=== design 1 ===
Figure 1. Routing congestion (design 1).
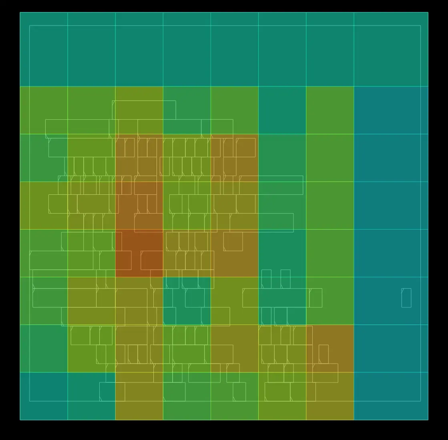

## config.mk

```make
export PLATFORM = sky130hd
export DESIGN_NAME = rnm_dir_arbiter_flat
export DESIGN_NICKNAME = d
export VERILOG_FILES = /design/src/rtl/rnm_dir_arbiter_if.sv /design/src/rtl/rnm_dir_arbiter.sv /design/src/flat_wrapper.sv
export SDC_FILE = /design/constraint.sdc
export NUM_CORES = 1
export LEC_CHECK = 0
export ABC_AREA = 1
export CAP_MARGIN = 20
export CORE_UTILIZATION = 25
export CTS_BUF_LIST = sky130_fd_sc_hd__clkbuf_4 sky130_fd_sc_hd__clkbuf_8
export DETAILED_ROUTE_END_ITERATION = 12
export SLEW_MARGIN = 20
export SYNTH_ARGS = -nofsm -noshare
export SYNTH_HDL_FRONTEND = slang
export SYNTH_SLANG_ARGS = --single-unit
```

## constraint.sdc

```tcl
create_clock -name clk -period 1.6 [get_ports clk]
set_input_delay 0.32 -clock clk [delete_from_list [all_inputs] [get_ports clk]]
set_output_delay 0.32 -clock clk [all_outputs]
set_load 0.02 [all_outputs]
```

## src/rtl/rnm_dir_arbiter_if.sv

```systemverilog
// rtl/rnm_dir_arbiter_if.sv - request/release/grant bundle for the L/R direction arbiter
interface rnm_dir_arbiter_if;
    logic l_req;
    logic r_req;
    logic l_done;
    logic r_done;
    logic l_gnt;
    logic r_gnt;
    logic turn;
    logic timeout;

    modport master (
        output l_req, r_req, l_done, r_done,
        input  l_gnt, r_gnt, turn, timeout
    );

    modport slave (
        input  l_req, r_req, l_done, r_done,
        output l_gnt, r_gnt, turn, timeout
    );
endinterface

```

## src/rtl/rnm_dir_arbiter.sv

```systemverilog
// rtl/rnm_dir_arbiter.sv - round-robin direction arbiter with turnaround for a shared L/R connection
// Optional ownership timeout enabled by macro RNM_DIR_ARB_TIMEOUT_EN.
module rnm_dir_arbiter #(
    parameter int TURN_CYC = 2,
    parameter int MAX_HOLD = 16
) (
    input  logic               clk,
    input  logic               rst,
    rnm_dir_arbiter_if.slave   bus
);
    if (TURN_CYC < 1 || TURN_CYC > 255) begin : g_bad_turn
        $error("TURN_CYC out of range 1..255");
    end
    if (MAX_HOLD < 1 || MAX_HOLD > 65535) begin : g_bad_hold
        $error("MAX_HOLD out of range 1..65535");
    end

    typedef enum logic [1:0] {IDLE, OWN_L, OWN_R, TURN} state_t;

    // TURN is held for TURN_CYC cycles: counter starts at TURN_CYC-1 and exits at 0
    localparam logic [7:0] TURN_LOAD = 8'(TURN_CYC - 1);

    state_t     state;
    logic       last_own;       // 1: real side owned last
    logic [7:0] turn_cnt;
    logic       l_rel;
    logic       r_rel;
    logic       l_end;
    logic       r_end;

    assign l_rel = bus.l_done || !bus.l_req;
    assign r_rel = bus.r_done || !bus.r_req;

`ifdef RNM_DIR_ARB_TIMEOUT_EN
    localparam logic [15:0] HOLD_LAST = 16'(MAX_HOLD - 1);

    logic [15:0] hold_cnt;
    logic        hold_hit;
    logic        timeout_q;

    // hold_cnt counts completed owned cycles, so the MAX_HOLD-th owned cycle sees HOLD_LAST
    assign hold_hit    = (hold_cnt == HOLD_LAST);
    assign l_end       = l_rel || hold_hit;
    assign r_end       = r_rel || hold_hit;
    assign bus.timeout = timeout_q;
`else
    assign l_end       = l_rel;
    assign r_end       = r_rel;
    assign bus.timeout = 1'b0;
`endif

    always_ff @(posedge clk or posedge rst) begin
        if (rst) begin
            state     <= IDLE;
            last_own  <= 1'b1;
            turn_cnt  <= 8'd0;
`ifdef RNM_DIR_ARB_TIMEOUT_EN
            hold_cnt  <= 16'd0;
            timeout_q <= 1'b0;
`endif
        end else begin
`ifdef RNM_DIR_ARB_TIMEOUT_EN
            timeout_q <= 1'b0;
`endif
            case (state)
                IDLE: begin
`ifdef RNM_DIR_ARB_TIMEOUT_EN
                    hold_cnt <= 16'd0;
`endif
                    if (bus.l_req && (!bus.r_req || last_own)) begin
                        state <= OWN_L;
                    end else if (bus.r_req) begin
                        state <= OWN_R;
                    end
                end
                OWN_L: begin
                    if (l_end) begin
                        state    <= TURN;
                        last_own <= 1'b0;
                        turn_cnt <= TURN_LOAD;
`ifdef RNM_DIR_ARB_TIMEOUT_EN
                        timeout_q <= !l_rel;
`endif
                    end
`ifdef RNM_DIR_ARB_TIMEOUT_EN
                    else begin
                        hold_cnt <= hold_cnt + 16'd1;
                    end
`endif
                end
                OWN_R: begin
                    if (r_end) begin
                        state    <= TURN;
                        last_own <= 1'b1;
                        turn_cnt <= TURN_LOAD;
`ifdef RNM_DIR_ARB_TIMEOUT_EN
                        timeout_q <= !r_rel;
`endif
                    end
`ifdef RNM_DIR_ARB_TIMEOUT_EN
                    else begin
                        hold_cnt <= hold_cnt + 16'd1;
                    end
`endif
                end
                TURN: begin
                    if (turn_cnt == 8'd0) begin
                        state <= IDLE;
                    end else begin
                        turn_cnt <= turn_cnt - 8'd1;
                    end
                end
                default: state <= IDLE;
            endcase
        end
    end

    // Decoded straight from state so async reset removes the grant at once
    assign bus.l_gnt = (state == OWN_L);
    assign bus.r_gnt = (state == OWN_R);
    assign bus.turn  = (state == TURN);
endmodule

```

## src/flat_wrapper.sv

```systemverilog
// flat-port wrapper written by rule: the top's interface ports become plain ports
module rnm_dir_arbiter_flat 
#(
    parameter int TURN_CYC = 2,
    parameter int MAX_HOLD = 16
)
  (clk, rst, bus_l_req, bus_r_req, bus_l_done, bus_r_done, bus_l_gnt, bus_r_gnt, bus_turn, bus_timeout);
  rnm_dir_arbiter_if bus_i ();
  input  logic clk;
  input  logic rst;
  input wire logic [$bits(bus_i.l_req)-1:0] bus_l_req;
  input wire logic [$bits(bus_i.r_req)-1:0] bus_r_req;
  input wire logic [$bits(bus_i.l_done)-1:0] bus_l_done;
  input wire logic [$bits(bus_i.r_done)-1:0] bus_r_done;
  output wire logic [$bits(bus_i.l_gnt)-1:0] bus_l_gnt;
  output wire logic [$bits(bus_i.r_gnt)-1:0] bus_r_gnt;
  output wire logic [$bits(bus_i.turn)-1:0] bus_turn;
  output wire logic [$bits(bus_i.timeout)-1:0] bus_timeout;
  assign bus_i.l_req = bus_l_req;
  assign bus_i.r_req = bus_r_req;
  assign bus_i.l_done = bus_l_done;
  assign bus_i.r_done = bus_r_done;
  assign bus_l_gnt = bus_i.l_gnt;
  assign bus_r_gnt = bus_i.r_gnt;
  assign bus_turn = bus_i.turn;
  assign bus_timeout = bus_i.timeout;
  rnm_dir_arbiter #(.TURN_CYC(TURN_CYC), .MAX_HOLD(MAX_HOLD)) u_core (.clk(clk), .rst(rst), .bus(bus_i));
endmodule
```

=== design 2 ===
===== src/rtl/unidade_contexto_processos.sv =====
// Process context table with round-robin, quantum-driven scheduler and bounds-checked data relocation.
// Optional CONTEXT_SWITCH_COUNT_EN adds a saturating context-switch counter on Num_Trocas.
module unidade_contexto_processos #(
    parameter int NUM_PROC  = 8,
    parameter int PID_W     = 5,
    parameter int ADDR_W    = 32,
    parameter int QUANTUM_W = 16
) (
    input  logic                 Clock,
    input  logic                 Reset,
    input  logic                 Enable_Sched,
    input  logic [QUANTUM_W-1:0] Quantum,
    input  logic [ADDR_W-1:0]    PC_Atual,
    input  logic                 Halt,
    input  logic                 Yield,
    input  logic                 Exit,
    input  logic                 Acesso,
    input  logic [ADDR_W-1:0]    Endereco_Dados,
    input  logic                 Load_Wr,
    input  logic [PID_W-1:0]     Load_PID,
    input  logic [ADDR_W-1:0]    Load_PC,
    input  logic [ADDR_W-1:0]    Load_Base,
    input  logic [ADDR_W-1:0]    Load_Limite,
    output logic                 Load_Err,
    output logic                 Stall,
    output logic                 PC_Load,
    output logic [ADDR_W-1:0]    PC_Novo,
    output logic [PID_W-1:0]     PID_CPU,
    output logic [ADDR_W-1:0]    Endereco_Fisico,
    output logic                 Violacao,
    output logic [15:0]          Num_Trocas
);

    localparam int IDX_W = $clog2(NUM_PROC);
    localparam logic [PID_W:0] NUM_PROC_L = (PID_W + 1)'(NUM_PROC);

    typedef enum logic [1:0] {IDLE, SELECT, RESTORE, RUN} state_t;

    state_t                  state_q, state_d;
    logic [NUM_PROC-1:0]     valid_q, valid_d;
    logic [ADDR_W-1:0]       pc_tab_q    [NUM_PROC];
    logic [ADDR_W-1:0]       pc_tab_d    [NUM_PROC];
    logic [ADDR_W-1:0]       base_tab_q  [NUM_PROC];
    logic [ADDR_W-1:0]       base_tab_d  [NUM_PROC];
    logic [ADDR_W-1:0]       limit_tab_q [NUM_PROC];
    logic [ADDR_W-1:0]       limit_tab_d [NUM_PROC];
    logic [PID_W-1:0]        pid_q, pid_d;
    logic [ADDR_W-1:0]       base_q, base_d;
    logic [ADDR_W-1:0]       limit_q, limit_d;
    logic [ADDR_W-1:0]       pc_novo_q, pc_novo_d;
    logic [QUANTUM_W-1:0]    cnt_q, cnt_d;
    logic                    viol_q, viol_d;
    logic                    lerr_q, lerr_d;

    logic [IDX_W-1:0]        cur_idx;
    logic [IDX_W-1:0]        ld_idx;
    logic                    ld_ok;
    logic                    fault;
    logic                    expiry;
    logic                    trigger;
    logic                    rr_found;
    logic [IDX_W-1:0]        rr_sel;
    logic [IDX_W-1:0]        rr_cand;

    assign cur_idx = pid_q[IDX_W-1:0];
    assign ld_idx  = Load_PID[IDX_W-1:0];
    assign ld_ok   = Load_Wr && ({1'b0, Load_PID} < NUM_PROC_L) && !valid_q[ld_idx];

    assign fault   = (state_q == RUN) && Acesso && (Endereco_Dados >= limit_q);
    assign expiry  = Enable_Sched && (Quantum != '0) && (cnt_q == QUANTUM_W'(1)) && !Halt;
    assign trigger = (state_q == RUN) && (Exit || Yield || fault || expiry);

    // Search begins one past the running slot; the index wraps naturally, so the running slot is tried last.
    always_comb begin
        rr_found = 1'b0;
        rr_sel   = '0;
        rr_cand  = '0;
        for (int i = 1; i <= NUM_PROC; i++) begin
            rr_cand = cur_idx + IDX_W'(i);
            if (!rr_found && valid_q[rr_cand]) begin
                rr_found = 1'b1;
                rr_sel   = rr_cand;
            end
        end
    end

    always_comb begin
        state_d     = state_q;
        valid_d     = valid_q;
        pc_tab_d    = pc_tab_q;
        base_tab_d  = base_tab_q;
        limit_tab_d = limit_tab_q;
        pid_d       = pid_q;
        base_d      = base_q;
        limit_d     = limit_q;
        pc_novo_d   = pc_novo_q;
        cnt_d       = cnt_q;
        viol_d      = fault;
        lerr_d      = Load_Wr && !ld_ok;

        if (ld_ok) begin
            valid_d[ld_idx]     = 1'b1;
            pc_tab_d[ld_idx]    = Load_PC;
            base_tab_d[ld_idx]  = Load_Base;
            limit_tab_d[ld_idx] = Load_Limite;
        end

        case (state_q)
            IDLE: begin
                if (|valid_q) state_d = SELECT;
            end
            SELECT: begin
                // Context is fetched here so it is already visible while PC_Load is high in RESTORE.
                if (rr_found) begin
                    state_d   = RESTORE;
                    pid_d     = PID_W'(rr_sel);
                    base_d    = base_tab_q[rr_sel];
                    limit_d   = limit_tab_q[rr_sel];
                    pc_novo_d = pc_tab_q[rr_sel];
                end else begin
                    state_d = IDLE;
                end
            end
            RESTORE: begin
                cnt_d   = Quantum;
                state_d = RUN;
            end
            RUN: begin
                if (trigger) begin
                    pc_tab_d[cur_idx] = PC_Atual;
                    state_d           = SELECT;
                    if (Exit || fault) valid_d[cur_idx] = 1'b0;
                end else if (!Halt && (cnt_q > QUANTUM_W'(1))) begin
                    cnt_d = cnt_q - QUANTUM_W'(1);
                end
            end
            default: state_d = IDLE;
        endcase
    end

    always_ff @(posedge Clock or posedge Reset) begin
        if (Reset) begin
            state_q   <= IDLE;
            valid_q   <= '0;
            pid_q     <= '0;
            base_q    <= '0;
            limit_q   <= '0;
            pc_novo_q <= '0;
            cnt_q     <= '0;
            viol_q    <= 1'b0;
            lerr_q    <= 1'b0;
            for (int i = 0; i < NUM_PROC; i++) begin
                pc_tab_q[i]    <= '0;
                base_tab_q[i]  <= '0;
                limit_tab_q[i] <= '0;
            end
        end else begin
            state_q     <= state_d;
            valid_q     <= valid_d;
            pid_q       <= pid_d;
            base_q      <= base_d;
            limit_q     <= limit_d;
            pc_novo_q   <= pc_novo_d;
            cnt_q       <= cnt_d;
            viol_q      <= viol_d;
            lerr_q      <= lerr_d;
            pc_tab_q    <= pc_tab_d;
            base_tab_q  <= base_tab_d;
            limit_tab_q <= limit_tab_d;
        end
    end

    assign Stall           = (state_q != RUN) || trigger;
    assign PC_Load         = (state_q == RESTORE);
    assign PC_Novo         = pc_novo_q;
    assign PID_CPU         = pid_q;
    assign Endereco_Fisico = Endereco_Dados + base_q;
    assign Violacao        = viol_q;
    assign Load_Err        = lerr_q;

`ifdef CONTEXT_SWITCH_COUNT_EN
    logic [15:0] trocas_q, trocas_d;

    always_comb begin
        trocas_d = trocas_q;
        if ((state_q == RESTORE) && (trocas_q != 16'hFFFF)) trocas_d = trocas_q + 16'd1;
    end

    always_ff @(posedge Clock or posedge Reset) begin
        if (Reset) trocas_q <= '0;
        else       trocas_q <= trocas_d;
    end

    assign Num_Trocas = trocas_q;
`else
    assign Num_Trocas = '0;
`endif

endmodule


===== config.mk =====
export PLATFORM = sky130hd
export DESIGN_NAME = unidade_contexto_processos
export DESIGN_NICKNAME = d
export VERILOG_FILES = /design/src/rtl/unidade_contexto_processos.sv
export SDC_FILE = /design/constraint.sdc
export NUM_CORES = 2
export LEC_CHECK = 0
export ABC_AREA = 1
export CAP_MARGIN = 40
export CORE_MARGIN = 1.5
export CORE_UTILIZATION = 40
export CTS_BUF_LIST = sky130_fd_sc_hd__clkbuf_4 sky130_fd_sc_hd__clkbuf_8
export DETAILED_ROUTE_END_ITERATION = 10
export PLACE_DENSITY = 0.64
export SYNTH_ARGS = -nofsm -noshare
export SYNTH_HDL_FRONTEND = slang
export SYNTH_SLANG_ARGS = --single-unit

===== constraint.sdc =====
create_clock -name Clock -period 42.5 [get_ports Clock]
set_input_delay 10.625 -clock Clock [delete_from_list [all_inputs] [get_ports Clock]]
set_output_delay 10.625 -clock Clock [all_outputs]
set_load 0.01 [all_outputs]

=== design 3 ===
File: src/rtl/change_dispenser_pkg.sv
// Shared types and constants for the change dispenser.
// 7-seg patterns are active-low, bit 0 = segment a.
package change_dispenser_pkg;

  typedef enum logic [1:0] {
    ST_IDLE,
    ST_PULSE,
    ST_GAP,
    ST_DONE
  } state_e;

  typedef enum logic {
    SEL_HI,
    SEL_LO
  } coin_sel_e;

  localparam logic [0:6] SEG0      = 7'b000_0001;
  localparam logic [0:6] SEG1      = 7'b100_1111;
  localparam logic [0:6] SEG2      = 7'b001_0010;
  localparam logic [0:6] SEG3      = 7'b000_0110;
  localparam logic [0:6] SEG4      = 7'b100_1100;
  localparam logic [0:6] SEG5      = 7'b010_0100;
  localparam logic [0:6] SEG6      = 7'b010_0000;
  localparam logic [0:6] SEG7      = 7'b000_1111;
  localparam logic [0:6] SEG8      = 7'b000_0000;
  localparam logic [0:6] SEG9      = 7'b000_0100;
  localparam logic [0:6] SEG_BLANK = 7'b111_1111;

  function automatic int cnt_width(input int a, input int b);
    int m;
    m = (a > b) ? a : b;
    return $clog2(m + 1);
  endfunction

endpackage

File: src/rtl/change_dispenser_if.sv
// Start/ready/done payout handshake between purchase FSM and dispenser.
// master = requester, slave = dispenser.
interface change_dispenser_if #(
  parameter int AMT_W = 5
) ();
  logic             start;
  logic [AMT_W-1:0] amount;
  logic             ready;
  logic             done;
  logic             short_pay;
  logic [AMT_W-1:0] remaining;

  modport master (
    output start, amount,
    input  ready, done, short_pay, remaining
  );

  modport slave (
    input  start, amount,
    output ready, done, short_pay, remaining
  );
endinterface

File: src/rtl/change_dispenser_seg7_digit.sv
// One decimal digit to active-low [0:6] 7-seg pattern.
// Codes above 9 blank the digit.
import change_dispenser_pkg::*;

module seg7_digit (
  input  logic [3:0] digit,
  output logic [0:6] seg
);
  always_comb begin
    seg = SEG_BLANK;
    case (digit)
      4'd0:    seg = SEG0;
      4'd1:    seg = SEG1;
      4'd2:    seg = SEG2;
      4'd3:    seg = SEG3;
      4'd4:    seg = SEG4;
      4'd5:    seg = SEG5;
      4'd6:    seg = SEG6;
      4'd7:    seg = SEG7;
      4'd8:    seg = SEG8;
      4'd9:    seg = SEG9;
      default: seg = SEG_BLANK;
    endcase
  end
endmodule

File: src/rtl/change_dispenser.sv
// Greedy coin payout FSM with timed actuator pulses.
// CHANGE_SEG_EN enables the 7-seg decode of remaining.
import change_dispenser_pkg::*;

module change_dispenser #(
  parameter int AMT_W     = 5,
  parameter int COIN_HI   = 5,
  parameter int COIN_LO   = 1,
  parameter int PULSE_CYC = 4,
  parameter int GAP_CYC   = 2
) (
  input  logic                clk,
  input  logic                reset,
  change_dispenser_if.slave   bus,
  input  logic                inhibit,
  output logic                coin_hi,
  output logic                coin_lo,
  output logic [0:6]          hex_ones,
  output logic [0:6]          hex_tens
);
  localparam int CW = cnt_width(PULSE_CYC, GAP_CYC);
  localparam logic [CW-1:0] P_LAST = CW'(PULSE_CYC - 1);
  localparam logic [CW-1:0] G_LAST = CW'(GAP_CYC - 1);
  localparam logic [AMT_W-1:0] HI_V = AMT_W'(COIN_HI);
  localparam logic [AMT_W-1:0] LO_V = AMT_W'(COIN_LO);

  state_e           state_q, state_d;
  coin_sel_e        sel_q, sel_d;
  logic [CW-1:0]    cnt_q, cnt_d;
  logic [AMT_W-1:0] bal_q, bal_d;
  logic             shf_q, shf_d;

  logic             ready_q;
  logic             done_q;
  logic             short_q;
  logic [AMT_W-1:0] rem_q;

  logic             accept;
  logic [AMT_W-1:0] src;
  logic [AMT_W-1:0] coin_v;
  state_e           pk_state;
  coin_sel_e        pk_sel;
  logic             pk_short;

  assign accept = bus.start & ready_q & (state_q == ST_IDLE);
  assign coin_v = (sel_q == SEL_HI) ? HI_V : LO_V;

  // Greedy choice of the next step for a given balance
  always_comb begin
    src      = (state_q == ST_IDLE) ? bus.amount : bal_q;
    pk_state = ST_DONE;
    pk_sel   = SEL_LO;
    pk_short = 1'b0;
    unique case (1'b1)
      (src == '0): begin
        pk_state = ST_DONE;
      end
      (src >= HI_V): begin
        pk_state = ST_PULSE;
        pk_sel   = SEL_HI;
      end
      (src >= LO_V && src < HI_V): begin
        pk_state = ST_PULSE;
        pk_sel   = SEL_LO;
      end
      default: begin
        pk_short = 1'b1;
      end
    endcase
  end

  always_comb begin
    state_d = state_q;
    sel_d   = sel_q;
    cnt_d   = cnt_q;
    bal_d   = bal_q;
    shf_d   = shf_q;
    unique case (state_q)
      ST_IDLE: begin
        if (accept) begin
          bal_d   = bus.amount;
          state_d = pk_state;
          sel_d   = pk_sel;
          shf_d   = pk_short;
          cnt_d   = '0;
        end
      end
      ST_PULSE: begin
        if (cnt_q == P_LAST) begin
          bal_d   = bal_q - coin_v;
          cnt_d   = '0;
          state_d = ST_GAP;
        end else begin
          cnt_d = cnt_q + 1'b1;
        end
      end
      ST_GAP: begin
        // inhibit parks the counter at terminal
        if (cnt_q != G_LAST) begin
          cnt_d = cnt_q + 1'b1;
        end else if (!inhibit) begin
          cnt_d   = '0;
          state_d = pk_state;
          sel_d   = pk_sel;
          shf_d   = pk_short;
        end
      end
      ST_DONE: begin
        state_d = ST_IDLE;
      end
      default: begin
        state_d = ST_IDLE;
      end
    endcase
  end

  always_ff @(posedge clk) begin
    if (reset) begin
      state_q <= ST_IDLE;
      sel_q   <= SEL_HI;
      cnt_q   <= '0;
      bal_q   <= '0;
      shf_q   <= 1'b0;
      ready_q <= 1'b1;
      coin_hi <= 1'b0;
      coin_lo <= 1'b0;
      done_q  <= 1'b0;
      short_q <= 1'b0;
      rem_q   <= '0;
    end else begin
      state_q <= state_d;
      sel_q   <= sel_d;
      cnt_q   <= cnt_d;
      bal_q   <= bal_d;
      shf_q   <= shf_d;
      ready_q <= (state_q == ST_IDLE) & ~accept;
      coin_hi <= (state_q == ST_PULSE) & (sel_q == SEL_HI);
      coin_lo <= (state_q == ST_PULSE) & (sel_q == SEL_LO);
      done_q  <= (state_q == ST_DONE);
      short_q <= (state_q == ST_DONE) & shf_q;
      rem_q   <= bal_q;
    end
  end

  assign bus.ready     = ready_q;
  assign bus.done      = done_q;
  assign bus.short_pay = short_q;
  assign bus.remaining = rem_q;

`ifdef CHANGE_SEG_EN
  logic [31:0] rv;
  logic [3:0]  d_ones;
  logic [3:0]  d_tens;

  always_comb begin
    rv     = 32'(rem_q);
    d_ones = 4'hF;
    d_tens = 4'hF;
    if (rv < 32'd100) begin
      d_ones = 4'(rv % 32'd10);
      d_tens = 4'(rv / 32'd10);
    end
  end

  seg7_digit u_ones (
    .digit (d_ones),
    .seg   (hex_ones)
  );

  seg7_digit u_tens (
    .digit (d_tens),
    .seg   (hex_tens)
  );
`else
  assign hex_ones = SEG_BLANK;
  assign hex_tens = SEG_BLANK;
`endif

endmodule

File: src/flat_wrapper.sv
// flat-port wrapper written by rule: the top's interface ports become plain ports
module change_dispenser_flat 
#(
  parameter int AMT_W     = 5,
  parameter int COIN_HI   = 5,
  parameter int COIN_LO   = 1,
  parameter int PULSE_CYC = 4,
  parameter int GAP_CYC   = 2
)
  (clk, reset, inhibit, coin_hi, coin_lo, hex_ones, hex_tens, bus_start, bus_amount, bus_ready, bus_done, bus_short_pay, bus_remaining);
  change_dispenser_if #(.AMT_W(AMT_W)) bus_i ();
  input  logic clk;
  input  logic reset;
  input  logic inhibit;
  output logic coin_hi;
  output logic coin_lo;
  output logic [0:6] hex_ones;
  output logic [0:6] hex_tens;
  input wire logic [$bits(bus_i.start)-1:0] bus_start;
  input wire logic [$bits(bus_i.amount)-1:0] bus_amount;
  output wire logic [$bits(bus_i.ready)-1:0] bus_ready;
  output wire logic [$bits(bus_i.done)-1:0] bus_done;
  output wire logic [$bits(bus_i.short_pay)-1:0] bus_short_pay;
  output wire logic [$bits(bus_i.remaining)-1:0] bus_remaining;
  assign bus_i.start = bus_start;
  assign bus_i.amount = bus_amount;
  assign bus_ready = bus_i.ready;
  assign bus_done = bus_i.done;
  assign bus_short_pay = bus_i.short_pay;
  assign bus_remaining = bus_i.remaining;
  change_dispenser #(.AMT_W(AMT_W), .COIN_HI(COIN_HI), .COIN_LO(COIN_LO), .PULSE_CYC(PULSE_CYC), .GAP_CYC(GAP_CYC)) u_core (.clk(clk), .reset(reset), .bus(bus_i), .inhibit(inhibit), .coin_hi(coin_hi), .coin_lo(coin_lo), .hex_ones(hex_ones), .hex_tens(hex_tens));
endmodule
File: config.mk
export PLATFORM = sky130hd
export DESIGN_NAME = change_dispenser_flat
export DESIGN_NICKNAME = d
export VERILOG_FILES = /design/src/rtl/change_dispenser_pkg.sv /design/src/rtl/change_dispenser_if.sv /design/src/rtl/change_dispenser_seg7_digit.sv /design/src/rtl/change_dispenser.sv /design/src/flat_wrapper.sv
export SDC_FILE = /design/constraint.sdc
export NUM_CORES = 1
export LEC_CHECK = 0
export ABC_AREA = 0
export CAP_MARGIN = 20
export CORE_MARGIN = 2
export CORE_UTILIZATION = 52
export CTS_BUF_LIST = sky130_fd_sc_hd__clkbuf_16
export CTS_CLUSTER_SIZE = 14
export DETAILED_ROUTE_END_ITERATION = 10
export GPL_TIMING_DRIVEN = 0
export PLACE_DENSITY = 0.87
export SLEW_MARGIN = 20
export SYNTH_ARGS = -nofsm -noshare
export SYNTH_HDL_FRONTEND = slang
export SYNTH_HIERARCHICAL = 1
export SYNTH_SLANG_ARGS = --single-unit
File: constraint.sdc
create_clock -name clk -period 5.46 [get_ports clk]
set_clock_uncertainty 0.05 [all_clocks]
set_input_delay 1.638 -clock clk [delete_from_list [all_inputs] [get_ports clk]]
set_output_delay 1.638 -clock clk [all_outputs]
set_load 0.005 [all_outputs]
Figure 2. Met2 routing (design 1).
Drawn at 6 px/um.
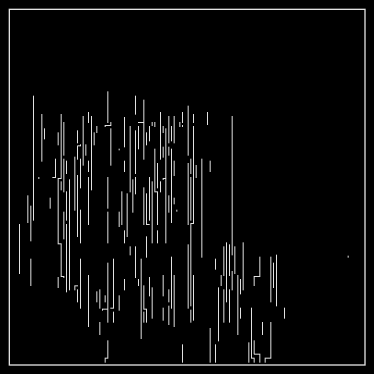
- main direction: vertical
- longest straight run: 23.1 um
- nets with wire on the layer: 118

Figure 3. Cell sizes after repair (design 1).
Drawn at 8 px/um.
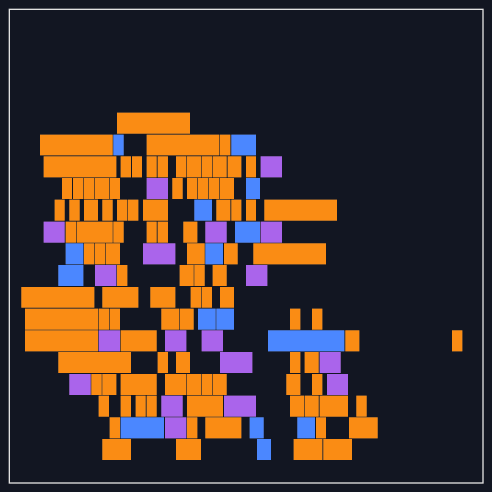
- x2: blue (cells 15; share 11%)
- x3 and x4: purple (cells 18; share 13%; most used buf_4)
- x1 and smaller: orange (cells 101; share 75%; most used nand2_1)

## Picture notes: Figure 1
most used routing layer: met2
utilization after layout: 0.342

==> results.ini, design 1 <==
[final_layout]
final_cell_area_sq_um=1050
largestClassByArea=multi-input combinational cells
stdcell_count=178
clock_area_frac=0.0261
logic_gates=81
seq_share=0.262
layout.nonclk_buf_frac=0.151
buffers=20

[final_timing]
layout_setup_ws_ns=0.0496
fin_setup_tns_ns=0

[critical_path]
crit_required_ns=1.28
startpoint_type=register
worstPathCellList=ha_1 -> dlygate4sd2_1
reg2regPathDepth=9
timing.rr.start=u_core.state[0]

[global_routing]
overflow=0

[route]
drc=0
wl_per_cell_um=9.42
first_iter_violations=8
met3_length_um=51

[cts]
htree_levels=1

[synth]
most_common_cell=nand2_1
mux_area_frac=0
edf_count=0
yosysTopAreaCell=dfrtp_1
xor_area_frac=0.0215
synth_cell_types=22
ys_top_logic_family=simple AND/OR/NAND/NOR gates

[floorplan]
dieArea_sq_um=3490
num_rows=20
ios=10
die_w_um=59.0

[flow_run]
maxCapViolCount=0

[placement]
dp_slack_ns=-0.175
gp_congestion=0.778

[run_status]
status=completed

==> design 1: logic make-up after synthesis <==
logic type | after synthesis
AND-OR/OR-AND | 14
XOR/XNOR | 2
adder cells (fa/ha/maj) | 7
buffers and inverters | 20
flip-flops | 11
other | 1
AND/OR/NAND/NOR | 57
==> design 1: placed cells by master, fill, tap and decap left out, drive strengths merged <==
cell and n:
a21boi 1, a21oi 1, buf 14, clkbuf 3, clkdlybuf4s50 5, clkinv 1, conb 1, dfrtp 10
dfstp 1, dlygate4sd2 1, ha 7, inv 18, nand2 29, nand3 12, nand4 2, nor2 12
nor3 1, o21ai 12, or2 1, xor2 2
==> design 1: state kept, by name, indices dropped and copies added, names as in the netlist <==
name,cells
u_core.last_own,1
u_core.state,2
u_core.turn_cnt,8
==> design 1: layer usage <==
| layer | vias to the layer above | track usage |
|---|---|---|
| met5 | - | 0 |
| met4 | 0 | 0.0306 |
| met3 | 3 | 0.0393 |
| met2 | 7 | 0.185 |
| met1 | 349 | 0.134 |
| li1 | 391 | - |
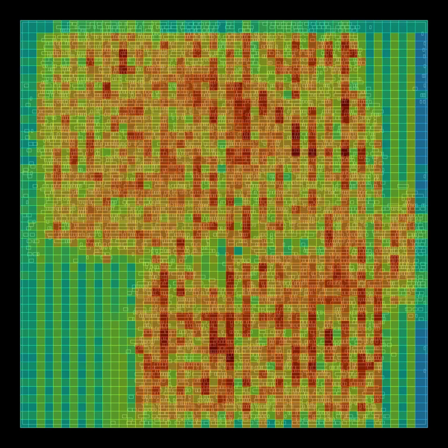
Figure 4: design 2, routing congestion.
most used routing layer: met2
met1 Use GR: 0.358
utilization after layout: 0.464

Figure 5. Layout detail (design 2).
Window x 158 to 183, y 158 to 183 um. Cells in gray, sequential cells in the stronger gray; small squares are vias.
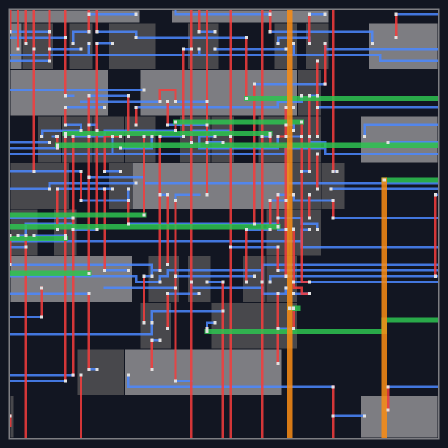
- M3: green
- M4: orange
- M2: red
- M1: blue
- most frequent: nand2_1 (11), nand3_1 (8), o21ai_0 (6)
- netlist names of flops here include: base_tab_q (5)
- sequential cells in the window: 5
- cells with their middle in the window: 35

==> results.ini, design 2 <==
[run_status]
status=completed

[route]
vias=42019
ant_nets=0
dr_wl_met2_mm=67.9

[synth]
edf_count=0
yosys.area_share.aoi=0.134
mux_area_frac=0.000218
synth_cell_types=48
synth_flops=895
synth_top_area_share=0.488
top_cells_by_area=dfrtp_1 (49%), nand2_1 (16%), nand3_1 (11%), o21ai_0 (9.0%), o211ai_1 (3.2%)

[final_layout]
layout.nonclk_buf_frac=0.0675
final_cell_area_sq_um=52900
antenna_cells=2
n_all_inverters=284
area_growth_pct=15.3
nFlopsAndLatches=895
fin_nets=6247
regArea_sq_um=22400

[final_timing]
fin_setup_tns_ns=0
rsz0062_at_grt=false
layout_setup_ws_ns=17.52
fmax_mhz=40.0
slew_headroom=0.246
fin_skew_ns=0.0480
drv_slew=0

[floorplan]
ios=278
core_sq_um=114000
initCoreUtil=0.402

[critical_path]
crit_top_cell=nand2_1
crit_buf_inv=4
crit_required_ns=31.87
r2r_end=limit_q[14]
crit_arrival_ns=14.35
crit_path_end=Endereco_Fisico[20]
critPathSlowestCell=clkdlybuf4s50_1
crit_fanout=3

[flow_run]
maxCapViolCount=0
log.warning_count=48

[global_routing]
antenna_found_initial=4
grtUsageMet3=0.0434

[placement]
dp_slack_ns=17.54
io_buffer_count=259
dpl.hpwl_mm=86.6

[worst_hold_path]
hp-start=PC_Novo[12]
hp-class=reg2reg

[cts]
clock-root-buffer=clkbuf_8

-- design 2: cells in the final DEF, fill, tap and decap left out, types with 4 or more instances in the layout --
cell type and count:
nor3_1 21, xnor2_1 10, o21a_1 5, o21ai_0 821, nand3_1 1002, dfrtp_1 895, nand4_1 12, buf_4 52
clkbuf_4 53, nor2_4 9, inv_1 269, buf_16 15, xor2_1 28, inv_6 5, nand2_1 1916, buf_12 8
ha_1 75, a31oi_1 7, o211ai_1 196, clkbuf_8 199, inv_4 8, clkinv_8 4, nor2_1 75, conb_1 18
nand2_2 11, inv_8 4, clkdlybuf4s50_1 259, clkinv_2 12, inv_2 5, o22ai_1 6, a21oi_1 57
-- design 2: cell families after synthesis --
group / count (synthesis)
adder cells (fa/ha/maj): 76
buffers and inverters: 739
other: 1
flip-flops: 895
XOR/XNOR: 38
AND/OR/NAND/NOR: 3064
multiplexers: 1
AND-OR/OR-AND: 1111
Figure 6. Layout detail (design 3).
Window x 14 to 39, y 14 to 39 um. Cells in gray, sequential cells in the stronger gray; small squares are vias.
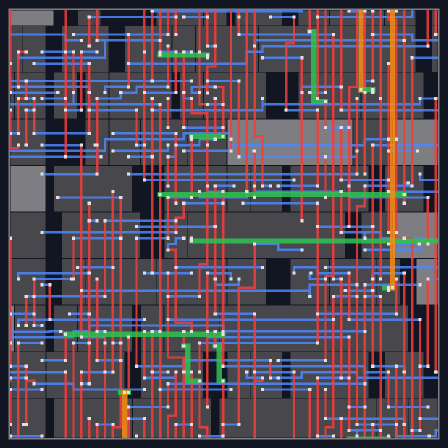
- M2: red
- M3: green
- M4: orange
- M1: blue
- sequential cells in the window: 1
- most frequent: ha_1 (7), nand2_1 (5)
- cells with their middle in the window: 58
- netlist names of flops here include: u_core/sel_q (1)

==> results.ini, design 3 <==
[run_status]
status=completed

[synth]
synth_area_sq_um=1280
most_common_cell=dfxtp_1
synth.cellmix.adderShare=0.107
netlist_instances=144
top_cells_by_area=dfxtp_1 (34%), ha_1 (11%), buf_4 (8.2%), nor2b_1 (3.9%), nand2_1 (3.5%)
synth_flops=22

[critical_path]
max_stage_delay_ns=0.48
crit_required_ns=5.59
startpoint_type=primary input
worstPathCellList=clkdlybuf4s50_1 -> and4bb_2 -> o21ai_1 -> or3_2 -> a21oi_1
critPathSlowestCell=or3_2
crit_start=inhibit

[final_timing]
drv_slew=0

[placement]
dp_slack_ns=2.26

[cts]
clock-root-buffer=clkbuf_16
cts_resized=0
post-cts-setup-buffers=0
cts_hold_buf=0

[final_layout]
lay_top_cells=dfxtp_1 (22), clkdlybuf4s50_1 (18), buf_4 (14), conb_1 (14), nand2_1 (12)

design 3: flip-flops by register name, indices dropped and copies added (netlist names):
signal and count:
u_core/bal_q 5, u_core/bus.done 1, u_core/bus.ready 1, u_core/bus.remaining 5, u_core/bus.short_pay 1, u_core/cnt_q 3, u_core/coin_hi 1, u_core/coin_lo 1
u_core/sel_q 1, u_core/shf_q 1, u_core/state_q 2
design 3: per-layer routing:
layer	vias up	GRT usage	wire length, um
met5	-	0	0
met4	0	0.141	53
met3	8	0.0528	149
met2	48	0.392	1450
met1	524	0.213	1190
li1	540	-	-
design 3: cell type report:
cell class,count,area share
Buffer,18,0.0773
Sequential cell,22,0.267
Clock buffer,3,0.0455
Timing Repair Buffer,18,0.109
Inverter,11,0.0250
Tap cell,28,0.0212
Clock inverter,1,0.0182
Multi-Input combinational cell,106,0.437

=== design 4 ===
Figure 7. Routing congestion (design 4).
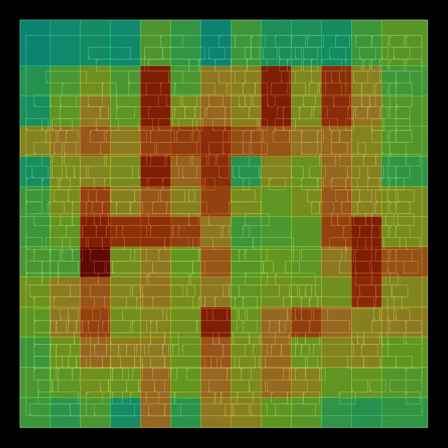

`src/rtl/fwd_pkg.sv`:
```
// Shared encodings and helpers for the forwarding / load-use hazard unit.
// Forward-select codes, per-stage control tag and counter-increment width.
package fwd_pkg;

  localparam logic [1:0] FWD_RF  = 2'b00;
  localparam logic [1:0] FWD_MEM = 2'b01;
  localparam logic [1:0] FWD_WB  = 2'b10;

  // Control part of a pipeline tag; addresses are parameter-sized and live beside it.
  typedef struct packed {
    logic valid;
    logic wr;
    logic load;
  } tag_ctl_t;

  // Bits needed to hold a per-cycle increment of 0..nsrc.
  function automatic int sat_add_w(input int nsrc);
    return $clog2(nsrc + 1);
  endfunction

endpackage

```
`src/rtl/fwd_operand_sel.sv`:
```
// Per-operand forwarding resolution: compares one EX source against MEM/WB
// destinations, applies MEM-over-WB priority and drives the operand mux.
module fwd_operand_sel
  import fwd_pkg::*;
#(
  parameter int DW       = 16,
  parameter int AW       = 4,
  parameter int ZERO_REG = 1
) (
  input  logic          ex_valid,
  input  logic          ex_used,
  input  logic [AW-1:0] ex_src,
  input  logic          mem_valid,
  input  logic          mem_wr,
  input  logic          mem_load,
  input  logic [AW-1:0] mem_dst,
  input  logic          wb_valid,
  input  logic          wb_wr,
  input  logic [AW-1:0] wb_dst,
  input  logic [DW-1:0] rf_data,
  input  logic [DW-1:0] mem_data,
  input  logic [DW-1:0] wb_data,
  output logic [1:0]    sel,
  output logic [DW-1:0] op
);

  logic active;
  logic mem_hit;
  logic wb_hit;

  always_comb begin
    active  = ex_valid && ex_used && !((ZERO_REG != 0) && (ex_src == '0));
    // A load in MEM has no data yet; the one-cycle stall keeps it from being needed.
    mem_hit = mem_valid && mem_wr && !mem_load && (mem_dst == ex_src);
    wb_hit  = wb_valid && wb_wr && (wb_dst == ex_src);

    sel = FWD_RF;
    if (active) begin
      if (mem_hit) begin
        sel = FWD_MEM;
      end else if (wb_hit) begin
        sel = FWD_WB;
      end
    end
  end

  always_comb begin
    case (sel)
      FWD_MEM: op = mem_data;
      FWD_WB:  op = wb_data;
      default: op = rf_data;
    endcase
  end

endmodule

```
`src/rtl/fwd_hazard_unit.sv`:
```
// Forwarding and load-use hazard unit: tracks EX/MEM/WB destination tags,
// resolves NSRC operands, stalls on load-use, honours flush, counts events.
module fwd_hazard_unit
  import fwd_pkg::*;
#(
  parameter int DW       = 16,
  parameter int AW       = 4,
  parameter int NSRC     = 2,
  parameter int CW       = 16,
  parameter int ZERO_REG = 1
) (
  input  logic                 CLOCK,
  input  logic                 in_rst,
  input  logic                 in_id_valid,
  input  logic [NSRC*AW-1:0]   in_id_src,
  input  logic [NSRC-1:0]      in_id_src_used,
  input  logic [AW-1:0]        in_id_dst,
  input  logic                 in_id_wr,
  input  logic                 in_id_load,
  input  logic                 in_flush,
  input  logic [NSRC*DW-1:0]   in_ex_rf_data,
  input  logic [DW-1:0]        in_mem_data,
  input  logic [DW-1:0]        in_wb_data,
  output logic                 out_stall,
  output logic [NSRC*2-1:0]    out_fwd_sel,
  output logic [NSRC*DW-1:0]   out_op,
  output logic [CW-1:0]        out_stall_cnt,
  output logic [CW-1:0]        out_fwd_cnt
);

  localparam int FW = sat_add_w(NSRC);

  tag_ctl_t              ex_ctl_reg;
  logic [NSRC*AW-1:0]    ex_src_reg;
  logic [NSRC-1:0]       ex_used_reg;
  logic [AW-1:0]         ex_dst_reg;
  tag_ctl_t              mem_ctl_reg;
  logic [AW-1:0]         mem_dst_reg;
  logic                  wb_valid_reg;
  logic                  wb_wr_reg;
  logic [AW-1:0]         wb_dst_reg;
  logic [CW-1:0]         stall_cnt_reg;
  logic [CW-1:0]         fwd_cnt_reg;

  logic [NSRC-1:0]       id_hit;
  logic                  ex_dst_zero;
  logic                  stall;
  logic [FW-1:0]         fwd_events;
  logic [CW:0]           stall_sum;
  logic [CW+FW-1:0]      fwd_sum;
  logic [CW-1:0]         stall_cnt_next;
  logic [CW-1:0]         fwd_cnt_next;

  genvar gi;
  generate
    for (gi = 0; gi < NSRC; gi++) begin : g_src
      assign id_hit[gi] = in_id_src_used[gi] && (in_id_src[gi*AW +: AW] == ex_dst_reg);

      fwd_operand_sel #(
        .DW       (DW),
        .AW       (AW),
        .ZERO_REG (ZERO_REG)
      ) u_sel (
        .ex_valid  (ex_ctl_reg.valid),
        .ex_used   (ex_used_reg[gi]),
        .ex_src    (ex_src_reg[gi*AW +: AW]),
        .mem_valid (mem_ctl_reg.valid),
        .mem_wr    (mem_ctl_reg.wr),
        .mem_load  (mem_ctl_reg.load),
        .mem_dst   (mem_dst_reg),
        .wb_valid  (wb_valid_reg),
        .wb_wr     (wb_wr_reg),
        .wb_dst    (wb_dst_reg),
        .rf_data   (in_ex_rf_data[gi*DW +: DW]),
        .mem_data  (in_mem_data),
        .wb_data   (in_wb_data),
        .sel       (out_fwd_sel[gi*2 +: 2]),
        .op        (out_op[gi*DW +: DW])
      );
    end
  endgenerate

  // A load in EX feeding the ID instruction must wait one cycle for WB forwarding.
  assign ex_dst_zero = (ZERO_REG != 0) && (ex_dst_reg == '0);
  assign stall = in_id_valid && !in_flush && ex_ctl_reg.valid && ex_ctl_reg.load &&
                 ex_ctl_reg.wr && (|id_hit) && !ex_dst_zero;
  assign out_stall = stall;

  always_comb begin
    fwd_events = '0;
    for (int k = 0; k < NSRC; k++) begin
      fwd_events = fwd_events + FW'(out_fwd_sel[k*2 +: 2] != FWD_RF);
    end
  end

  // Counters saturate at all-ones instead of wrapping.
  always_comb begin
    stall_sum      = {1'b0, stall_cnt_reg} + (CW+1)'(stall);
    stall_cnt_next = stall_sum[CW] ? {CW{1'b1}} : stall_sum[CW-1:0];
    fwd_sum        = {{FW{1'b0}}, fwd_cnt_reg} + (CW+FW)'(fwd_events);
    fwd_cnt_next   = (fwd_sum > {{FW{1'b0}}, {CW{1'b1}}}) ? {CW{1'b1}} : fwd_sum[CW-1:0];
  end

  always_ff @(posedge CLOCK or negedge in_rst) begin
    if (!in_rst) begin
      ex_ctl_reg    <= '0;
      ex_src_reg    <= '0;
      ex_used_reg   <= '0;
      ex_dst_reg    <= '0;
      mem_ctl_reg   <= '0;
      mem_dst_reg   <= '0;
      wb_valid_reg  <= 1'b0;
      wb_wr_reg     <= 1'b0;
      wb_dst_reg    <= '0;
      stall_cnt_reg <= '0;
      fwd_cnt_reg   <= '0;
    end else begin
      wb_valid_reg <= mem_ctl_reg.valid;
      wb_wr_reg    <= mem_ctl_reg.wr;
      wb_dst_reg   <= mem_dst_reg;
      mem_ctl_reg  <= ex_ctl_reg;
      mem_dst_reg  <= ex_dst_reg;
      if (stall || in_flush) begin
        ex_ctl_reg <= '0;
      end else begin
        ex_ctl_reg.valid <= in_id_valid;
        ex_ctl_reg.wr    <= in_id_wr;
        ex_ctl_reg.load  <= in_id_load;
        ex_src_reg       <= in_id_src;
        ex_used_reg      <= in_id_src_used;
        ex_dst_reg       <= in_id_dst;
      end
      stall_cnt_reg <= stall_cnt_next;
      fwd_cnt_reg   <= fwd_cnt_next;
    end
  end

  assign out_stall_cnt = stall_cnt_reg;
  assign out_fwd_cnt   = fwd_cnt_reg;

endmodule

```
`config.mk`:
```
export PLATFORM = sky130hd
export DESIGN_NAME = fwd_hazard_unit
export DESIGN_NICKNAME = d
export VERILOG_FILES = /design/src/rtl/fwd_pkg.sv /design/src/rtl/fwd_operand_sel.sv /design/src/rtl/fwd_hazard_unit.sv
export SDC_FILE = /design/constraint.sdc
export NUM_CORES = 1
export LEC_CHECK = 0
export CORE_UTILIZATION = 43
export DETAILED_ROUTE_END_ITERATION = 8
export PLACE_DENSITY = 0.81
export RECOVER_POWER = 50
export SLEW_MARGIN = 0
export SYNTH_ARGS = -nofsm -noshare
export SYNTH_HDL_FRONTEND = slang
export SYNTH_SLANG_ARGS = --single-unit
export TNS_END_PERCENT = 5
```
`constraint.sdc`:
```
create_clock -name CLOCK -period 3.55 [get_ports CLOCK]
set_input_delay 0.71 -clock CLOCK [delete_from_list [all_inputs] [get_ports CLOCK]]
set_output_delay 0.71 -clock CLOCK [all_outputs]
set_load 0.01 [all_outputs]
```
=== design 5 ===
File: src/rtl/camera_pkg.sv
// Shared types and constants for the camera readout path: frame geometry,
// capture/serializer state encodings and the bank memory addressing helper.
package camera_pkg;

    localparam int DATA_W_DEFAULT = 8;
    localparam int PIX_PER_FRAME  = 4;
    localparam int NUM_BANKS      = 2;
    localparam logic [1:0] LAST_IDX = 2'(PIX_PER_FRAME - 1);

    typedef enum logic {
        WAIT_R1 = 1'b0,
        WAIT_R2 = 1'b1
    } cap_state_t;

    typedef enum logic {
        IDLE = 1'b0,
        SEND = 1'b1
    } ser_state_t;

    // Bit offset of pixel idx of a bank inside the flattened bank memory.
    function automatic int unsigned pix_base(input logic bank, input logic [1:0] idx,
                                             input int unsigned data_w);
        return ({31'd0, bank} * $unsigned(PIX_PER_FRAME) + {30'd0, idx}) * data_w;
    endfunction

endpackage

File: src/rtl/pixel_serializer.sv
// Streams buffered frames one pixel per beat over valid/ready, draining the
// oldest full bank first and releasing it on its accepted last beat.
module pixel_serializer
    import camera_pkg::*;
#(
    parameter int DATA_W = DATA_W_DEFAULT
) (
    input  logic                                  clk,
    input  logic                                  rst_n,
    input  logic [1:0]                            bank_full_nxt,
    input  logic                                  oldest_nxt,
    input  logic [NUM_BANKS*PIX_PER_FRAME*DATA_W-1:0] mem_nxt,
    input  logic                                  pix_ready,
    output logic [DATA_W-1:0]                     pix_data,
    output logic                                  pix_valid,
    output logic                                  pix_last,
    output logic                                  free_pulse,
    output logic                                  free_bank
);

    ser_state_t        state_r, state_s;
    logic              bank_r, bank_s, sel_bank_s;
    logic [1:0]        idx_r, idx_s, next_idx_s;
    logic [DATA_W-1:0] data_r, data_s;
    logic              valid_r, valid_s, last_r, last_s;
    logic              accept_s, start_s, step_s;

    assign accept_s   = valid_r & pix_ready;
    assign free_pulse = accept_s & last_r;
    assign free_bank  = bank_r;
    assign pix_data   = data_r;
    assign pix_valid  = valid_r;
    assign pix_last   = last_r;

    // Next-beat decision; bank fullness is the look-ahead value so a frame
    // completing this cycle is presented on the very next cycle.
    always_comb begin
        state_s    = state_r;
        bank_s     = bank_r;
        idx_s      = idx_r;
        data_s     = data_r;
        valid_s    = valid_r;
        last_s     = last_r;
        start_s    = 1'b0;
        step_s     = 1'b0;
        next_idx_s = idx_r + 2'd1;
        sel_bank_s = (&bank_full_nxt) ? oldest_nxt : bank_full_nxt[1];
        case (state_r)
            IDLE: start_s = |bank_full_nxt;
            SEND: begin
                if (accept_s && last_r) begin
                    start_s = |bank_full_nxt;
                end else if (accept_s) begin
                    step_s = 1'b1;
                end else begin
                    start_s = 1'b0;
                end
            end
            default: start_s = 1'b0;
        endcase
        if (start_s) begin
            state_s = SEND;
            bank_s  = sel_bank_s;
            idx_s   = 2'd0;
            data_s  = mem_nxt[pix_base(sel_bank_s, 2'd0, $unsigned(DATA_W)) +: DATA_W];
            valid_s = 1'b1;
            last_s  = 1'b0;
        end else if (step_s) begin
            idx_s  = next_idx_s;
            data_s = mem_nxt[pix_base(bank_r, next_idx_s, $unsigned(DATA_W)) +: DATA_W];
            last_s = (next_idx_s == LAST_IDX);
        end else if (state_r == SEND && !accept_s) begin
            state_s = SEND;
        end else begin
            state_s = IDLE;
            idx_s   = 2'd0;
            valid_s = 1'b0;
            last_s  = 1'b0;
        end
    end

    // Serializer state and registered stream outputs.
    always_ff @(posedge clk) begin
        if (!rst_n) begin
            state_r <= IDLE;
            bank_r  <= 1'b0;
            idx_r   <= 2'd0;
            data_r  <= '0;
            valid_r <= 1'b0;
            last_r  <= 1'b0;
        end else begin
            state_r <= state_s;
            bank_r  <= bank_s;
            idx_r   <= idx_s;
            data_r  <= data_s;
            valid_r <= valid_s;
            last_r  <= last_s;
        end
    end

endmodule

File: src/rtl/pixel_readout_buffer.sv
// Captures 2x2 frames from the column ADCs into a ping-pong buffer and
// streams them out; tracks sticky overflow and row-sequence error flags.
module pixel_readout_buffer
    import camera_pkg::*;
#(
    parameter int DATA_W = DATA_W_DEFAULT
) (
    input  logic              Clk,
    input  logic              Reset,
    input  logic              ADC,
    input  logic              NRE_1,
    input  logic              NRE_2,
    input  logic              Erase,
    input  logic [DATA_W-1:0] Col1_data,
    input  logic [DATA_W-1:0] Col2_data,
    input  logic              Clr_flags,
    output logic [DATA_W-1:0] Pix_data,
    output logic              Pix_valid,
    input  logic              Pix_ready,
    output logic              Pix_last,
    output logic              Ovf,
    output logic              Seq_err
);

    localparam int MEM_W = NUM_BANKS * PIX_PER_FRAME * DATA_W;

    cap_state_t        cap_state_r, cap_state_s;
    logic              adc_prev_r, adc_evt_s;
    logic              row1_s, row2_s, both_s;
    logic              load_r1_s, frame_done_s, seq_err_set_s;
    logic [DATA_W-1:0] r1c1_r, r1c2_r;
    logic [MEM_W-1:0]  mem_r, mem_nxt_s;
    logic [1:0]        bank_full_r, bank_full_nxt_s, free_mask_s, full_kept_s;
    logic              oldest_r, oldest_nxt_s;
    logic              wr_en_s, wr_bank_s, ovf_set_s;
    logic              free_pulse_s, free_bank_s;
    logic              ovf_r, seq_err_r;

    assign adc_evt_s = ADC & ~adc_prev_r;
    assign row1_s    = ~NRE_1 &  NRE_2;
    assign row2_s    =  NRE_1 & ~NRE_2;
    assign both_s    = ~NRE_1 & ~NRE_2;
    assign Ovf       = ovf_r;
    assign Seq_err   = seq_err_r;

    // Row capture sequencing; Erase dominates and suppresses capture events.
    always_comb begin
        cap_state_s   = cap_state_r;
        load_r1_s     = 1'b0;
        frame_done_s  = 1'b0;
        seq_err_set_s = 1'b0;
        if (Erase) begin
            cap_state_s = WAIT_R1;
        end else if (adc_evt_s) begin
            case (cap_state_r)
                WAIT_R1: begin
                    if (row1_s) begin
                        load_r1_s   = 1'b1;
                        cap_state_s = WAIT_R2;
                    end else if (row2_s || both_s) begin
                        seq_err_set_s = 1'b1;
                    end else begin
                        cap_state_s = WAIT_R1;
                    end
                end
                WAIT_R2: begin
                    if (row2_s) begin
                        frame_done_s = 1'b1;
                        cap_state_s  = WAIT_R1;
                    end else if (row1_s || both_s) begin
                        seq_err_set_s = 1'b1;
                    end else begin
                        cap_state_s = WAIT_R2;
                    end
                end
                default: cap_state_s = WAIT_R1;
            endcase
        end else begin
            cap_state_s = cap_state_r;
        end
    end

    // Bank allocation: a bank released this cycle may take the completing frame.
    always_comb begin
        free_mask_s = free_pulse_s ? (free_bank_s ? 2'b10 : 2'b01) : 2'b00;
        full_kept_s = bank_full_r & ~free_mask_s;
        wr_en_s     = 1'b0;
        wr_bank_s   = 1'b0;
        ovf_set_s   = 1'b0;
        if (frame_done_s) begin
            if (!full_kept_s[0]) begin
                wr_en_s = 1'b1;
            end else if (!full_kept_s[1]) begin
                wr_en_s   = 1'b1;
                wr_bank_s = 1'b1;
            end else begin
                ovf_set_s = 1'b1;
            end
        end else begin
            wr_en_s = 1'b0;
        end
        bank_full_nxt_s = full_kept_s | (wr_en_s ? (wr_bank_s ? 2'b10 : 2'b01) : 2'b00);
        case (full_kept_s)
            2'b01:   oldest_nxt_s = 1'b0;
            2'b10:   oldest_nxt_s = 1'b1;
            2'b00:   oldest_nxt_s = wr_en_s ? wr_bank_s : oldest_r;
            default: oldest_nxt_s = oldest_r;
        endcase
        mem_nxt_s = mem_r;
        if (wr_en_s) begin
            mem_nxt_s[pix_base(wr_bank_s, 2'd0, $unsigned(DATA_W)) +: DATA_W] = r1c1_r;
            mem_nxt_s[pix_base(wr_bank_s, 2'd1, $unsigned(DATA_W)) +: DATA_W] = r1c2_r;
            mem_nxt_s[pix_base(wr_bank_s, 2'd2, $unsigned(DATA_W)) +: DATA_W] = Col1_data;
            mem_nxt_s[pix_base(wr_bank_s, 2'd3, $unsigned(DATA_W)) +: DATA_W] = Col2_data;
        end else begin
            mem_nxt_s = mem_r;
        end
    end

    // Capture, buffer and sticky-flag registers; a flag set beats a clear.
    always_ff @(posedge Clk) begin
        if (!Reset) begin
            adc_prev_r  <= 1'b0;
            cap_state_r <= WAIT_R1;
            r1c1_r      <= '0;
            r1c2_r      <= '0;
            mem_r       <= '0;
            bank_full_r <= 2'b00;
            oldest_r    <= 1'b0;
            ovf_r       <= 1'b0;
            seq_err_r   <= 1'b0;
        end else begin
            adc_prev_r  <= ADC;
            cap_state_r <= cap_state_s;
            if (load_r1_s) begin
                r1c1_r <= Col1_data;
                r1c2_r <= Col2_data;
            end
            mem_r       <= mem_nxt_s;
            bank_full_r <= bank_full_nxt_s;
            oldest_r    <= oldest_nxt_s;
            ovf_r       <= ovf_set_s | (ovf_r & ~Clr_flags);
            seq_err_r   <= seq_err_set_s | (seq_err_r & ~Clr_flags);
        end
    end

    pixel_serializer #(.DATA_W(DATA_W)) u_serializer (
        .clk           (Clk),
        .rst_n         (Reset),
        .bank_full_nxt (bank_full_nxt_s),
        .oldest_nxt    (oldest_nxt_s),
        .mem_nxt       (mem_nxt_s),
        .pix_ready     (Pix_ready),
        .pix_data      (Pix_data),
        .pix_valid     (Pix_valid),
        .pix_last      (Pix_last),
        .free_pulse    (free_pulse_s),
        .free_bank     (free_bank_s)
    );

endmodule

File: config.mk
export PLATFORM = sky130hd
export DESIGN_NAME = pixel_readout_buffer
export DESIGN_NICKNAME = d
export VERILOG_FILES = /design/src/rtl/camera_pkg.sv /design/src/rtl/pixel_serializer.sv /design/src/rtl/pixel_readout_buffer.sv
export SDC_FILE = /design/constraint.sdc
export NUM_CORES = 1
export LEC_CHECK = 0
export CAP_MARGIN = 40
export CORE_MARGIN = 2
export CORE_UTILIZATION = 31
export DETAILED_ROUTE_END_ITERATION = 10
export PLACE_DENSITY = 0.45
export SYNTH_ARGS = -nofsm -noshare
export SYNTH_HDL_FRONTEND = slang
export SYNTH_SLANG_ARGS = --single-unit
export TNS_END_PERCENT = 20
File: constraint.sdc
create_clock -name Clk -period 7.69 [get_ports Clk]
set_input_delay 1.538 -clock Clk [delete_from_list [all_inputs] [get_ports Clk]]
set_output_delay 1.538 -clock Clk [all_outputs]
set_load 0.02 [all_outputs]
=== design 6 ===
===== config.mk =====
export PLATFORM = sky130hd
export DESIGN_NAME = bit_4_sum_ser
export DESIGN_NICKNAME = d
export VERILOG_FILES = /design/src/rtl/bit_4_sum_ser_pkg.sv /design/src/rtl/sum_parr_cell.sv /design/src/rtl/bit_4_sum_ser.sv
export SDC_FILE = /design/constraint.sdc
export NUM_CORES = 1
export LEC_CHECK = 0
export CAP_MARGIN = 20
export CORE_MARGIN = 8
export CORE_UTILIZATION = 28
export CTS_CLUSTER_DIAMETER = 60
export DETAILED_ROUTE_END_ITERATION = 10
export SYNTH_ARGS = -nofsm -noshare
export SYNTH_HDL_FRONTEND = slang
export SYNTH_SLANG_ARGS = --single-unit

===== constraint.sdc =====
create_clock -name clk -period 1.8 [get_ports clk]
set_input_delay 0.36 -clock clk [delete_from_list [all_inputs] [get_ports clk]]
set_output_delay 0.36 -clock clk [all_outputs]
set_load 0.1 [all_outputs]

===== src/rtl/bit_4_sum_ser_pkg.sv =====
// Shared constants for the 4-bit ripple-carry adder.
package bit_4_sum_ser_pkg;

   localparam int unsigned ADD_W = 4;

endpackage


===== src/rtl/sum_parr_cell.sv =====
// 1-bit combinational full adder, one stage of the ripple-carry chain.
module sum_parr_cell (
   output logic s,
   output logic c_o,
   input  logic a,
   input  logic c_i,
   input  logic b
);

   always_comb begin
      s   = a ^ b ^ c_i;
      c_o = (a & b) | (a & c_i) | (b & c_i);
   end

endmodule


===== src/rtl/bit_4_sum_ser.sv =====
// 4-bit ripple-carry adder with registered sum, per-stage carries and valid.
module bit_4_sum_ser
   import bit_4_sum_ser_pkg::*;
(
   input  logic             clk,
   input  logic             rst,
   input  logic             in_valid,
   input  logic [ADD_W-1:0] a,
   input  logic             c_i,
   input  logic [ADD_W-1:0] b,
   output logic [ADD_W-1:0] s,
   output logic [ADD_W-1:0] c_o,
   output logic             out_valid
);

   logic [ADD_W-1:0] sum;
   logic [ADD_W-1:0] carry;
   logic [ADD_W-1:0] cin;

   // Stage i takes the carry out of stage i-1; stage 0 takes the external carry-in.
   assign cin = {carry[ADD_W-2:0], c_i};

   for (genvar i = 0; i < ADD_W; i++) begin : g_stage
      sum_parr_cell u_cell (
         .s   (sum[i]),
         .c_o (carry[i]),
         .a   (a[i]),
         .c_i (cin[i]),
         .b   (b[i])
      );
   end

   // s and c_o hold their last result while in_valid is low.
   always_ff @(posedge clk or posedge rst) begin
      if (rst) begin
         s         <= '0;
         c_o       <= '0;
         out_valid <= 1'b0;
      end else begin
         out_valid <= in_valid;
         if (in_valid) begin
            s   <= sum;
            c_o <= carry;
         end
      end
   end

endmodule


Figure 8. Routing congestion (design 5).
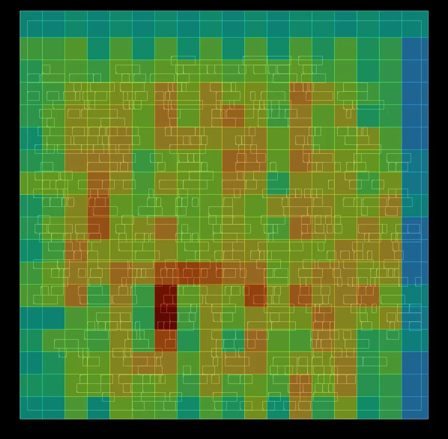
utilization after layout: 0.377
met1 Use GR: 0.235

==> results.ini, design 5 <==
[power]
power.density_nw_per_um2=198
p_int_mw=0.838
peakVddDrop_v=0.000100
p_switching_mw=0.240

[final_timing]
min_period_ns=4.39
hold_viol=0
worstMarginPinSlew_ns=0.930
fmax_mhz=228
fin_setup_tns_ns=0

[global_routing]
grtUsageMet3=0.0419
grt_pass1_wl_mm=20.1
grt_max_degree=99
overflow=0
met2_usage=0.248
first_global_vias=3463

[cts]
htree_levels=3
path_clk_slew_ns=0.07
clk_path_buf_depth=2
clock-root-buffer=clkbuf_16

[synth]
top_cells_by_count=dfxtp_1 (101), nand2_1 (57), nor2b_1 (50)
top_cells_by_area=dfxtp_1 (44%), mux2i_1 (11%), nor2b_1 (6.8%), a21boi_0 (6.2%), nand3_1 (5.1%)
netlist_instances=481
simple_gate_share=0.203
most_common_cell=dfxtp_1
yosysWarnings=0
synthesis.nets=506
edf_count=0

[critical_path]
timing.rr.start=u_serializer.pix_last
r2r_slack_ns=4.59
crit_start=ADC
crit_arrival_ns=4.59
max_stage_delay_ns=0.61
path_class=in2reg
crit_required_ns=7.89

[floorplan]
die_w_um=125
dieArea_sq_um=15700
ios=36
num_rows=44
die_y_um=125

[route]
first_iter_violations=211
dr_wl_met2_mm=5.65
met3_length_um=510
wl_met1_mm=6.24
dr.pass1.iters=4
ant_nets=0

[final_layout]
comb_area_sq_um=2410

[run_status]
status=completed

[flow_run]
maxCapViolCount=0

[design 5: through the flow]
stage	total power [mW]	instance area [sq um]	utilization	setup WS [ns]
finish	1.08	5450	0.377	3.30
global route	1.12	5450	0.377	3.12
CTS	1.10	5450	0.377	3.33
detailed placement	0.583	5120	0.354	2.92
global placement	0.583	5080	0.351	2.89
floorplan	0.559	4570	-	4.02
[design 5: power by group through the flow]
stage	logic, mW	clock network, mW	registers [mW]
after floorplan	0.0188	0	0.540
final	0.0425	0.508	0.528
after CTS	0.0431	0.525	0.528
after global placement	0.0428	0	0.540
after detailed placement	0.0431	0	0.540
after global routing	0.0457	0.545	0.528
[design 5: cells in the final DEF, fill, tap and decap left out, drive strengths merged, types with 8 or more instances in the layout]
master and instances:
a21boi 38, nor2b 50, mux4 8, nand3 47
nand2 57, dfxtp 101, clkdlybuf4s50 34, clkbuf 9
mux2i 48, buf 14, a32oi 8, o21ai 30
[design 5: area by class of cell]
type	instances	share of cell area
timing repair buffer	48	0.0826
tap	184	0.0422
clock buffer	9	0.0413
sequential	101	0.371
inverter	3	0.00207
multi-input combinational	344	0.442
clock inverter	7	0.0190
Figure 9. Placement density heat map (design 6).
Drawn at 6 px/um. The die is cut into 11 by 11 equal tiles; black is low, pale yellow is high, 0 to 100% covered.
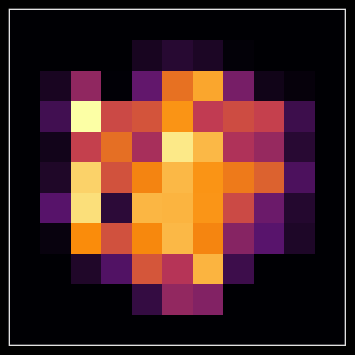
- mean over tiles: 25%
- fullest tile: 100%
- densest ninth of the die: middle
- nearly empty tiles: 47%
- tiles over 75% full: 12%
- emptiest ninth of the die: bottom right

Figure 10. Met2 routing (design 6).
Drawn at 6 px/um.
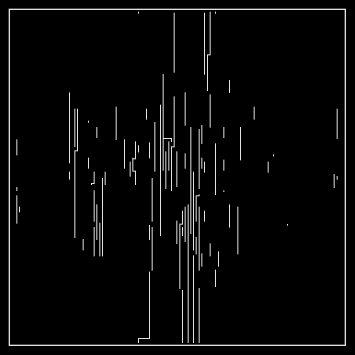
- nets with wire on the layer: 69
- wire length on this layer: 476 um

==> results.ini, design 6 <==
[run_status]
status=finished with violations
violations=setup timing

[global_routing]
overflow=0
met2_usage=0.106

[final_layout]
final_cell_area_sq_um=790
area_growth_pct=78.2

[cts]
cts_tree=built
cts_hold_buf=0

[critical_path]
crit_buf_inv=4
path_class=in2reg
crit_path_end=s[3]
cp.depth=9

[route]
wl_met1_um=411
dr.pass1.iters=1
routed_via_density=4.42

[final_timing]
setup_viol=1
layout_setup_ws_ns=-0.0532

[floorplan]
num_rows=14

[synth]
syn_area_per_cell_sq_um=13.0
yosysTopAreaCell=dfrtp_1
top_cells_by_area=dfrtp_1 (51%), fa_1 (18%), mux2_4 (10%), inv_1 (7.6%), a21oi_1 (3.4%)

design 6: cells by family (layout without fill, tap and decap cells):
logic type / after synthesis / after routing / synth area share
AND/OR/NAND/NOR: 3 / 3 / 0.0254
multiplexers: 5 / 5 / 0.150
flip-flops: 9 / 9 / 0.508
AND-OR/OR-AND: 3 / 3 / 0.0339
adder cells (fa/ha/maj): 4 / 4 / 0.181
buffers and inverters: 10 / 34 / 0.102
design 6: layout make-up:
| class | instances | area [sq um] | share of cell area |
|---|---|---|---|
| Sequential cell | 9 | 225 | 0.285 |
| Multi-Input combinational cell | 15 | 180 | 0.228 |
| Clock buffer | 4 | 26.3 | 0.0333 |
| Tap cell | 16 | 20.0 | 0.0254 |
| Timing Repair Buffer | 21 | 299 | 0.379 |
| Inverter | 9 | 38.8 | 0.0491 |
design 6: where the power goes:
| group | total (mW) | internal (mW) | leakage, nW | switching (mW) |
|---|---|---|---|---|
| Clock | 0.162 | 0.0857 | 0.0150 | 0.0759 |
| Sequential | 0.269 | 0.234 | 0.103 | 0.0348 |
| Combinational | 0.477 | 0.184 | 0.256 | 0.294 |
design 6: flip-flops by register name, summed over array words and instances, names as in the netlist:
signal,cells
c_o,4
s,4
out_valid,1
Figure 11. Cell sizes after repair (design 4).
Drawn at 4 px/um.
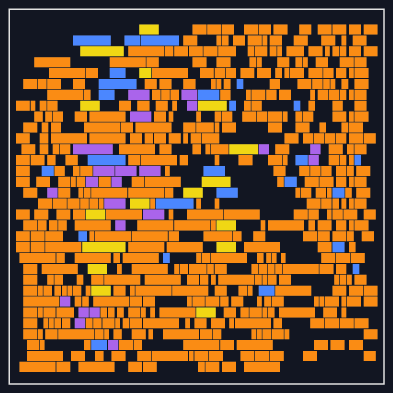
- x2: blue (cells 25; share 4.6%; most used clkbuf_2)
- x6 and larger: yellow (cells 16; share 2.9%; most used clkbuf_8)
- x1 and smaller: orange (cells 481; share 88%; most used clkdlybuf4s50_1)
- x3 and x4: purple (cells 22; share 4.0%; most used buf_4)

About Figure 7:
utilization after layout: 0.697
wire per inst: 16.0 um

==> results.ini, design 4 <==
[run_status]
status=finished with violations
violations=capacitance limit, slew limit

[final_layout]
clock_area_frac=0.0419
buffers=166

[final_timing]
min_period_over_period=0.950
drv_slew=43
rsz0062_at_grt=false

[synth]
synth_area_sq_um=3580
synth.cellmix.adderShare=0.0370
synth_top_area_share=0.433

[floorplan]
taps=102
core_sq_um=7890

[power]
p_int_mw=1.33
power.density_nw_per_um2=320

[placement]
dpl.hpwl_mm=8.07

[critical_path]
crit_required_ns=2.84
reg2regPathDepth=13
worstPathCellList=xnor2_1 -> nand4_1 -> nor2_1 -> or4_1 -> ha_2 -> buf_12 -> nand2_1 -> o21ai_2 -> dlygate4sd2_1

[cts]
clk_path_buf_depth=2

[flow_run]
maxCapViolCount=1

[global_routing]
grt_util_all_layers=0.246
overflow=0

[design 4: power groups by stage]
stage	registers [mW]	logic [mW]	clock network, mW
floorplan	0.785	0.115	0
global placement	0.793	0.289	0
detailed placement	0.795	0.294	0
CTS	0.782	0.284	0.714
global route	0.789	0.302	0.740
finish	0.783	0.280	0.699
[design 4: worst max-delay path by stage]
stage	slack, ns	endpoint	start	depth (start not counted)
global placement	0.01	out_op[30]	ex_src_reg[6]	8
CTS	-0.22	out_op[2]	ex_src_reg[3]	10
detailed placement	0.001	out_op[30]	ex_src_reg[6]	10
finish	0.18	out_op[31]	ex_src_reg[7]	9
global route	0.004	out_op[31]	ex_src_reg[5]	9
floorplan	0.41	out_op[0]	ex_src_reg[3]	10
[design 4: per-stage QoR]
step                      hold slack [ns]  power [mW]  setup slack, ns
after detailed placement            0.361        1.09          0.00109
after floorplan                     0.347       0.900            0.411
after CTS                           0.366        1.78           -0.220
final                               0.367        1.76            0.176
after global placement              0.360        1.08           0.0119
after global routing                0.382        1.83          0.00407
[design 4: repair_timing]
action / in CTS / in global routing
gates resized: 45 / 26
hold endpoints to repair: 0 / 0
gates cloned: 0 / 0
endpoints found under the setup margin: 32 / 20
hold buffers: 0 / 0

=== design 7 ===
Figure 12. Sequential cells colored by netlist name (design 7).
Drawn at 3 px/um.
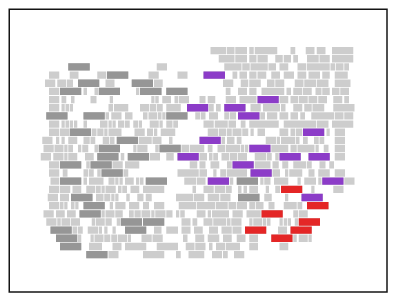

--- src/rtl/core_pkg.sv ---
// Shared encodings for the core's pipeline control: forwarding selects,
// result-source codes and the hazard controller's sequencing states.
package core_pkg;

    localparam logic [1:0] FWD_RF   = 2'b00;
    localparam logic [1:0] FWD_W    = 2'b01;
    localparam logic [1:0] FWD_M    = 2'b10;
    localparam logic [1:0] RES_LOAD = 2'b01;

    typedef enum logic {
        RUN  = 1'b0,
        WAIT = 1'b1
    } hz_state_e;

endpackage

--- src/rtl/hazard_ctrl_if.sv ---
// Pipeline <-> hazard controller bundle: register identifiers and status in,
// stall/flush/forward controls and statistics out.
interface hazard_ctrl_if #(
    parameter int unsigned CNT_W = 16
);
    logic [4:0]       rs1D, rs2D, rs1E, rs2E;
    logic [4:0]       rdE, rdM, rdW;
    logic [1:0]       ResultSrcE;
    logic             RegWriteM, RegWriteW;
    logic             PCSrcE;
    logic             MemReqM;
    logic             dmem_ready;
    logic [1:0]       ForwardAE, ForwardBE;
    logic             StallF, StallD, StallE, StallM;
    logic             FlushD, FlushE, FlushW;
    logic             mem_timeout;
    logic [CNT_W-1:0] stall_cnt, flush_cnt, wait_cnt;

    modport master (
        output rs1D, rs2D, rs1E, rs2E, rdE, rdM, rdW, ResultSrcE,
               RegWriteM, RegWriteW, PCSrcE, MemReqM, dmem_ready,
        input  ForwardAE, ForwardBE, StallF, StallD, StallE, StallM,
               FlushD, FlushE, FlushW, mem_timeout, stall_cnt, flush_cnt, wait_cnt
    );

    modport slave (
        input  rs1D, rs2D, rs1E, rs2E, rdE, rdM, rdW, ResultSrcE,
               RegWriteM, RegWriteW, PCSrcE, MemReqM, dmem_ready,
        output ForwardAE, ForwardBE, StallF, StallD, StallE, StallM,
               FlushD, FlushE, FlushW, mem_timeout, stall_cnt, flush_cnt, wait_cnt
    );

endinterface

--- src/rtl/hazard_stat_cnt.sv ---
// Saturating event counter: counts cycles with inc_i high, sticks at all-ones.
module hazard_stat_cnt #(
    parameter int unsigned W = 16
) (
    input  logic         clk,
    input  logic         reset,
    input  logic         inc_i,
    output logic [W-1:0] cnt_o
);

    logic [W-1:0] cnt_q, cnt_d;

    always_comb begin
        cnt_d = cnt_q;
        if (inc_i && (cnt_q != '1)) cnt_d = cnt_q + 1'b1;
    end

    always_ff @(posedge clk) begin
        if (reset) cnt_q <= '0;
        else       cnt_q <= cnt_d;
    end

    assign cnt_o = cnt_q;

endmodule

--- src/rtl/hazard_ctrl.sv ---
// Hazard/sequencing controller for the 5-stage core: forwarding, load-use
// bubbles, branch flushes, data-memory wait freeze, timeout flag, statistics.
module hazard_ctrl
    import core_pkg::*;
#(
    parameter int unsigned CNT_W   = 16,
    parameter int unsigned TIMEOUT = 64,
    parameter int unsigned TO_W    = 7
) (
    input  logic          clk,
    input  logic          reset,
    hazard_ctrl_if.slave  bus
);

    hz_state_e   state_q;
    logic [TO_W-1:0] to_cnt_q;
    logic        mem_timeout_q;

    logic        lw_haz;
    logic        mem_stall;
    logic        branch_flush;
    logic        stall_f, stall_d, stall_e, stall_m;
    logic        flush_d, flush_e, flush_w;

    always_comb begin
        bus.ForwardAE = FWD_RF;
        if (bus.RegWriteM && (bus.rdM != 5'd0) && (bus.rdM == bus.rs1E))
            bus.ForwardAE = FWD_M;
        else if (bus.RegWriteW && (bus.rdW != 5'd0) && (bus.rdW == bus.rs1E))
            bus.ForwardAE = FWD_W;

        bus.ForwardBE = FWD_RF;
        if (bus.RegWriteM && (bus.rdM != 5'd0) && (bus.rdM == bus.rs2E))
            bus.ForwardBE = FWD_M;
        else if (bus.RegWriteW && (bus.rdW != 5'd0) && (bus.rdW == bus.rs2E))
            bus.ForwardBE = FWD_W;
    end

    assign lw_haz = (bus.ResultSrcE == RES_LOAD) && (bus.rdE != 5'd0) &&
                    ((bus.rdE == bus.rs1D) || (bus.rdE == bus.rs2D));

    // In WAIT the stall drops combinationally on dmem_ready (zero-cycle release).
    assign mem_stall = (state_q == WAIT) ? !bus.dmem_ready
                                         : (bus.MemReqM && !bus.dmem_ready);

    always_comb begin
        stall_f      = 1'b0;
        stall_d      = 1'b0;
        stall_e      = 1'b0;
        stall_m      = 1'b0;
        flush_d      = 1'b0;
        flush_e      = 1'b0;
        flush_w      = 1'b0;
        branch_flush = 1'b0;
        if (mem_stall) begin
            stall_f = 1'b1;
            stall_d = 1'b1;
            stall_e = 1'b1;
            stall_m = 1'b1;
            flush_w = 1'b1;
        end else if (bus.PCSrcE) begin
            flush_d      = 1'b1;
            flush_e      = 1'b1;
            branch_flush = 1'b1;
        end else if (lw_haz) begin
            stall_f = 1'b1;
            stall_d = 1'b1;
            flush_e = 1'b1;
        end
    end

    assign bus.StallF      = stall_f;
    assign bus.StallD      = stall_d;
    assign bus.StallE      = stall_e;
    assign bus.StallM      = stall_m;
    assign bus.FlushD      = flush_d;
    assign bus.FlushE      = flush_e;
    assign bus.FlushW      = flush_w;
    assign bus.mem_timeout = mem_timeout_q;

    always_ff @(posedge clk) begin
        if (reset) begin
            state_q       <= RUN;
            to_cnt_q      <= '0;
            mem_timeout_q <= 1'b0;
        end else begin
            case (state_q)
                RUN: begin
                    to_cnt_q <= '0;
                    if (bus.MemReqM && !bus.dmem_ready) state_q <= WAIT;
                end
                WAIT: begin
                    to_cnt_q <= to_cnt_q + 1'b1;
                    if (!bus.dmem_ready && (to_cnt_q == TO_W'(TIMEOUT - 1)))
                        mem_timeout_q <= 1'b1;
                    if (bus.dmem_ready) state_q <= RUN;
                end
                default: state_q <= RUN;
            endcase
        end
    end

    hazard_stat_cnt #(.W(CNT_W)) u_stall_cnt (
        .clk   (clk),
        .reset (reset),
        .inc_i (stall_f),
        .cnt_o (bus.stall_cnt)
    );

    hazard_stat_cnt #(.W(CNT_W)) u_flush_cnt (
        .clk   (clk),
        .reset (reset),
        .inc_i (branch_flush),
        .cnt_o (bus.flush_cnt)
    );

    hazard_stat_cnt #(.W(CNT_W)) u_wait_cnt (
        .clk   (clk),
        .reset (reset),
        .inc_i (mem_stall),
        .cnt_o (bus.wait_cnt)
    );

endmodule

--- src/flat_wrapper.sv ---
// flat-port wrapper written by rule: the top's interface ports become plain ports
module hazard_ctrl_flat import core_pkg::*;
#(
    parameter int unsigned CNT_W   = 16,
    parameter int unsigned TIMEOUT = 64,
    parameter int unsigned TO_W    = 7
)
  (clk, reset, bus_rs1D, bus_rs2D, bus_rs1E, bus_rs2E, bus_rdE, bus_rdM, bus_rdW, bus_ResultSrcE, bus_RegWriteM, bus_RegWriteW, bus_PCSrcE, bus_MemReqM, bus_dmem_ready, bus_ForwardAE, bus_ForwardBE, bus_StallF, bus_StallD, bus_StallE, bus_StallM, bus_FlushD, bus_FlushE, bus_FlushW, bus_mem_timeout, bus_stall_cnt, bus_flush_cnt, bus_wait_cnt);
  hazard_ctrl_if #(.CNT_W(CNT_W)) bus_i ();
  input  logic clk;
  input  logic reset;
  input wire logic [$bits(bus_i.rs1D)-1:0] bus_rs1D;
  input wire logic [$bits(bus_i.rs2D)-1:0] bus_rs2D;
  input wire logic [$bits(bus_i.rs1E)-1:0] bus_rs1E;
  input wire logic [$bits(bus_i.rs2E)-1:0] bus_rs2E;
  input wire logic [$bits(bus_i.rdE)-1:0] bus_rdE;
  input wire logic [$bits(bus_i.rdM)-1:0] bus_rdM;
  input wire logic [$bits(bus_i.rdW)-1:0] bus_rdW;
  input wire logic [$bits(bus_i.ResultSrcE)-1:0] bus_ResultSrcE;
  input wire logic [$bits(bus_i.RegWriteM)-1:0] bus_RegWriteM;
  input wire logic [$bits(bus_i.RegWriteW)-1:0] bus_RegWriteW;
  input wire logic [$bits(bus_i.PCSrcE)-1:0] bus_PCSrcE;
  input wire logic [$bits(bus_i.MemReqM)-1:0] bus_MemReqM;
  input wire logic [$bits(bus_i.dmem_ready)-1:0] bus_dmem_ready;
  output wire logic [$bits(bus_i.ForwardAE)-1:0] bus_ForwardAE;
  output wire logic [$bits(bus_i.ForwardBE)-1:0] bus_ForwardBE;
  output wire logic [$bits(bus_i.StallF)-1:0] bus_StallF;
  output wire logic [$bits(bus_i.StallD)-1:0] bus_StallD;
  output wire logic [$bits(bus_i.StallE)-1:0] bus_StallE;
  output wire logic [$bits(bus_i.StallM)-1:0] bus_StallM;
  output wire logic [$bits(bus_i.FlushD)-1:0] bus_FlushD;
  output wire logic [$bits(bus_i.FlushE)-1:0] bus_FlushE;
  output wire logic [$bits(bus_i.FlushW)-1:0] bus_FlushW;
  output wire logic [$bits(bus_i.mem_timeout)-1:0] bus_mem_timeout;
  output wire logic [$bits(bus_i.stall_cnt)-1:0] bus_stall_cnt;
  output wire logic [$bits(bus_i.flush_cnt)-1:0] bus_flush_cnt;
  output wire logic [$bits(bus_i.wait_cnt)-1:0] bus_wait_cnt;
  assign bus_i.rs1D = bus_rs1D;
  assign bus_i.rs2D = bus_rs2D;
  assign bus_i.rs1E = bus_rs1E;
  assign bus_i.rs2E = bus_rs2E;
  assign bus_i.rdE = bus_rdE;
  assign bus_i.rdM = bus_rdM;
  assign bus_i.rdW = bus_rdW;
  assign bus_i.ResultSrcE = bus_ResultSrcE;
  assign bus_i.RegWriteM = bus_RegWriteM;
  assign bus_i.RegWriteW = bus_RegWriteW;
  assign bus_i.PCSrcE = bus_PCSrcE;
  assign bus_i.MemReqM = bus_MemReqM;
  assign bus_i.dmem_ready = bus_dmem_ready;
  assign bus_ForwardAE = bus_i.ForwardAE;
  assign bus_ForwardBE = bus_i.ForwardBE;
  assign bus_StallF = bus_i.StallF;
  assign bus_StallD = bus_i.StallD;
  assign bus_StallE = bus_i.StallE;
  assign bus_StallM = bus_i.StallM;
  assign bus_FlushD = bus_i.FlushD;
  assign bus_FlushE = bus_i.FlushE;
  assign bus_FlushW = bus_i.FlushW;
  assign bus_mem_timeout = bus_i.mem_timeout;
  assign bus_stall_cnt = bus_i.stall_cnt;
  assign bus_flush_cnt = bus_i.flush_cnt;
  assign bus_wait_cnt = bus_i.wait_cnt;
  hazard_ctrl #(.CNT_W(CNT_W), .TIMEOUT(TIMEOUT), .TO_W(TO_W)) u_core (.clk(clk), .reset(reset), .bus(bus_i));
endmodule
--- config.mk ---
export PLATFORM = sky130hd
export DESIGN_NAME = hazard_ctrl_flat
export DESIGN_NICKNAME = d
export VERILOG_FILES = /design/src/rtl/core_pkg.sv /design/src/rtl/hazard_ctrl_if.sv /design/src/rtl/hazard_stat_cnt.sv /design/src/rtl/hazard_ctrl.sv /design/src/flat_wrapper.sv
export SDC_FILE = /design/constraint.sdc
export NUM_CORES = 1
export LEC_CHECK = 0
export CAP_MARGIN = 20
export CORE_ASPECT_RATIO = 0.7
export CORE_MARGIN = 10
export CORE_UTILIZATION = 40
export CTS_CLUSTER_DIAMETER = 40
export DETAILED_ROUTE_END_ITERATION = 10
export PLACE_DENSITY = 0.82
export SETUP_SLACK_MARGIN = 0.4
export SYNTH_ARGS = -nofsm -noshare
export SYNTH_HDL_FRONTEND = slang
export SYNTH_SLANG_ARGS = --single-unit
--- constraint.sdc ---
create_clock -name clk -period 3.1 [get_ports clk]
set_clock_uncertainty 0.2 [all_clocks]
set_input_delay 0.62 -clock clk [delete_from_list [all_inputs] [get_ports clk]]
set_output_delay 0.62 -clock clk [all_outputs]
set_load 0.05 [all_outputs]
=== design 8 ===
## src/rtl/enemy_spawn_scheduler.sv

```systemverilog
// Spawn controller for all enemy pools: per-class interval timers scaled by score level,
// round-robin arbitration between pending classes, lowest-free-slot pick and a global alive cap.
module enemy_spawn_scheduler #(
  parameter int unsigned NUM_CLASS        = 3,
  parameter int unsigned CLASS_BIT_LEN    = 2,
  parameter int unsigned SLOT_NUM         = 10,
  parameter int unsigned SLOT_BIT_LEN     = 4,
  parameter int unsigned BASE_INTERVAL    = 50,
  parameter int unsigned MIN_INTERVAL     = 10,
  parameter int unsigned INTERVAL_BIT_LEN = 9,
  parameter int unsigned LEVEL_STEP       = 5,
  parameter int unsigned LEVEL_MAX        = 7,
  parameter int unsigned LEVEL_BIT_LEN    = 3,
  parameter int unsigned SCORE_PER_LEVEL  = 20,
  parameter int unsigned SCORE_BIT_LEN    = 16,
  parameter int unsigned MAX_ALIVE        = 12,
  parameter int unsigned ALIVE_BIT_LEN    = 5
) (
  input  logic                          clk_run,
  input  logic                          rst,
  input  logic                          en_i,
  input  logic                          pause_i,
  input  logic [SCORE_BIT_LEN-1:0]      score_i,
  input  logic [ALIVE_BIT_LEN-1:0]      alive_cnt_i,
  input  logic [NUM_CLASS*SLOT_NUM-1:0] slot_busy_i,
  output logic [NUM_CLASS-1:0]          trigger_o,
  output logic [SLOT_BIT_LEN-1:0]       trigger_idx_o,
  output logic [LEVEL_BIT_LEN-1:0]      level_o,
  output logic                          spawn_drop_o,
  output logic [1:0]                    state_o
);

  typedef enum logic [1:0] {
    StIdle  = 2'd0,
    StRun   = 2'd1,
    StPause = 2'd2
  } state_e;

  state_e                      state_q, state_d;
  logic [INTERVAL_BIT_LEN-1:0] cnt_q [NUM_CLASS];
  logic [INTERVAL_BIT_LEN-1:0] cnt_d [NUM_CLASS];
  logic [INTERVAL_BIT_LEN-1:0] interval [NUM_CLASS];
  logic [NUM_CLASS-1:0]        pending_q, pending_d;
  logic [CLASS_BIT_LEN-1:0]    ptr_q, ptr_d;
  logic                        cooldown_q, cooldown_d;
  logic [LEVEL_BIT_LEN-1:0]    level_q, level_d;
  logic [NUM_CLASS-1:0]        trigger_q, trigger_d;
  logic [SLOT_BIT_LEN-1:0]     trig_idx_q, trig_idx_d;
  logic                        drop_q, drop_d;

  logic [NUM_CLASS-1:0]        eligible, expire, grant_oh;
  logic                        grant_vld;
  logic [CLASS_BIT_LEN-1:0]    grant_cls, cand;
  logic [SLOT_BIT_LEN-1:0]     grant_slot;
  logic [SLOT_NUM-1:0]         cls_busy;
  int unsigned                 lvl_tgt;

  // Reduced interval, clamped to the floor instead of underflowing.
  function automatic logic [INTERVAL_BIT_LEN-1:0] calc_interval(
    input int unsigned              cls,
    input logic [LEVEL_BIT_LEN-1:0] lvl
  );
    int unsigned base_v, red_v;
    base_v = BASE_INTERVAL * (cls + 1);
    red_v  = LEVEL_STEP * 32'(lvl);
    if (red_v + MIN_INTERVAL >= base_v) begin
      return INTERVAL_BIT_LEN'(MIN_INTERVAL);
    end
    return INTERVAL_BIT_LEN'(base_v - red_v);
  endfunction

  always_comb begin
    state_d = state_q;
    if (!en_i) begin
      state_d = StIdle;
    end else begin
      unique case (state_q)
        StIdle:  state_d = StRun;
        StRun:   if (pause_i) state_d = StPause;
        StPause: if (!pause_i) state_d = StRun;
        default: state_d = StIdle;
      endcase
    end
  end

  always_comb begin
    for (int c = 0; c < int'(NUM_CLASS); c++) begin
      interval[c] = calc_interval(c, level_q);
      eligible[c] = pending_q[c] & ~(&slot_busy_i[c*SLOT_NUM +: SLOT_NUM]);
    end
  end

  // Round-robin search starts one past the last granted class.
  always_comb begin
    grant_vld = 1'b0;
    grant_cls = '0;
    cand      = ptr_q;
    for (int i = 0; i < int'(NUM_CLASS); i++) begin
      cand = (cand == CLASS_BIT_LEN'(NUM_CLASS - 1)) ? '0 : cand + 1'b1;
      if (!grant_vld && eligible[cand]) begin
        grant_vld = 1'b1;
        grant_cls = cand;
      end
    end
    grant_vld = grant_vld & (state_q == StRun) & (state_d != StIdle) & ~cooldown_q &
                (alive_cnt_i < ALIVE_BIT_LEN'(MAX_ALIVE));
    grant_oh = '0;
    if (grant_vld) grant_oh[grant_cls] = 1'b1;
    cls_busy   = slot_busy_i[grant_cls*SLOT_NUM +: SLOT_NUM];
    grant_slot = '0;
    for (int s = int'(SLOT_NUM) - 1; s >= 0; s--) begin
      if (!cls_busy[s]) grant_slot = SLOT_BIT_LEN'(s);
    end
  end

  always_comb begin
    cnt_d      = cnt_q;
    pending_d  = pending_q;
    ptr_d      = ptr_q;
    cooldown_d = 1'b0;
    level_d    = level_q;
    trigger_d  = '0;
    trig_idx_d = trig_idx_q;
    drop_d     = 1'b0;
    expire     = '0;
    lvl_tgt    = 32'(score_i) / SCORE_PER_LEVEL;
    if (lvl_tgt > LEVEL_MAX) lvl_tgt = LEVEL_MAX;

    if (state_q == StRun) begin
      // >= so a level rise that shrinks the interval below the count expires immediately.
      for (int c = 0; c < int'(NUM_CLASS); c++) begin
        expire[c] = (cnt_q[c] >= interval[c] - INTERVAL_BIT_LEN'(1));
        cnt_d[c]  = expire[c] ? '0 : cnt_q[c] + INTERVAL_BIT_LEN'(1);
      end
      drop_d    = |(expire & pending_q & ~grant_oh);
      pending_d = (pending_q & ~grant_oh) | expire;
      if (grant_vld) begin
        trigger_d  = grant_oh;
        trig_idx_d = grant_slot;
        ptr_d      = grant_cls;
        cooldown_d = 1'b1;
      end
      if (lvl_tgt > 32'(level_q)) level_d = LEVEL_BIT_LEN'(lvl_tgt);
    end

    if (state_d == StIdle) begin
      for (int c = 0; c < int'(NUM_CLASS); c++) cnt_d[c] = '0;
      pending_d  = '0;
      ptr_d      = '0;
      cooldown_d = 1'b0;
      level_d    = '0;
      trigger_d  = '0;
      drop_d     = 1'b0;
    end
  end

  always_ff @(posedge clk_run) begin
    if (rst) begin
      state_q    <= StIdle;
      for (int c = 0; c < int'(NUM_CLASS); c++) cnt_q[c] <= '0;
      pending_q  <= '0;
      ptr_q      <= '0;
      cooldown_q <= 1'b0;
      level_q    <= '0;
      trigger_q  <= '0;
      trig_idx_q <= '0;
      drop_q     <= 1'b0;
    end else begin
      state_q    <= state_d;
      for (int c = 0; c < int'(NUM_CLASS); c++) cnt_q[c] <= cnt_d[c];
      pending_q  <= pending_d;
      ptr_q      <= ptr_d;
      cooldown_q <= cooldown_d;
      level_q    <= level_d;
      trigger_q  <= trigger_d;
      trig_idx_q <= trig_idx_d;
      drop_q     <= drop_d;
    end
  end

  assign trigger_o     = trigger_q;
  assign trigger_idx_o = trig_idx_q;
  assign level_o       = level_q;
  assign spawn_drop_o  = drop_q;
  assign state_o       = state_q;

endmodule
```

## config.mk

```make
export PLATFORM = sky130hd
export DESIGN_NAME = enemy_spawn_scheduler
export DESIGN_NICKNAME = d
export VERILOG_FILES = /design/src/rtl/enemy_spawn_scheduler.sv
export SDC_FILE = /design/constraint.sdc
export NUM_CORES = 1
export LEC_CHECK = 0
export CAP_MARGIN = 15
export CORE_MARGIN = 3
export CORE_UTILIZATION = 50
export CTS_CLUSTER_SIZE = 30
export DETAILED_ROUTE_END_ITERATION = 12
export PLACE_DENSITY_LB_ADDON = 0.3
export REMOVE_ABC_BUFFERS = 1
export SETUP_SLACK_MARGIN = 0.4
export SLEW_MARGIN = 20
export SYNTH_ARGS = -nofsm -noshare
export SYNTH_HDL_FRONTEND = slang
export SYNTH_SLANG_ARGS = --single-unit
```

## constraint.sdc

```tcl
create_clock -name clk_run -period 20.9 [get_ports clk_run]
set_input_delay 2.09 -clock clk_run [delete_from_list [all_inputs] [get_ports clk_run]]
set_output_delay 2.09 -clock clk_run [all_outputs]
set_load 0.01 [all_outputs]
```

=== design 9 ===
**config.mk**
```make
export PLATFORM = sky130hd
export DESIGN_NAME = id_ex_hazard_reg
export DESIGN_NICKNAME = d
export VERILOG_FILES = /design/src/rtl/id_ex_hazard_reg.sv
export SDC_FILE = /design/constraint.sdc
export NUM_CORES = 1
export LEC_CHECK = 0
export ABC_AREA = 0
export CORE_MARGIN = 2
export CORE_UTILIZATION = 41
export DETAILED_ROUTE_END_ITERATION = 6
export PLACE_DENSITY = 0.95
export SLEW_MARGIN = 15
export SYNTH_ARGS = -nofsm -noshare
export SYNTH_HDL_FRONTEND = slang
export SYNTH_SLANG_ARGS = --single-unit
```
**constraint.sdc**
```tcl
create_clock -name clk_i -period 4 [get_ports clk_i]
set_input_delay 1.2 -clock clk_i [delete_from_list [all_inputs] [get_ports clk_i]]
set_output_delay 1.2 -clock clk_i [all_outputs]
set_load 0.01 [all_outputs]
```
**src/rtl/id_ex_hazard_reg.sv**
```systemverilog
// ID/EX pipeline register with load-use hazard detection and
// saturating stall/flush performance counters.
module id_ex_hazard_reg #(
    parameter int unsigned DATA_W = 32,
    parameter int unsigned REG_W  = 5,
    parameter int unsigned CNT_W  = 16
) (
    input  logic              clk_i,
    input  logic              rst_i,
    input  logic              ID_Valid_i,
    input  logic [REG_W-1:0]  ID_RS1_i,
    input  logic [REG_W-1:0]  ID_RS2_i,
    input  logic              ID_UsesRS1_i,
    input  logic              ID_UsesRS2_i,
    input  logic [REG_W-1:0]  ID_Rd_i,
    input  logic              ID_RegWrite_i,
    input  logic              ID_MemRead_i,
    input  logic              ID_MemWrite_i,
    input  logic              ID_MemtoReg_i,
    input  logic [1:0]        ID_ALUOp_i,
    input  logic              ID_ALUSrc_i,
    input  logic [DATA_W-1:0] ID_RS1data_i,
    input  logic [DATA_W-1:0] ID_RS2data_i,
    input  logic [DATA_W-1:0] ID_Imm_i,
    input  logic [9:0]        ID_Funct_i,
    input  logic              Flush_i,
    output logic              Stall_o,
    output logic              EX_Valid_o,
    output logic [REG_W-1:0]  EX_RS1_o,
    output logic [REG_W-1:0]  EX_RS2_o,
    output logic [REG_W-1:0]  EX_Rd_o,
    output logic              EX_RegWrite_o,
    output logic              EX_MemRead_o,
    output logic              EX_MemWrite_o,
    output logic              EX_MemtoReg_o,
    output logic              EX_ALUSrc_o,
    output logic [1:0]        EX_ALUOp_o,
    output logic [DATA_W-1:0] EX_RS1data_o,
    output logic [DATA_W-1:0] EX_RS2data_o,
    output logic [DATA_W-1:0] EX_Imm_o,
    output logic [9:0]        EX_Funct_o,
    output logic [CNT_W-1:0]  StallCnt_o,
    output logic [CNT_W-1:0]  FlushCnt_o
);

    logic rs1_match;
    logic rs2_match;
    logic take_id;

    always_comb begin
        rs1_match = ID_UsesRS1_i && (ID_RS1_i == EX_Rd_o);
        rs2_match = ID_UsesRS2_i && (ID_RS2_i == EX_Rd_o);
        Stall_o   = EX_Valid_o && EX_MemRead_o && (EX_Rd_o != '0) &&
                    ID_Valid_i && !Flush_i && (rs1_match || rs2_match);
        take_id   = !Flush_i && !Stall_o;
    end

    // Flush and stall both load a bubble: every field is zeroed unless ID is taken.
    always_ff @(posedge clk_i) begin
        if (rst_i) begin
            EX_Valid_o    <= 1'b0;
            EX_RS1_o      <= '0;
            EX_RS2_o      <= '0;
            EX_Rd_o       <= '0;
            EX_RegWrite_o <= 1'b0;
            EX_MemRead_o  <= 1'b0;
            EX_MemWrite_o <= 1'b0;
            EX_MemtoReg_o <= 1'b0;
            EX_ALUSrc_o   <= 1'b0;
            EX_ALUOp_o    <= '0;
            EX_RS1data_o  <= '0;
            EX_RS2data_o  <= '0;
            EX_Imm_o      <= '0;
            EX_Funct_o    <= '0;
            StallCnt_o    <= '0;
            FlushCnt_o    <= '0;
        end else begin
            EX_Valid_o    <= take_id && ID_Valid_i;
            EX_RS1_o      <= take_id ? ID_RS1_i      : '0;
            EX_RS2_o      <= take_id ? ID_RS2_i      : '0;
            EX_Rd_o       <= take_id ? ID_Rd_i       : '0;
            EX_RegWrite_o <= take_id && ID_RegWrite_i;
            EX_MemRead_o  <= take_id && ID_MemRead_i;
            EX_MemWrite_o <= take_id && ID_MemWrite_i;
            EX_MemtoReg_o <= take_id && ID_MemtoReg_i;
            EX_ALUSrc_o   <= take_id && ID_ALUSrc_i;
            EX_ALUOp_o    <= take_id ? ID_ALUOp_i    : '0;
            EX_RS1data_o  <= take_id ? ID_RS1data_i  : '0;
            EX_RS2data_o  <= take_id ? ID_RS2data_i  : '0;
            EX_Imm_o      <= take_id ? ID_Imm_i      : '0;
            EX_Funct_o    <= take_id ? ID_Funct_i    : '0;

            if (Flush_i && ID_Valid_i && (FlushCnt_o != '1))
                FlushCnt_o <= FlushCnt_o + CNT_W'(1);
            if (Stall_o && (StallCnt_o != '1))
                StallCnt_o <= StallCnt_o + CNT_W'(1);
        end
    end

endmodule
```
Figure 13. Cell sizes after repair (design 9).
Drawn at 4 px/um.
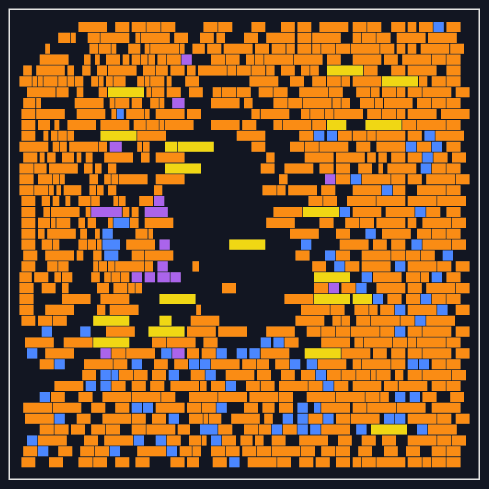
- x3 and x4: purple (cells 16; share 2.0%; most used buf_4)
- x6 and larger: yellow (cells 21; share 2.7%; most used clkbuf_16)
- x1 and smaller: orange (cells 659; share 84%; most used clkdlybuf4s50_1)
- x2: blue (cells 88; share 11%; most used and2_2)

==> results.ini, design 9 <==
[run_status]
status=completed

[synth]
simple_gate_share=0.276
yosysWarnings=0
mux_area_frac=0.00191
synthesis.nets=605
xor_area_frac=0.0451
top_cells_by_area=dfxtp_1 (61%), and2_2 (11%), and2_1 (6.2%), xor2_1 (2.3%), xnor2_1 (2.2%)
most_common_cell=dfxtp_1
yosysTopAreaCell=dfxtp_1

[final_timing]
hold_viol=0
fin_skew_ns=0.00703
min_period_ns=3.93
drv_slew=0
slew_headroom=0.501

[floorplan]
core_sq_um=12600
dieArea_sq_um=13700
ios=296

[placement]
dpl.hpwl_mm=12.5
placed_cell_area_sq_um=8360
dp.cells=924

[global_routing]
grt_util_all_layers=0.235
grtUsageMet3=0.0736
antenna_found_initial=5
overflow=0
use_met1=0.237
grt_pass1_wl_mm=23.5
grt_max_degree=73
met2_usage=0.419

[final_layout]
lay_top_cells=clkdlybuf4s50_1 (293), dfxtp_1 (161), and2_2 (80)
top_regs=EX_Imm_o: 32 flops, EX_RS1data_o: 32 flops, EX_RS2data_o: 32 flops
fillers=903
layout-drive-gt1-share=0.159
area_growth_pct=69.9
stdcell_count=961

[cts]
clkLatencyLatePin_ns=0.41
cts_hold_buf=0
post-cts-setup-buffers=0
path_clk_slew_ns=0.06
cts_tree=built
cts_resized=3
cts_sinks=161
cts_made_buffers=17

[route]
wl_mm=16.7
wl_per_cell_um=17.4
dr.pass1.iters=4
met3_length_mm=1.24

[critical_path]
timing.rr.start=EX_Rd_o[4]
r2r_end=EX_RS2_o[4]
crit_arrival_ns=2.73

[power]
p_leak_nw=3.41
p_switching_mw=0.782
seqPwrFrac=0.478
p_total_mw=3.51
peakVddDrop_v=0.000279

[worst_hold_path]
holdPathStages=2

design 9: critical path: stages:
cell and delay [ns]:
clkdlybuf4s50_1 0.54, xnor2_1 0.15, nand4_1 0.16, o22ai_2 0.23, and2_4 0.19, dlygate4sd2_1 0.26
design 9: layout make-up:
type,count,area (sq um),area share
Tap cell,172,215,0.0241
Sequential cell,161,3220,0.362
Timing Repair Buffer,302,3000,0.337
Clock inverter,11,81.3,0.00912
Antenna cell,5,12.5,0.00140
Multi-Input combinational cell,287,1910,0.214
Clock buffer,21,460,0.0517
Inverter,2,7.51,0.000842
design 9: cells by family after synthesis:
family                     after synthesis
xor gates and xnor gates                27
muxes                                    1
DFF                                    161
adders and majority gates                2
buffers and inverters                   21
and+or+nand+nor                        225
AOI/OAI and AO/OA                       32
design 9: power by group through the flow:
stage | Sequential (mW) | Clock [mW] | Combinational (mW)
after floorplan | 1.74 | 0 | 0.0737
after global placement | 1.71 | 0 | 0.345
after detailed placement | 1.71 | 0 | 0.355
after CTS | 1.68 | 1.50 | 0.360
after global routing | 1.68 | 1.57 | 0.378
final | 1.68 | 1.48 | 0.357
Figure 14. Cell sizes after repair (design 7).
Drawn at 4 px/um.
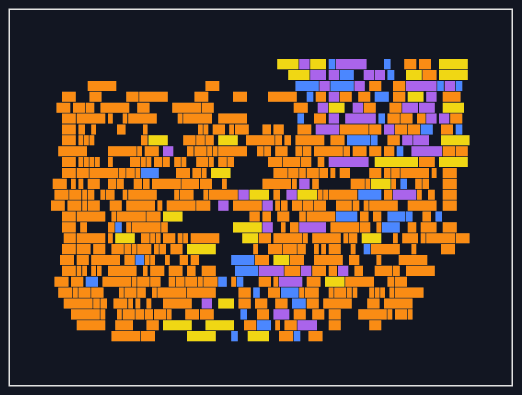
- x3 and x4: purple (cells 42; share 8.4%; most used buf_4)
- x1 and smaller: orange (cells 389; share 77%; most used nor2_1)
- x2: blue (cells 40; share 8.0%; most used clkbuf_2)
- x6 and larger: yellow (cells 31; share 6.2%; most used clkbuf_8)

## Picture notes: Figure 12
- u_core.u_stall_cnt.cnt_o: purple (sequential cells 16)
- u_core.to_cnt_q: red (sequential cells 7; where bottom right)
- not colored: 34

==> results.ini, design 7 <==
[run_status]
status=completed

[worst_hold_path]
holdPathStages=1

[synth]
synth_cell_types=48
ys_seq_share=0.367
synth_top_flop_cell=dfxtp_1
most_common_cell=nor2_1
yosysWarnings=0
top_cells_by_area=dfxtp_1 (37%), xor2_1 (10%), nor2_1 (7.5%), xnor2_1 (6.8%), nand2_1 (3.1%)

[critical_path]
worstPathCellList=buf_2 -> or4_4 -> o21ai_4 -> buf_4 -> nor4_4 -> nor4_4 -> buf_12
crit_required_ns=2.28
crit_fanout=2
end_kind=output pin
cp.depth=7
timing.rr.start=u_core.u_stall_cnt.cnt_o[0]
critical-path-top-delay-family=simple AND/OR/NAND/NOR gates
max_stage_delay_ns=0.52
r2r_slack_ns=0.60
reg2regPathDepth=8

[final_layout]
seq_share=0.236
n_all_inverters=11
logic_gates=288
lay_top_cells=nor2_1 (61), dfxtp_1 (57), clkdlybuf4s50_1 (54)
antenna_cells=0

[route]
wl_mm=10.0
drc=0
dr.pass1.iters=4

[cts]
clock-root-buffer=clkbuf_8
cts_tree=built
cts_resized=92
path_clk_slew_ns=0.06

[placement]
io_buffer_count=103

[power]
p_clk_frac=0.398
peakVddDrop_v=0.000189

[floorplan]
ios=104
die_y_um=93.8
taps=98

[flow_run]
maxCapViolCount=0

[final_timing]
setup_viol=0

==> design 7: cells by family after synthesis <==
| kind of cell | share of synthesized area |
|---|---|
| buffers and inverters | 0.0394 |
| muxes | 0.0278 |
| DFF | 0.367 |
| and+or+nand+nor | 0.292 |
| xor gates and xnor gates | 0.172 |
| AOI/OAI and AO/OA | 0.0865 |
| adders and majority gates | 0.0161 |
==> design 7: routing by layer <==
metal	wire (um)	GRT usage	up-vias
met3	571	0.0558	15
met1	4600	0.200	1495
met5	0	0	-
li1	-	-	1552
met4	166	0.0468	0
met2	4680	0.275	94
==> design 7: power by group through the flow <==
stage	registers (mW)	logic (mW)	clock network, mW
final	0.748	0.302	0.695
after global routing	0.749	0.321	0.747
after CTS	0.748	0.288	0.703
after detailed placement	0.764	0.283	0
after global placement	0.764	0.276	0
after floorplan	0.785	0.124	0
==> design 7: flip-flops by register name, summed over array words and instances, names as in the netlist <==
name and flops:
u_core.bus.mem_timeout 1, u_core.u_flush_cnt.cnt_o 16, u_core.state_q 1, u_core.u_wait_cnt.cnt_o 16, u_core.to_cnt_q 7, u_core.u_stall_cnt.cnt_o 16
Figure 15. Sequential cells colored by netlist name (design 8).
Drawn at 3 px/um.
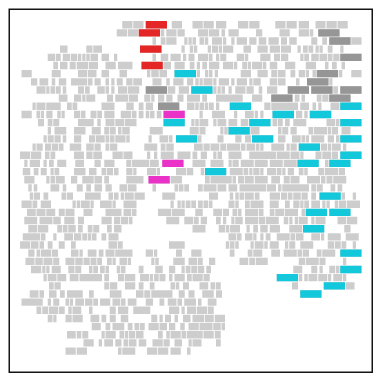
- level_o: magenta (sequential cells 3)
- trigger_idx_o: red (sequential cells 4; where top middle)
- cnt_q: cyan (sequential cells 27)
- not colored: 12

==> results.ini, design 8 <==
[final_layout]
final_cell_area_sq_um=7400
logic_gates=791
regArea_sq_um=921
nFlopsAndLatches=46
comb_share=0.726
layout.nonclk_buf_frac=0.0899
layout-drive-gt1-share=0.0674
final_core_util=0.582
fin_nets=1035
largestClassByArea=multi-input combinational cells
comb_area_sq_um=5370

[global_routing]
grtUsageMet3=0.0196
met2_usage=0.386
antenna_found_initial=0

[route]
vias=6815
ant_nets=0
dr.pass1.iters=5
drc=0
routed_via_density=6.16

[final_timing]
min_period_over_period=0.600
worstMarginPinSlew_ns=1.05
fin_skew_ns=0.00409
min_period_ns=12.55
hold_viol=0
slew_headroom=0.293
rsz0062_at_grt=false
fin_setup_tns_ns=0

[placement]
io_buffer_count=65
dp_slack_ns=8.21
gp_congestion=0.904
dp.cells=1099

[synth]
ys_async_sr_fraction=0
xor_area_frac=0.0798
synth_flops=46
synth.cellmix.adderShare=0.0972
simple_gate_share=0.304
synth_top_area_share=0.140
yosysTopAreaCell=dfxtp_1
synth_cell_types=107
ys_seq_share=0.140

[critical_path]
startpoint_type=primary input
max_stage_delay_ns=0.77
critical-path-top-delay-family=AND-OR/OR-AND gates
r2r_slack_ns=15.86

[power]
p_leak_nw=2.81
power.density_nw_per_um2=55.9
p_total_mw=0.414
peakVddDrop_v=0.0000402

[floorplan]
initCoreUtil=0.515
ios=68

[cts]
clkLatencyLatePin_ns=0.28
clock-root-buffer=clkbuf_16
cts_tree=built
cts_resized=0
clk_path_buf_depth=2

[worst_hold_path]
hp-class=reg2reg

[run_status]
status=completed

[flow_run]
log.warning_count=34

design 8: power breakdown:
group          leakage [nW]  internal (mW)  switching [mW]
Combinational          2.37         0.0958           0.151
Sequential            0.371         0.0882         0.00138
Clock                0.0708         0.0444          0.0336
Total                  2.81          0.228           0.186
design 8: sequential cells by signal, summed over array words and instances, names as in the netlist:
name           count
pending_q          3
trigger_o          3
spawn_drop_o       1
cnt_q             27
ptr_q              2
state_o            2
trigger_idx_o      4
level_o            3
cooldown_q         1
design 8: how the worst min path moves through the flow:
stage / slack [ns] / from / cells after the start / to
final: 0.49 / trigger_idx_o[1] / 2 / trigger_idx_o[1]
after detailed placement: 0.49 / trigger_idx_o[1] / 2 / trigger_idx_o[1]
after floorplan: 0.45 / pending_q[1] / 2 / pending_q[1]
after global placement: 0.47 / pending_q[1] / 2 / pending_q[1]
after CTS: 0.50 / pending_q[1] / 2 / pending_q[1]
after global routing: 0.51 / pending_q[1] / 2 / pending_q[1]
design 8: per-layer routing:
layer  part of all wire  up-vias  routed length [um]
met5                  0        -                   0
met4             0.0096        0                 163
met3              0.034       15                 578
met2               0.47      122                7990
met1               0.48     3208                8210
li1                   -     3470                   -

=== design 10 ===
### src/rtl/counter_cmd_seq_pkg.sv
// -----------------------------------------------------------------------------
// counter_pkg
// Shared definitions for the counter command sequencer: default data width,
// command opcodes and the sequencer FSM state encoding.
// -----------------------------------------------------------------------------
package counter_pkg;

  localparam int WIDTH = 8;

  // Command opcodes carried on cmd_op
  localparam logic [1:0] OP_CLR  = 2'b00;
  localparam logic [1:0] OP_LOAD = 2'b01;
  localparam logic [1:0] OP_UP   = 2'b10;
  localparam logic [1:0] OP_DOWN = 2'b11;

  typedef enum logic [1:0] {
    ST_IDLE      = 2'b00,
    ST_EXEC_CLR  = 2'b01,
    ST_EXEC_LOAD = 2'b10,
    ST_RUN       = 2'b11
  } state_t;

endpackage

### src/rtl/counter_cmd_seq_if.sv
// -----------------------------------------------------------------------------
// counter_cmd_seq_if
// Command handshake between a command producer and the sequencer.
//   cmd_valid  producer -> sequencer  command present
//   cmd_ready  sequencer -> producer  command FIFO can accept
//   cmd_op     producer -> sequencer  00 CLR, 01 LOAD, 10 UP, 11 DOWN
//   cmd_data   producer -> sequencer  LOAD value or step count
// -----------------------------------------------------------------------------
interface counter_cmd_seq_if #(
  parameter int WIDTH = counter_pkg::WIDTH
);
  logic             cmd_valid;
  logic             cmd_ready;
  logic [1:0]       cmd_op;
  logic [WIDTH-1:0] cmd_data;

  modport master (output cmd_valid, output cmd_op, output cmd_data, input cmd_ready);
  modport slave  (input cmd_valid, input cmd_op, input cmd_data, output cmd_ready);
endinterface

### src/rtl/counter_cmd_seq_cmd_fifo.sv
// -----------------------------------------------------------------------------
// cmd_fifo
// Synchronous FIFO holding {op, data} command words.
//   clk    in   clock
//   clear  in   synchronous flush, active-high
//   push   in   write wdata (ignored when full)
//   wdata  in   command word
//   pop    in   drop head entry (ignored when empty)
//   full   out  no free entry
//   empty  out  no valid entry
//   head   out  oldest entry, valid when !empty
// -----------------------------------------------------------------------------
module cmd_fifo #(
  parameter int DW    = 10,
  parameter int DEPTH = 4
) (
  input  logic          clk,
  input  logic          clear,
  input  logic          push,
  input  logic [DW-1:0] wdata,
  input  logic          pop,
  output logic          full,
  output logic          empty,
  output logic [DW-1:0] head
);

  localparam int AW = $clog2(DEPTH);
  localparam logic [AW:0] PTR_ONE = {{AW{1'b0}}, 1'b1};

  // Pointers carry one extra wrap bit so full and empty are distinguishable.
  logic [AW:0]   wr_ptr_r;
  logic [AW:0]   rd_ptr_r;
  logic [DW-1:0] mem_r [DEPTH];
  logic          full_s;
  logic          empty_s;

  assign full_s  = (wr_ptr_r[AW] != rd_ptr_r[AW]) && (wr_ptr_r[AW-1:0] == rd_ptr_r[AW-1:0]);
  assign empty_s = (wr_ptr_r == rd_ptr_r);
  assign full    = full_s;
  assign empty   = empty_s;
  assign head    = mem_r[rd_ptr_r[AW-1:0]];

  // Read/write pointer update with synchronous flush
  always_ff @(posedge clk) begin
    if (clear) begin
      wr_ptr_r <= {(AW+1){1'b0}};
      rd_ptr_r <= {(AW+1){1'b0}};
    end else begin
      if (push && !full_s) begin
        wr_ptr_r <= wr_ptr_r + PTR_ONE;
      end
      if (pop && !empty_s) begin
        rd_ptr_r <= rd_ptr_r + PTR_ONE;
      end
    end
  end

  // Storage write; contents need no reset because the pointers gate visibility
  always_ff @(posedge clk) begin
    if (push && !full_s && !clear) begin
      mem_r[wr_ptr_r[AW-1:0]] <= wdata;
    end
  end

endmodule

### src/rtl/counter_cmd_seq.sv
// -----------------------------------------------------------------------------
// counter_cmd_seq
// Command sequencer in front of an 8-bit up/down counter that has no enable.
// Commands are queued in a FIFO and replayed onto the counter control pins;
// when idle the counter's own output is reloaded so it holds its value.
//   clk          in   clock
//   clear        in   synchronous reset, active-high (also clears the counter)
//   cmd          if   command handshake (slave side)
//   cnt_q        in   counter output fed back
//   ctr_in       out  counter data input
//   ctr_load     out  counter load
//   ctr_up_down  out  counter direction (1 = up)
//   ctr_clear_n  out  counter clear, active-low
//   busy         out  executing or commands pending
//   done         out  one-cycle pulse after a command finishes
// -----------------------------------------------------------------------------
module counter_cmd_seq #(
  parameter int WIDTH      = counter_pkg::WIDTH,
  parameter int FIFO_DEPTH = 4
) (
  input  logic             clk,
  input  logic             clear,
  counter_cmd_seq_if.slave cmd,
  input  logic [WIDTH-1:0] cnt_q,
  output logic [WIDTH-1:0] ctr_in,
  output logic             ctr_load,
  output logic             ctr_up_down,
  output logic             ctr_clear_n,
  output logic             busy,
  output logic             done
);
  import counter_pkg::*;

  localparam logic [WIDTH-1:0] ZERO_W   = {WIDTH{1'b0}};
  localparam logic [WIDTH-1:0] STEP_ONE = {{(WIDTH-1){1'b0}}, 1'b1};

  state_t             state_r;
  state_t             state_nxt_s;
  logic [WIDTH-1:0]   data_r;
  logic [WIDTH-1:0]   remaining_r;
  logic               dir_r;
  logic               done_r;
  logic               done_nxt_s;

  logic               cmd_ready_s;
  logic               push_s;
  logic               pop_s;
  logic               full_s;
  logic               empty_s;
  logic [WIDTH+1:0]   head_s;
  logic [1:0]         head_op_s;
  logic [WIDTH-1:0]   head_data_s;

  // Ready is withheld during clear so nothing is queued while flushing.
  assign cmd_ready_s   = !full_s && !clear;
  assign cmd.cmd_ready = cmd_ready_s;
  assign push_s        = cmd.cmd_valid && cmd_ready_s;
  assign head_op_s     = head_s[WIDTH+1:WIDTH];
  assign head_data_s   = head_s[WIDTH-1:0];

  cmd_fifo #(
    .DW    (WIDTH + 2),
    .DEPTH (FIFO_DEPTH)
  ) u_fifo (
    .clk   (clk),
    .clear (clear),
    .push  (push_s),
    .wdata ({cmd.cmd_op, cmd.cmd_data}),
    .pop   (pop_s),
    .full  (full_s),
    .empty (empty_s),
    .head  (head_s)
  );

  // Next-state, pop and done-pulse decision
  always_comb begin
    state_nxt_s = state_r;
    pop_s       = 1'b0;
    done_nxt_s  = 1'b0;
    case (state_r)
      ST_IDLE: begin
        if (!empty_s) begin
          pop_s = 1'b1;
          case (head_op_s)
            OP_CLR:  state_nxt_s = ST_EXEC_CLR;
            OP_LOAD: state_nxt_s = ST_EXEC_LOAD;
            OP_UP, OP_DOWN: begin
              // A zero step count finishes straight from IDLE.
              if (head_data_s == ZERO_W) begin
                state_nxt_s = ST_IDLE;
                done_nxt_s  = 1'b1;
              end else begin
                state_nxt_s = ST_RUN;
              end
            end
            default: state_nxt_s = ST_IDLE;
          endcase
        end else begin
          state_nxt_s = ST_IDLE;
        end
      end
      ST_EXEC_CLR, ST_EXEC_LOAD: begin
        state_nxt_s = ST_IDLE;
        done_nxt_s  = 1'b1;
      end
      ST_RUN: begin
        // Exit on the last step so exactly n steps reach the counter.
        if (remaining_r == STEP_ONE) begin
          state_nxt_s = ST_IDLE;
          done_nxt_s  = 1'b1;
        end else begin
          state_nxt_s = ST_RUN;
        end
      end
      default: state_nxt_s = ST_IDLE;
    endcase
  end

  // State, captured head command and step counter
  always_ff @(posedge clk) begin
    if (clear) begin
      state_r     <= ST_IDLE;
      data_r      <= ZERO_W;
      remaining_r <= ZERO_W;
      dir_r       <= 1'b0;
      done_r      <= 1'b0;
    end else begin
      state_r <= state_nxt_s;
      done_r  <= done_nxt_s;
      if (pop_s) begin
        data_r      <= head_data_s;
        remaining_r <= head_data_s;
        dir_r       <= (head_op_s == OP_UP);
      end else if (state_r == ST_RUN) begin
        remaining_r <= remaining_r - STEP_ONE;
      end
    end
  end

  // Counter pin drive; clear forces the counter into its own clear as well
  always_comb begin
    ctr_in      = ZERO_W;
    ctr_load    = 1'b0;
    ctr_up_down = 1'b0;
    ctr_clear_n = 1'b0;
    if (clear) begin
      ctr_clear_n = 1'b0;
    end else begin
      case (state_r)
        ST_IDLE: begin
          ctr_load    = 1'b1;
          ctr_in      = cnt_q;
          ctr_clear_n = 1'b1;
        end
        ST_EXEC_CLR: begin
          ctr_clear_n = 1'b0;
        end
        ST_EXEC_LOAD: begin
          ctr_load    = 1'b1;
          ctr_in      = data_r;
          ctr_clear_n = 1'b1;
        end
        ST_RUN: begin
          ctr_up_down = dir_r;
          ctr_clear_n = 1'b1;
        end
        default: begin
          ctr_clear_n = 1'b0;
        end
      endcase
    end
  end

  assign busy = !clear && ((state_r != ST_IDLE) || !empty_s);
  assign done = done_r && !clear;

endmodule

### src/flat_wrapper.sv
// flat-port wrapper written by rule: the top's interface ports become plain ports
module counter_cmd_seq_flat import counter_pkg::*;
#(
  parameter int WIDTH      = counter_pkg::WIDTH,
  parameter int FIFO_DEPTH = 4
)
  (clk, clear, cnt_q, ctr_in, ctr_load, ctr_up_down, ctr_clear_n, busy, done, cmd_cmd_valid, cmd_cmd_op, cmd_cmd_data, cmd_cmd_ready);
  counter_cmd_seq_if #(.WIDTH(WIDTH)) cmd_i ();
  input  logic clk;
  input  logic clear;
  input  logic [WIDTH-1:0] cnt_q;
  output logic [WIDTH-1:0] ctr_in;
  output logic ctr_load;
  output logic ctr_up_down;
  output logic ctr_clear_n;
  output logic busy;
  output logic done;
  input wire logic [$bits(cmd_i.cmd_valid)-1:0] cmd_cmd_valid;
  input wire logic [$bits(cmd_i.cmd_op)-1:0] cmd_cmd_op;
  input wire logic [$bits(cmd_i.cmd_data)-1:0] cmd_cmd_data;
  output wire logic [$bits(cmd_i.cmd_ready)-1:0] cmd_cmd_ready;
  assign cmd_i.cmd_valid = cmd_cmd_valid;
  assign cmd_i.cmd_op = cmd_cmd_op;
  assign cmd_i.cmd_data = cmd_cmd_data;
  assign cmd_cmd_ready = cmd_i.cmd_ready;
  counter_cmd_seq #(.WIDTH(WIDTH), .FIFO_DEPTH(FIFO_DEPTH)) u_core (.clk(clk), .clear(clear), .cmd(cmd_i), .cnt_q(cnt_q), .ctr_in(ctr_in), .ctr_load(ctr_load), .ctr_up_down(ctr_up_down), .ctr_clear_n(ctr_clear_n), .busy(busy), .done(done));
endmodule
### config.mk
export PLATFORM = sky130hd
export DESIGN_NAME = counter_cmd_seq_flat
export DESIGN_NICKNAME = d
export VERILOG_FILES = /design/src/rtl/counter_cmd_seq_pkg.sv /design/src/rtl/counter_cmd_seq_if.sv /design/src/rtl/counter_cmd_seq_cmd_fifo.sv /design/src/rtl/counter_cmd_seq.sv /design/src/flat_wrapper.sv
export SDC_FILE = /design/constraint.sdc
export NUM_CORES = 1
export LEC_CHECK = 0
export CAP_MARGIN = 40
export CORE_MARGIN = 8
export CORE_UTILIZATION = 45
export DETAILED_ROUTE_END_ITERATION = 12
export PLACE_DENSITY = 0.64
export SETUP_SLACK_MARGIN = 0.1
export SYNTH_ARGS = -nofsm -noshare
export SYNTH_HDL_FRONTEND = slang
export SYNTH_SLANG_ARGS = --single-unit
### constraint.sdc
create_clock -name clk -period 4.25 [get_ports clk]
set_input_delay 1.0625 -clock clk [delete_from_list [all_inputs] [get_ports clk]]
set_output_delay 1.0625 -clock clk [all_outputs]
set_load 0.01 [all_outputs]
Figure 16. Routing congestion (design 10).
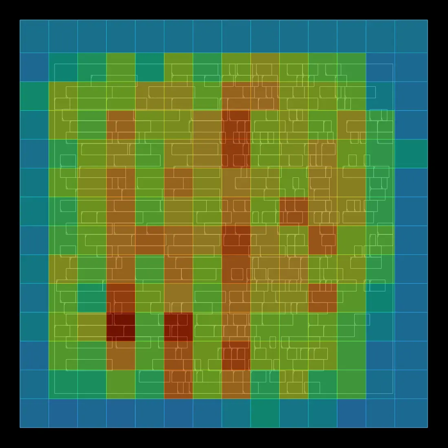
most used routing layer: met2
grt met2 use: 0.218

==> results.ini <==
[floorplan]
dieArea_sq_um=9520
initCoreUtil=0.469
ios=35

[run_status]
status=completed

[power]
power.largest_group=registers
seq_power_mw=0.895
p_leak_nw=1.26
power.density_nw_per_um2=563

[final_timing]
layout_setup_ws_ns=0.658
fin_skew_ns=0.00826
drv_slew=0
setup_viol=0

[route]
dr_wl_met2_mm=2.87
routed_via_density=5.39
first_iter_violations=91
wl_per_cell_um=16.5

[final_layout]
layout-drive-gt1-share=0.108
antenna_cells=0

[synth]
synth_area_sq_um=2990
synth_top_area_share=0.401
yosysTopAreaCell=edfxtp_1
synth_flops=68

[worst_hold_path]
holdPathStages=2
hp-class=reg2reg
hp-start=u_core.data_r[4]

[cts]
clock-root-buffer=clkbuf_8
cts_tree=built

[global_routing]
first_global_vias=2048
grtUsageMet3=0.0313
grt_max_degree=30

[critical_path]
path_class=in2out
crit_required_ns=3.19

sequential cells by signal, indices dropped and copies added, names as in the netlist, named ones only:
| signal | count |
|---|---|
| u_core.u_fifo.mem_r | 40 |
| u_core.data_r | 8 |
| u_core.remaining_r | 8 |
| u_core.u_fifo.rd_ptr_r | 3 |
| u_core.u_fifo.wr_ptr_r | 3 |
| u_core.state_r | 2 |
| u_core.dir_r | 1 |
| u_core.done_r | 1 |
logic make-up after synthesis:
kind of cell               Yosys count  synth area share
xor gates and xnor gates            13            0.0380
and+or+nand+nor                     69             0.113
muxes                               11            0.0824
buffers and inverters               21            0.0297
DFF                                 68             0.589
AOI/OAI and AO/OA                   43            0.0978
adders and majority gates           12            0.0502
worst register-to-register path: cells and delay by family (launching register included):
family / cells / cell delay, ns
AND-OR/OR-AND: 1 / 0.08
AND/OR/NAND/NOR: 2 / 0.65
multiplexers: 1 / 0.63
flip-flops: 1 / 0.74
cell type report:
cell class / count / share of cell area
inverter: 10 / 0.0104
multi-input combinational: 148 / 0.321
sequential: 68 / 0.489
clock buffer: 9 / 0.0344
timing repair buffer: 37 / 0.106
tap: 77 / 0.0267
clock inverter: 7 / 0.0122


==> notes/layouts.md <==
Pictures saved along the way, in no particular order.

Layout detail.
picture 1
Window x 50 to 75, y 34 to 59 um. Cells in gray, sequential cells in the stronger gray; small squares are vias.
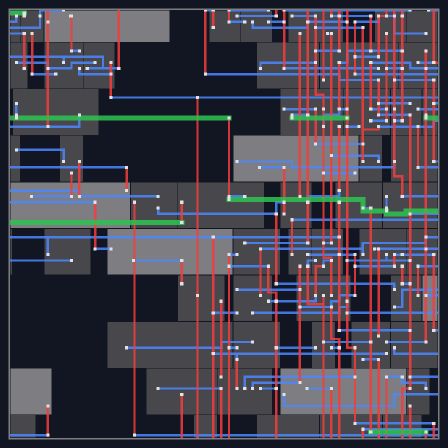
picture 2
Window x 17 to 42, y 17 to 42 um. Cells in gray, sequential cells in the stronger gray; small squares are vias.
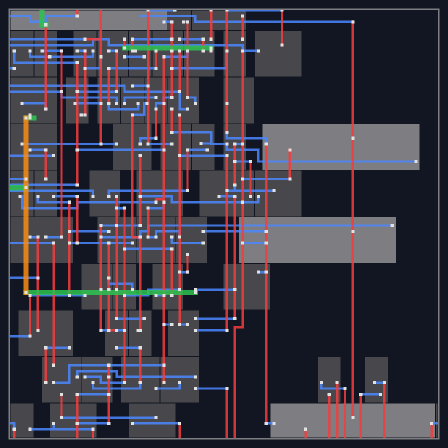
picture 3
Window x 46 to 71, y 46 to 71 um. Cells in gray, sequential cells in the stronger gray; small squares are vias.
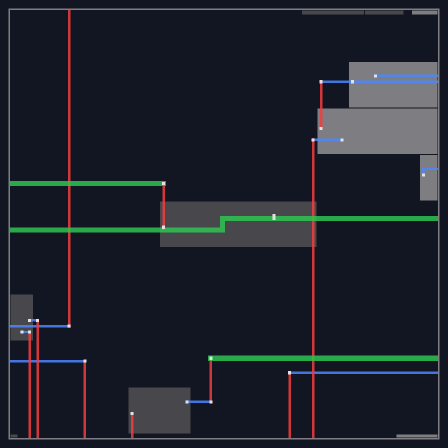
picture 4
Window x 34 to 59, y 34 to 59 um. Cells in gray, sequential cells in the stronger gray; small squares are vias.
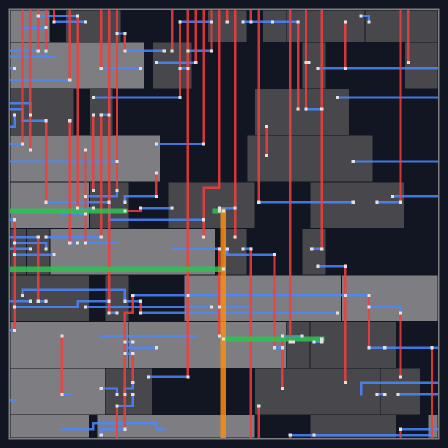
picture 5
Window x 15 to 40, y 15 to 40 um. Cells in gray, sequential cells in the stronger gray; small squares are vias.
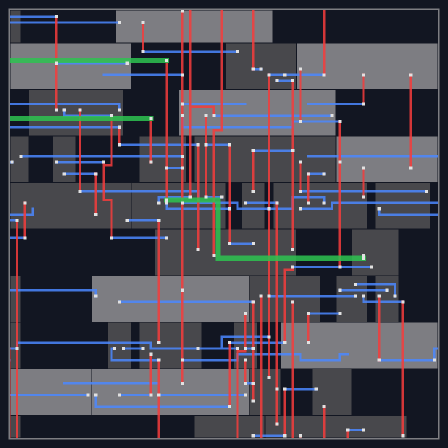
picture 6
Window x 48 to 73, y 48 to 73 um. Cells in gray, sequential cells in the stronger gray; small squares are vias.
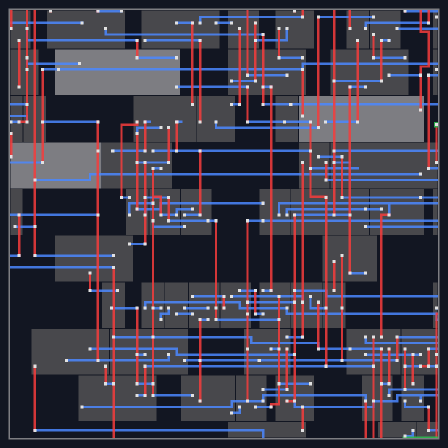
Picture 5 comes from design 6.
Picture 1 comes from design 7.
Picture 3 comes from design 9.
Picture 6 comes from design 8.
Picture 2 comes from design 1.
Picture 4 comes from design 4.


==> gallery <==
Routing congestion.
(a)
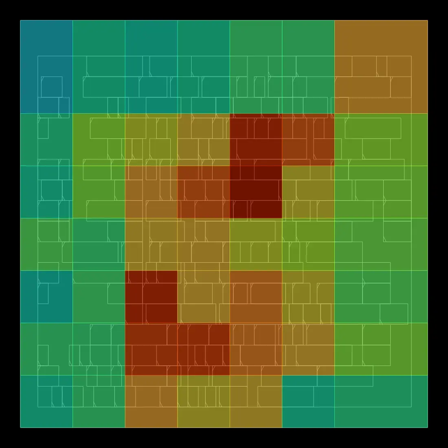
(b)
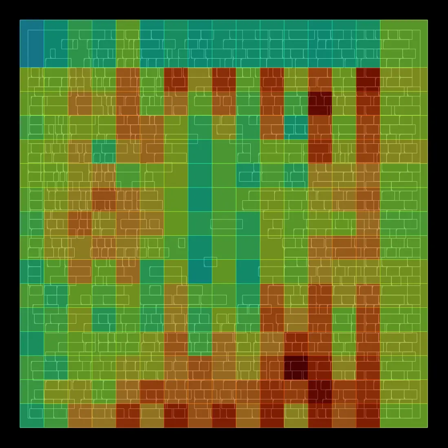
(c)
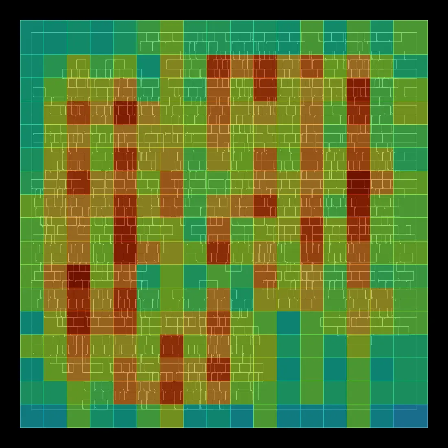
(d)
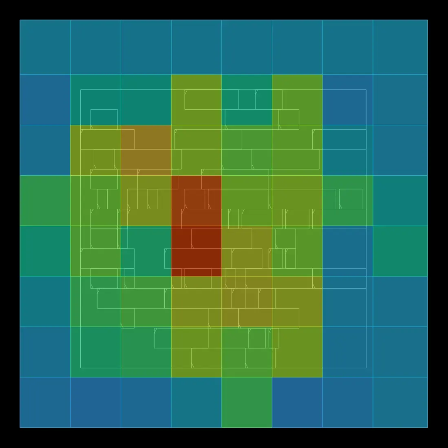
(e)
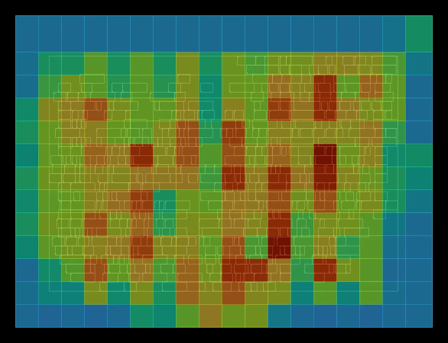
Of these, lowest track usage: (d)
design 6: (d)
design 9: (b)
design 8: (c)
design 3: (a)
design 7: (e)

Power is estimated from default activity; no workload was simulated.
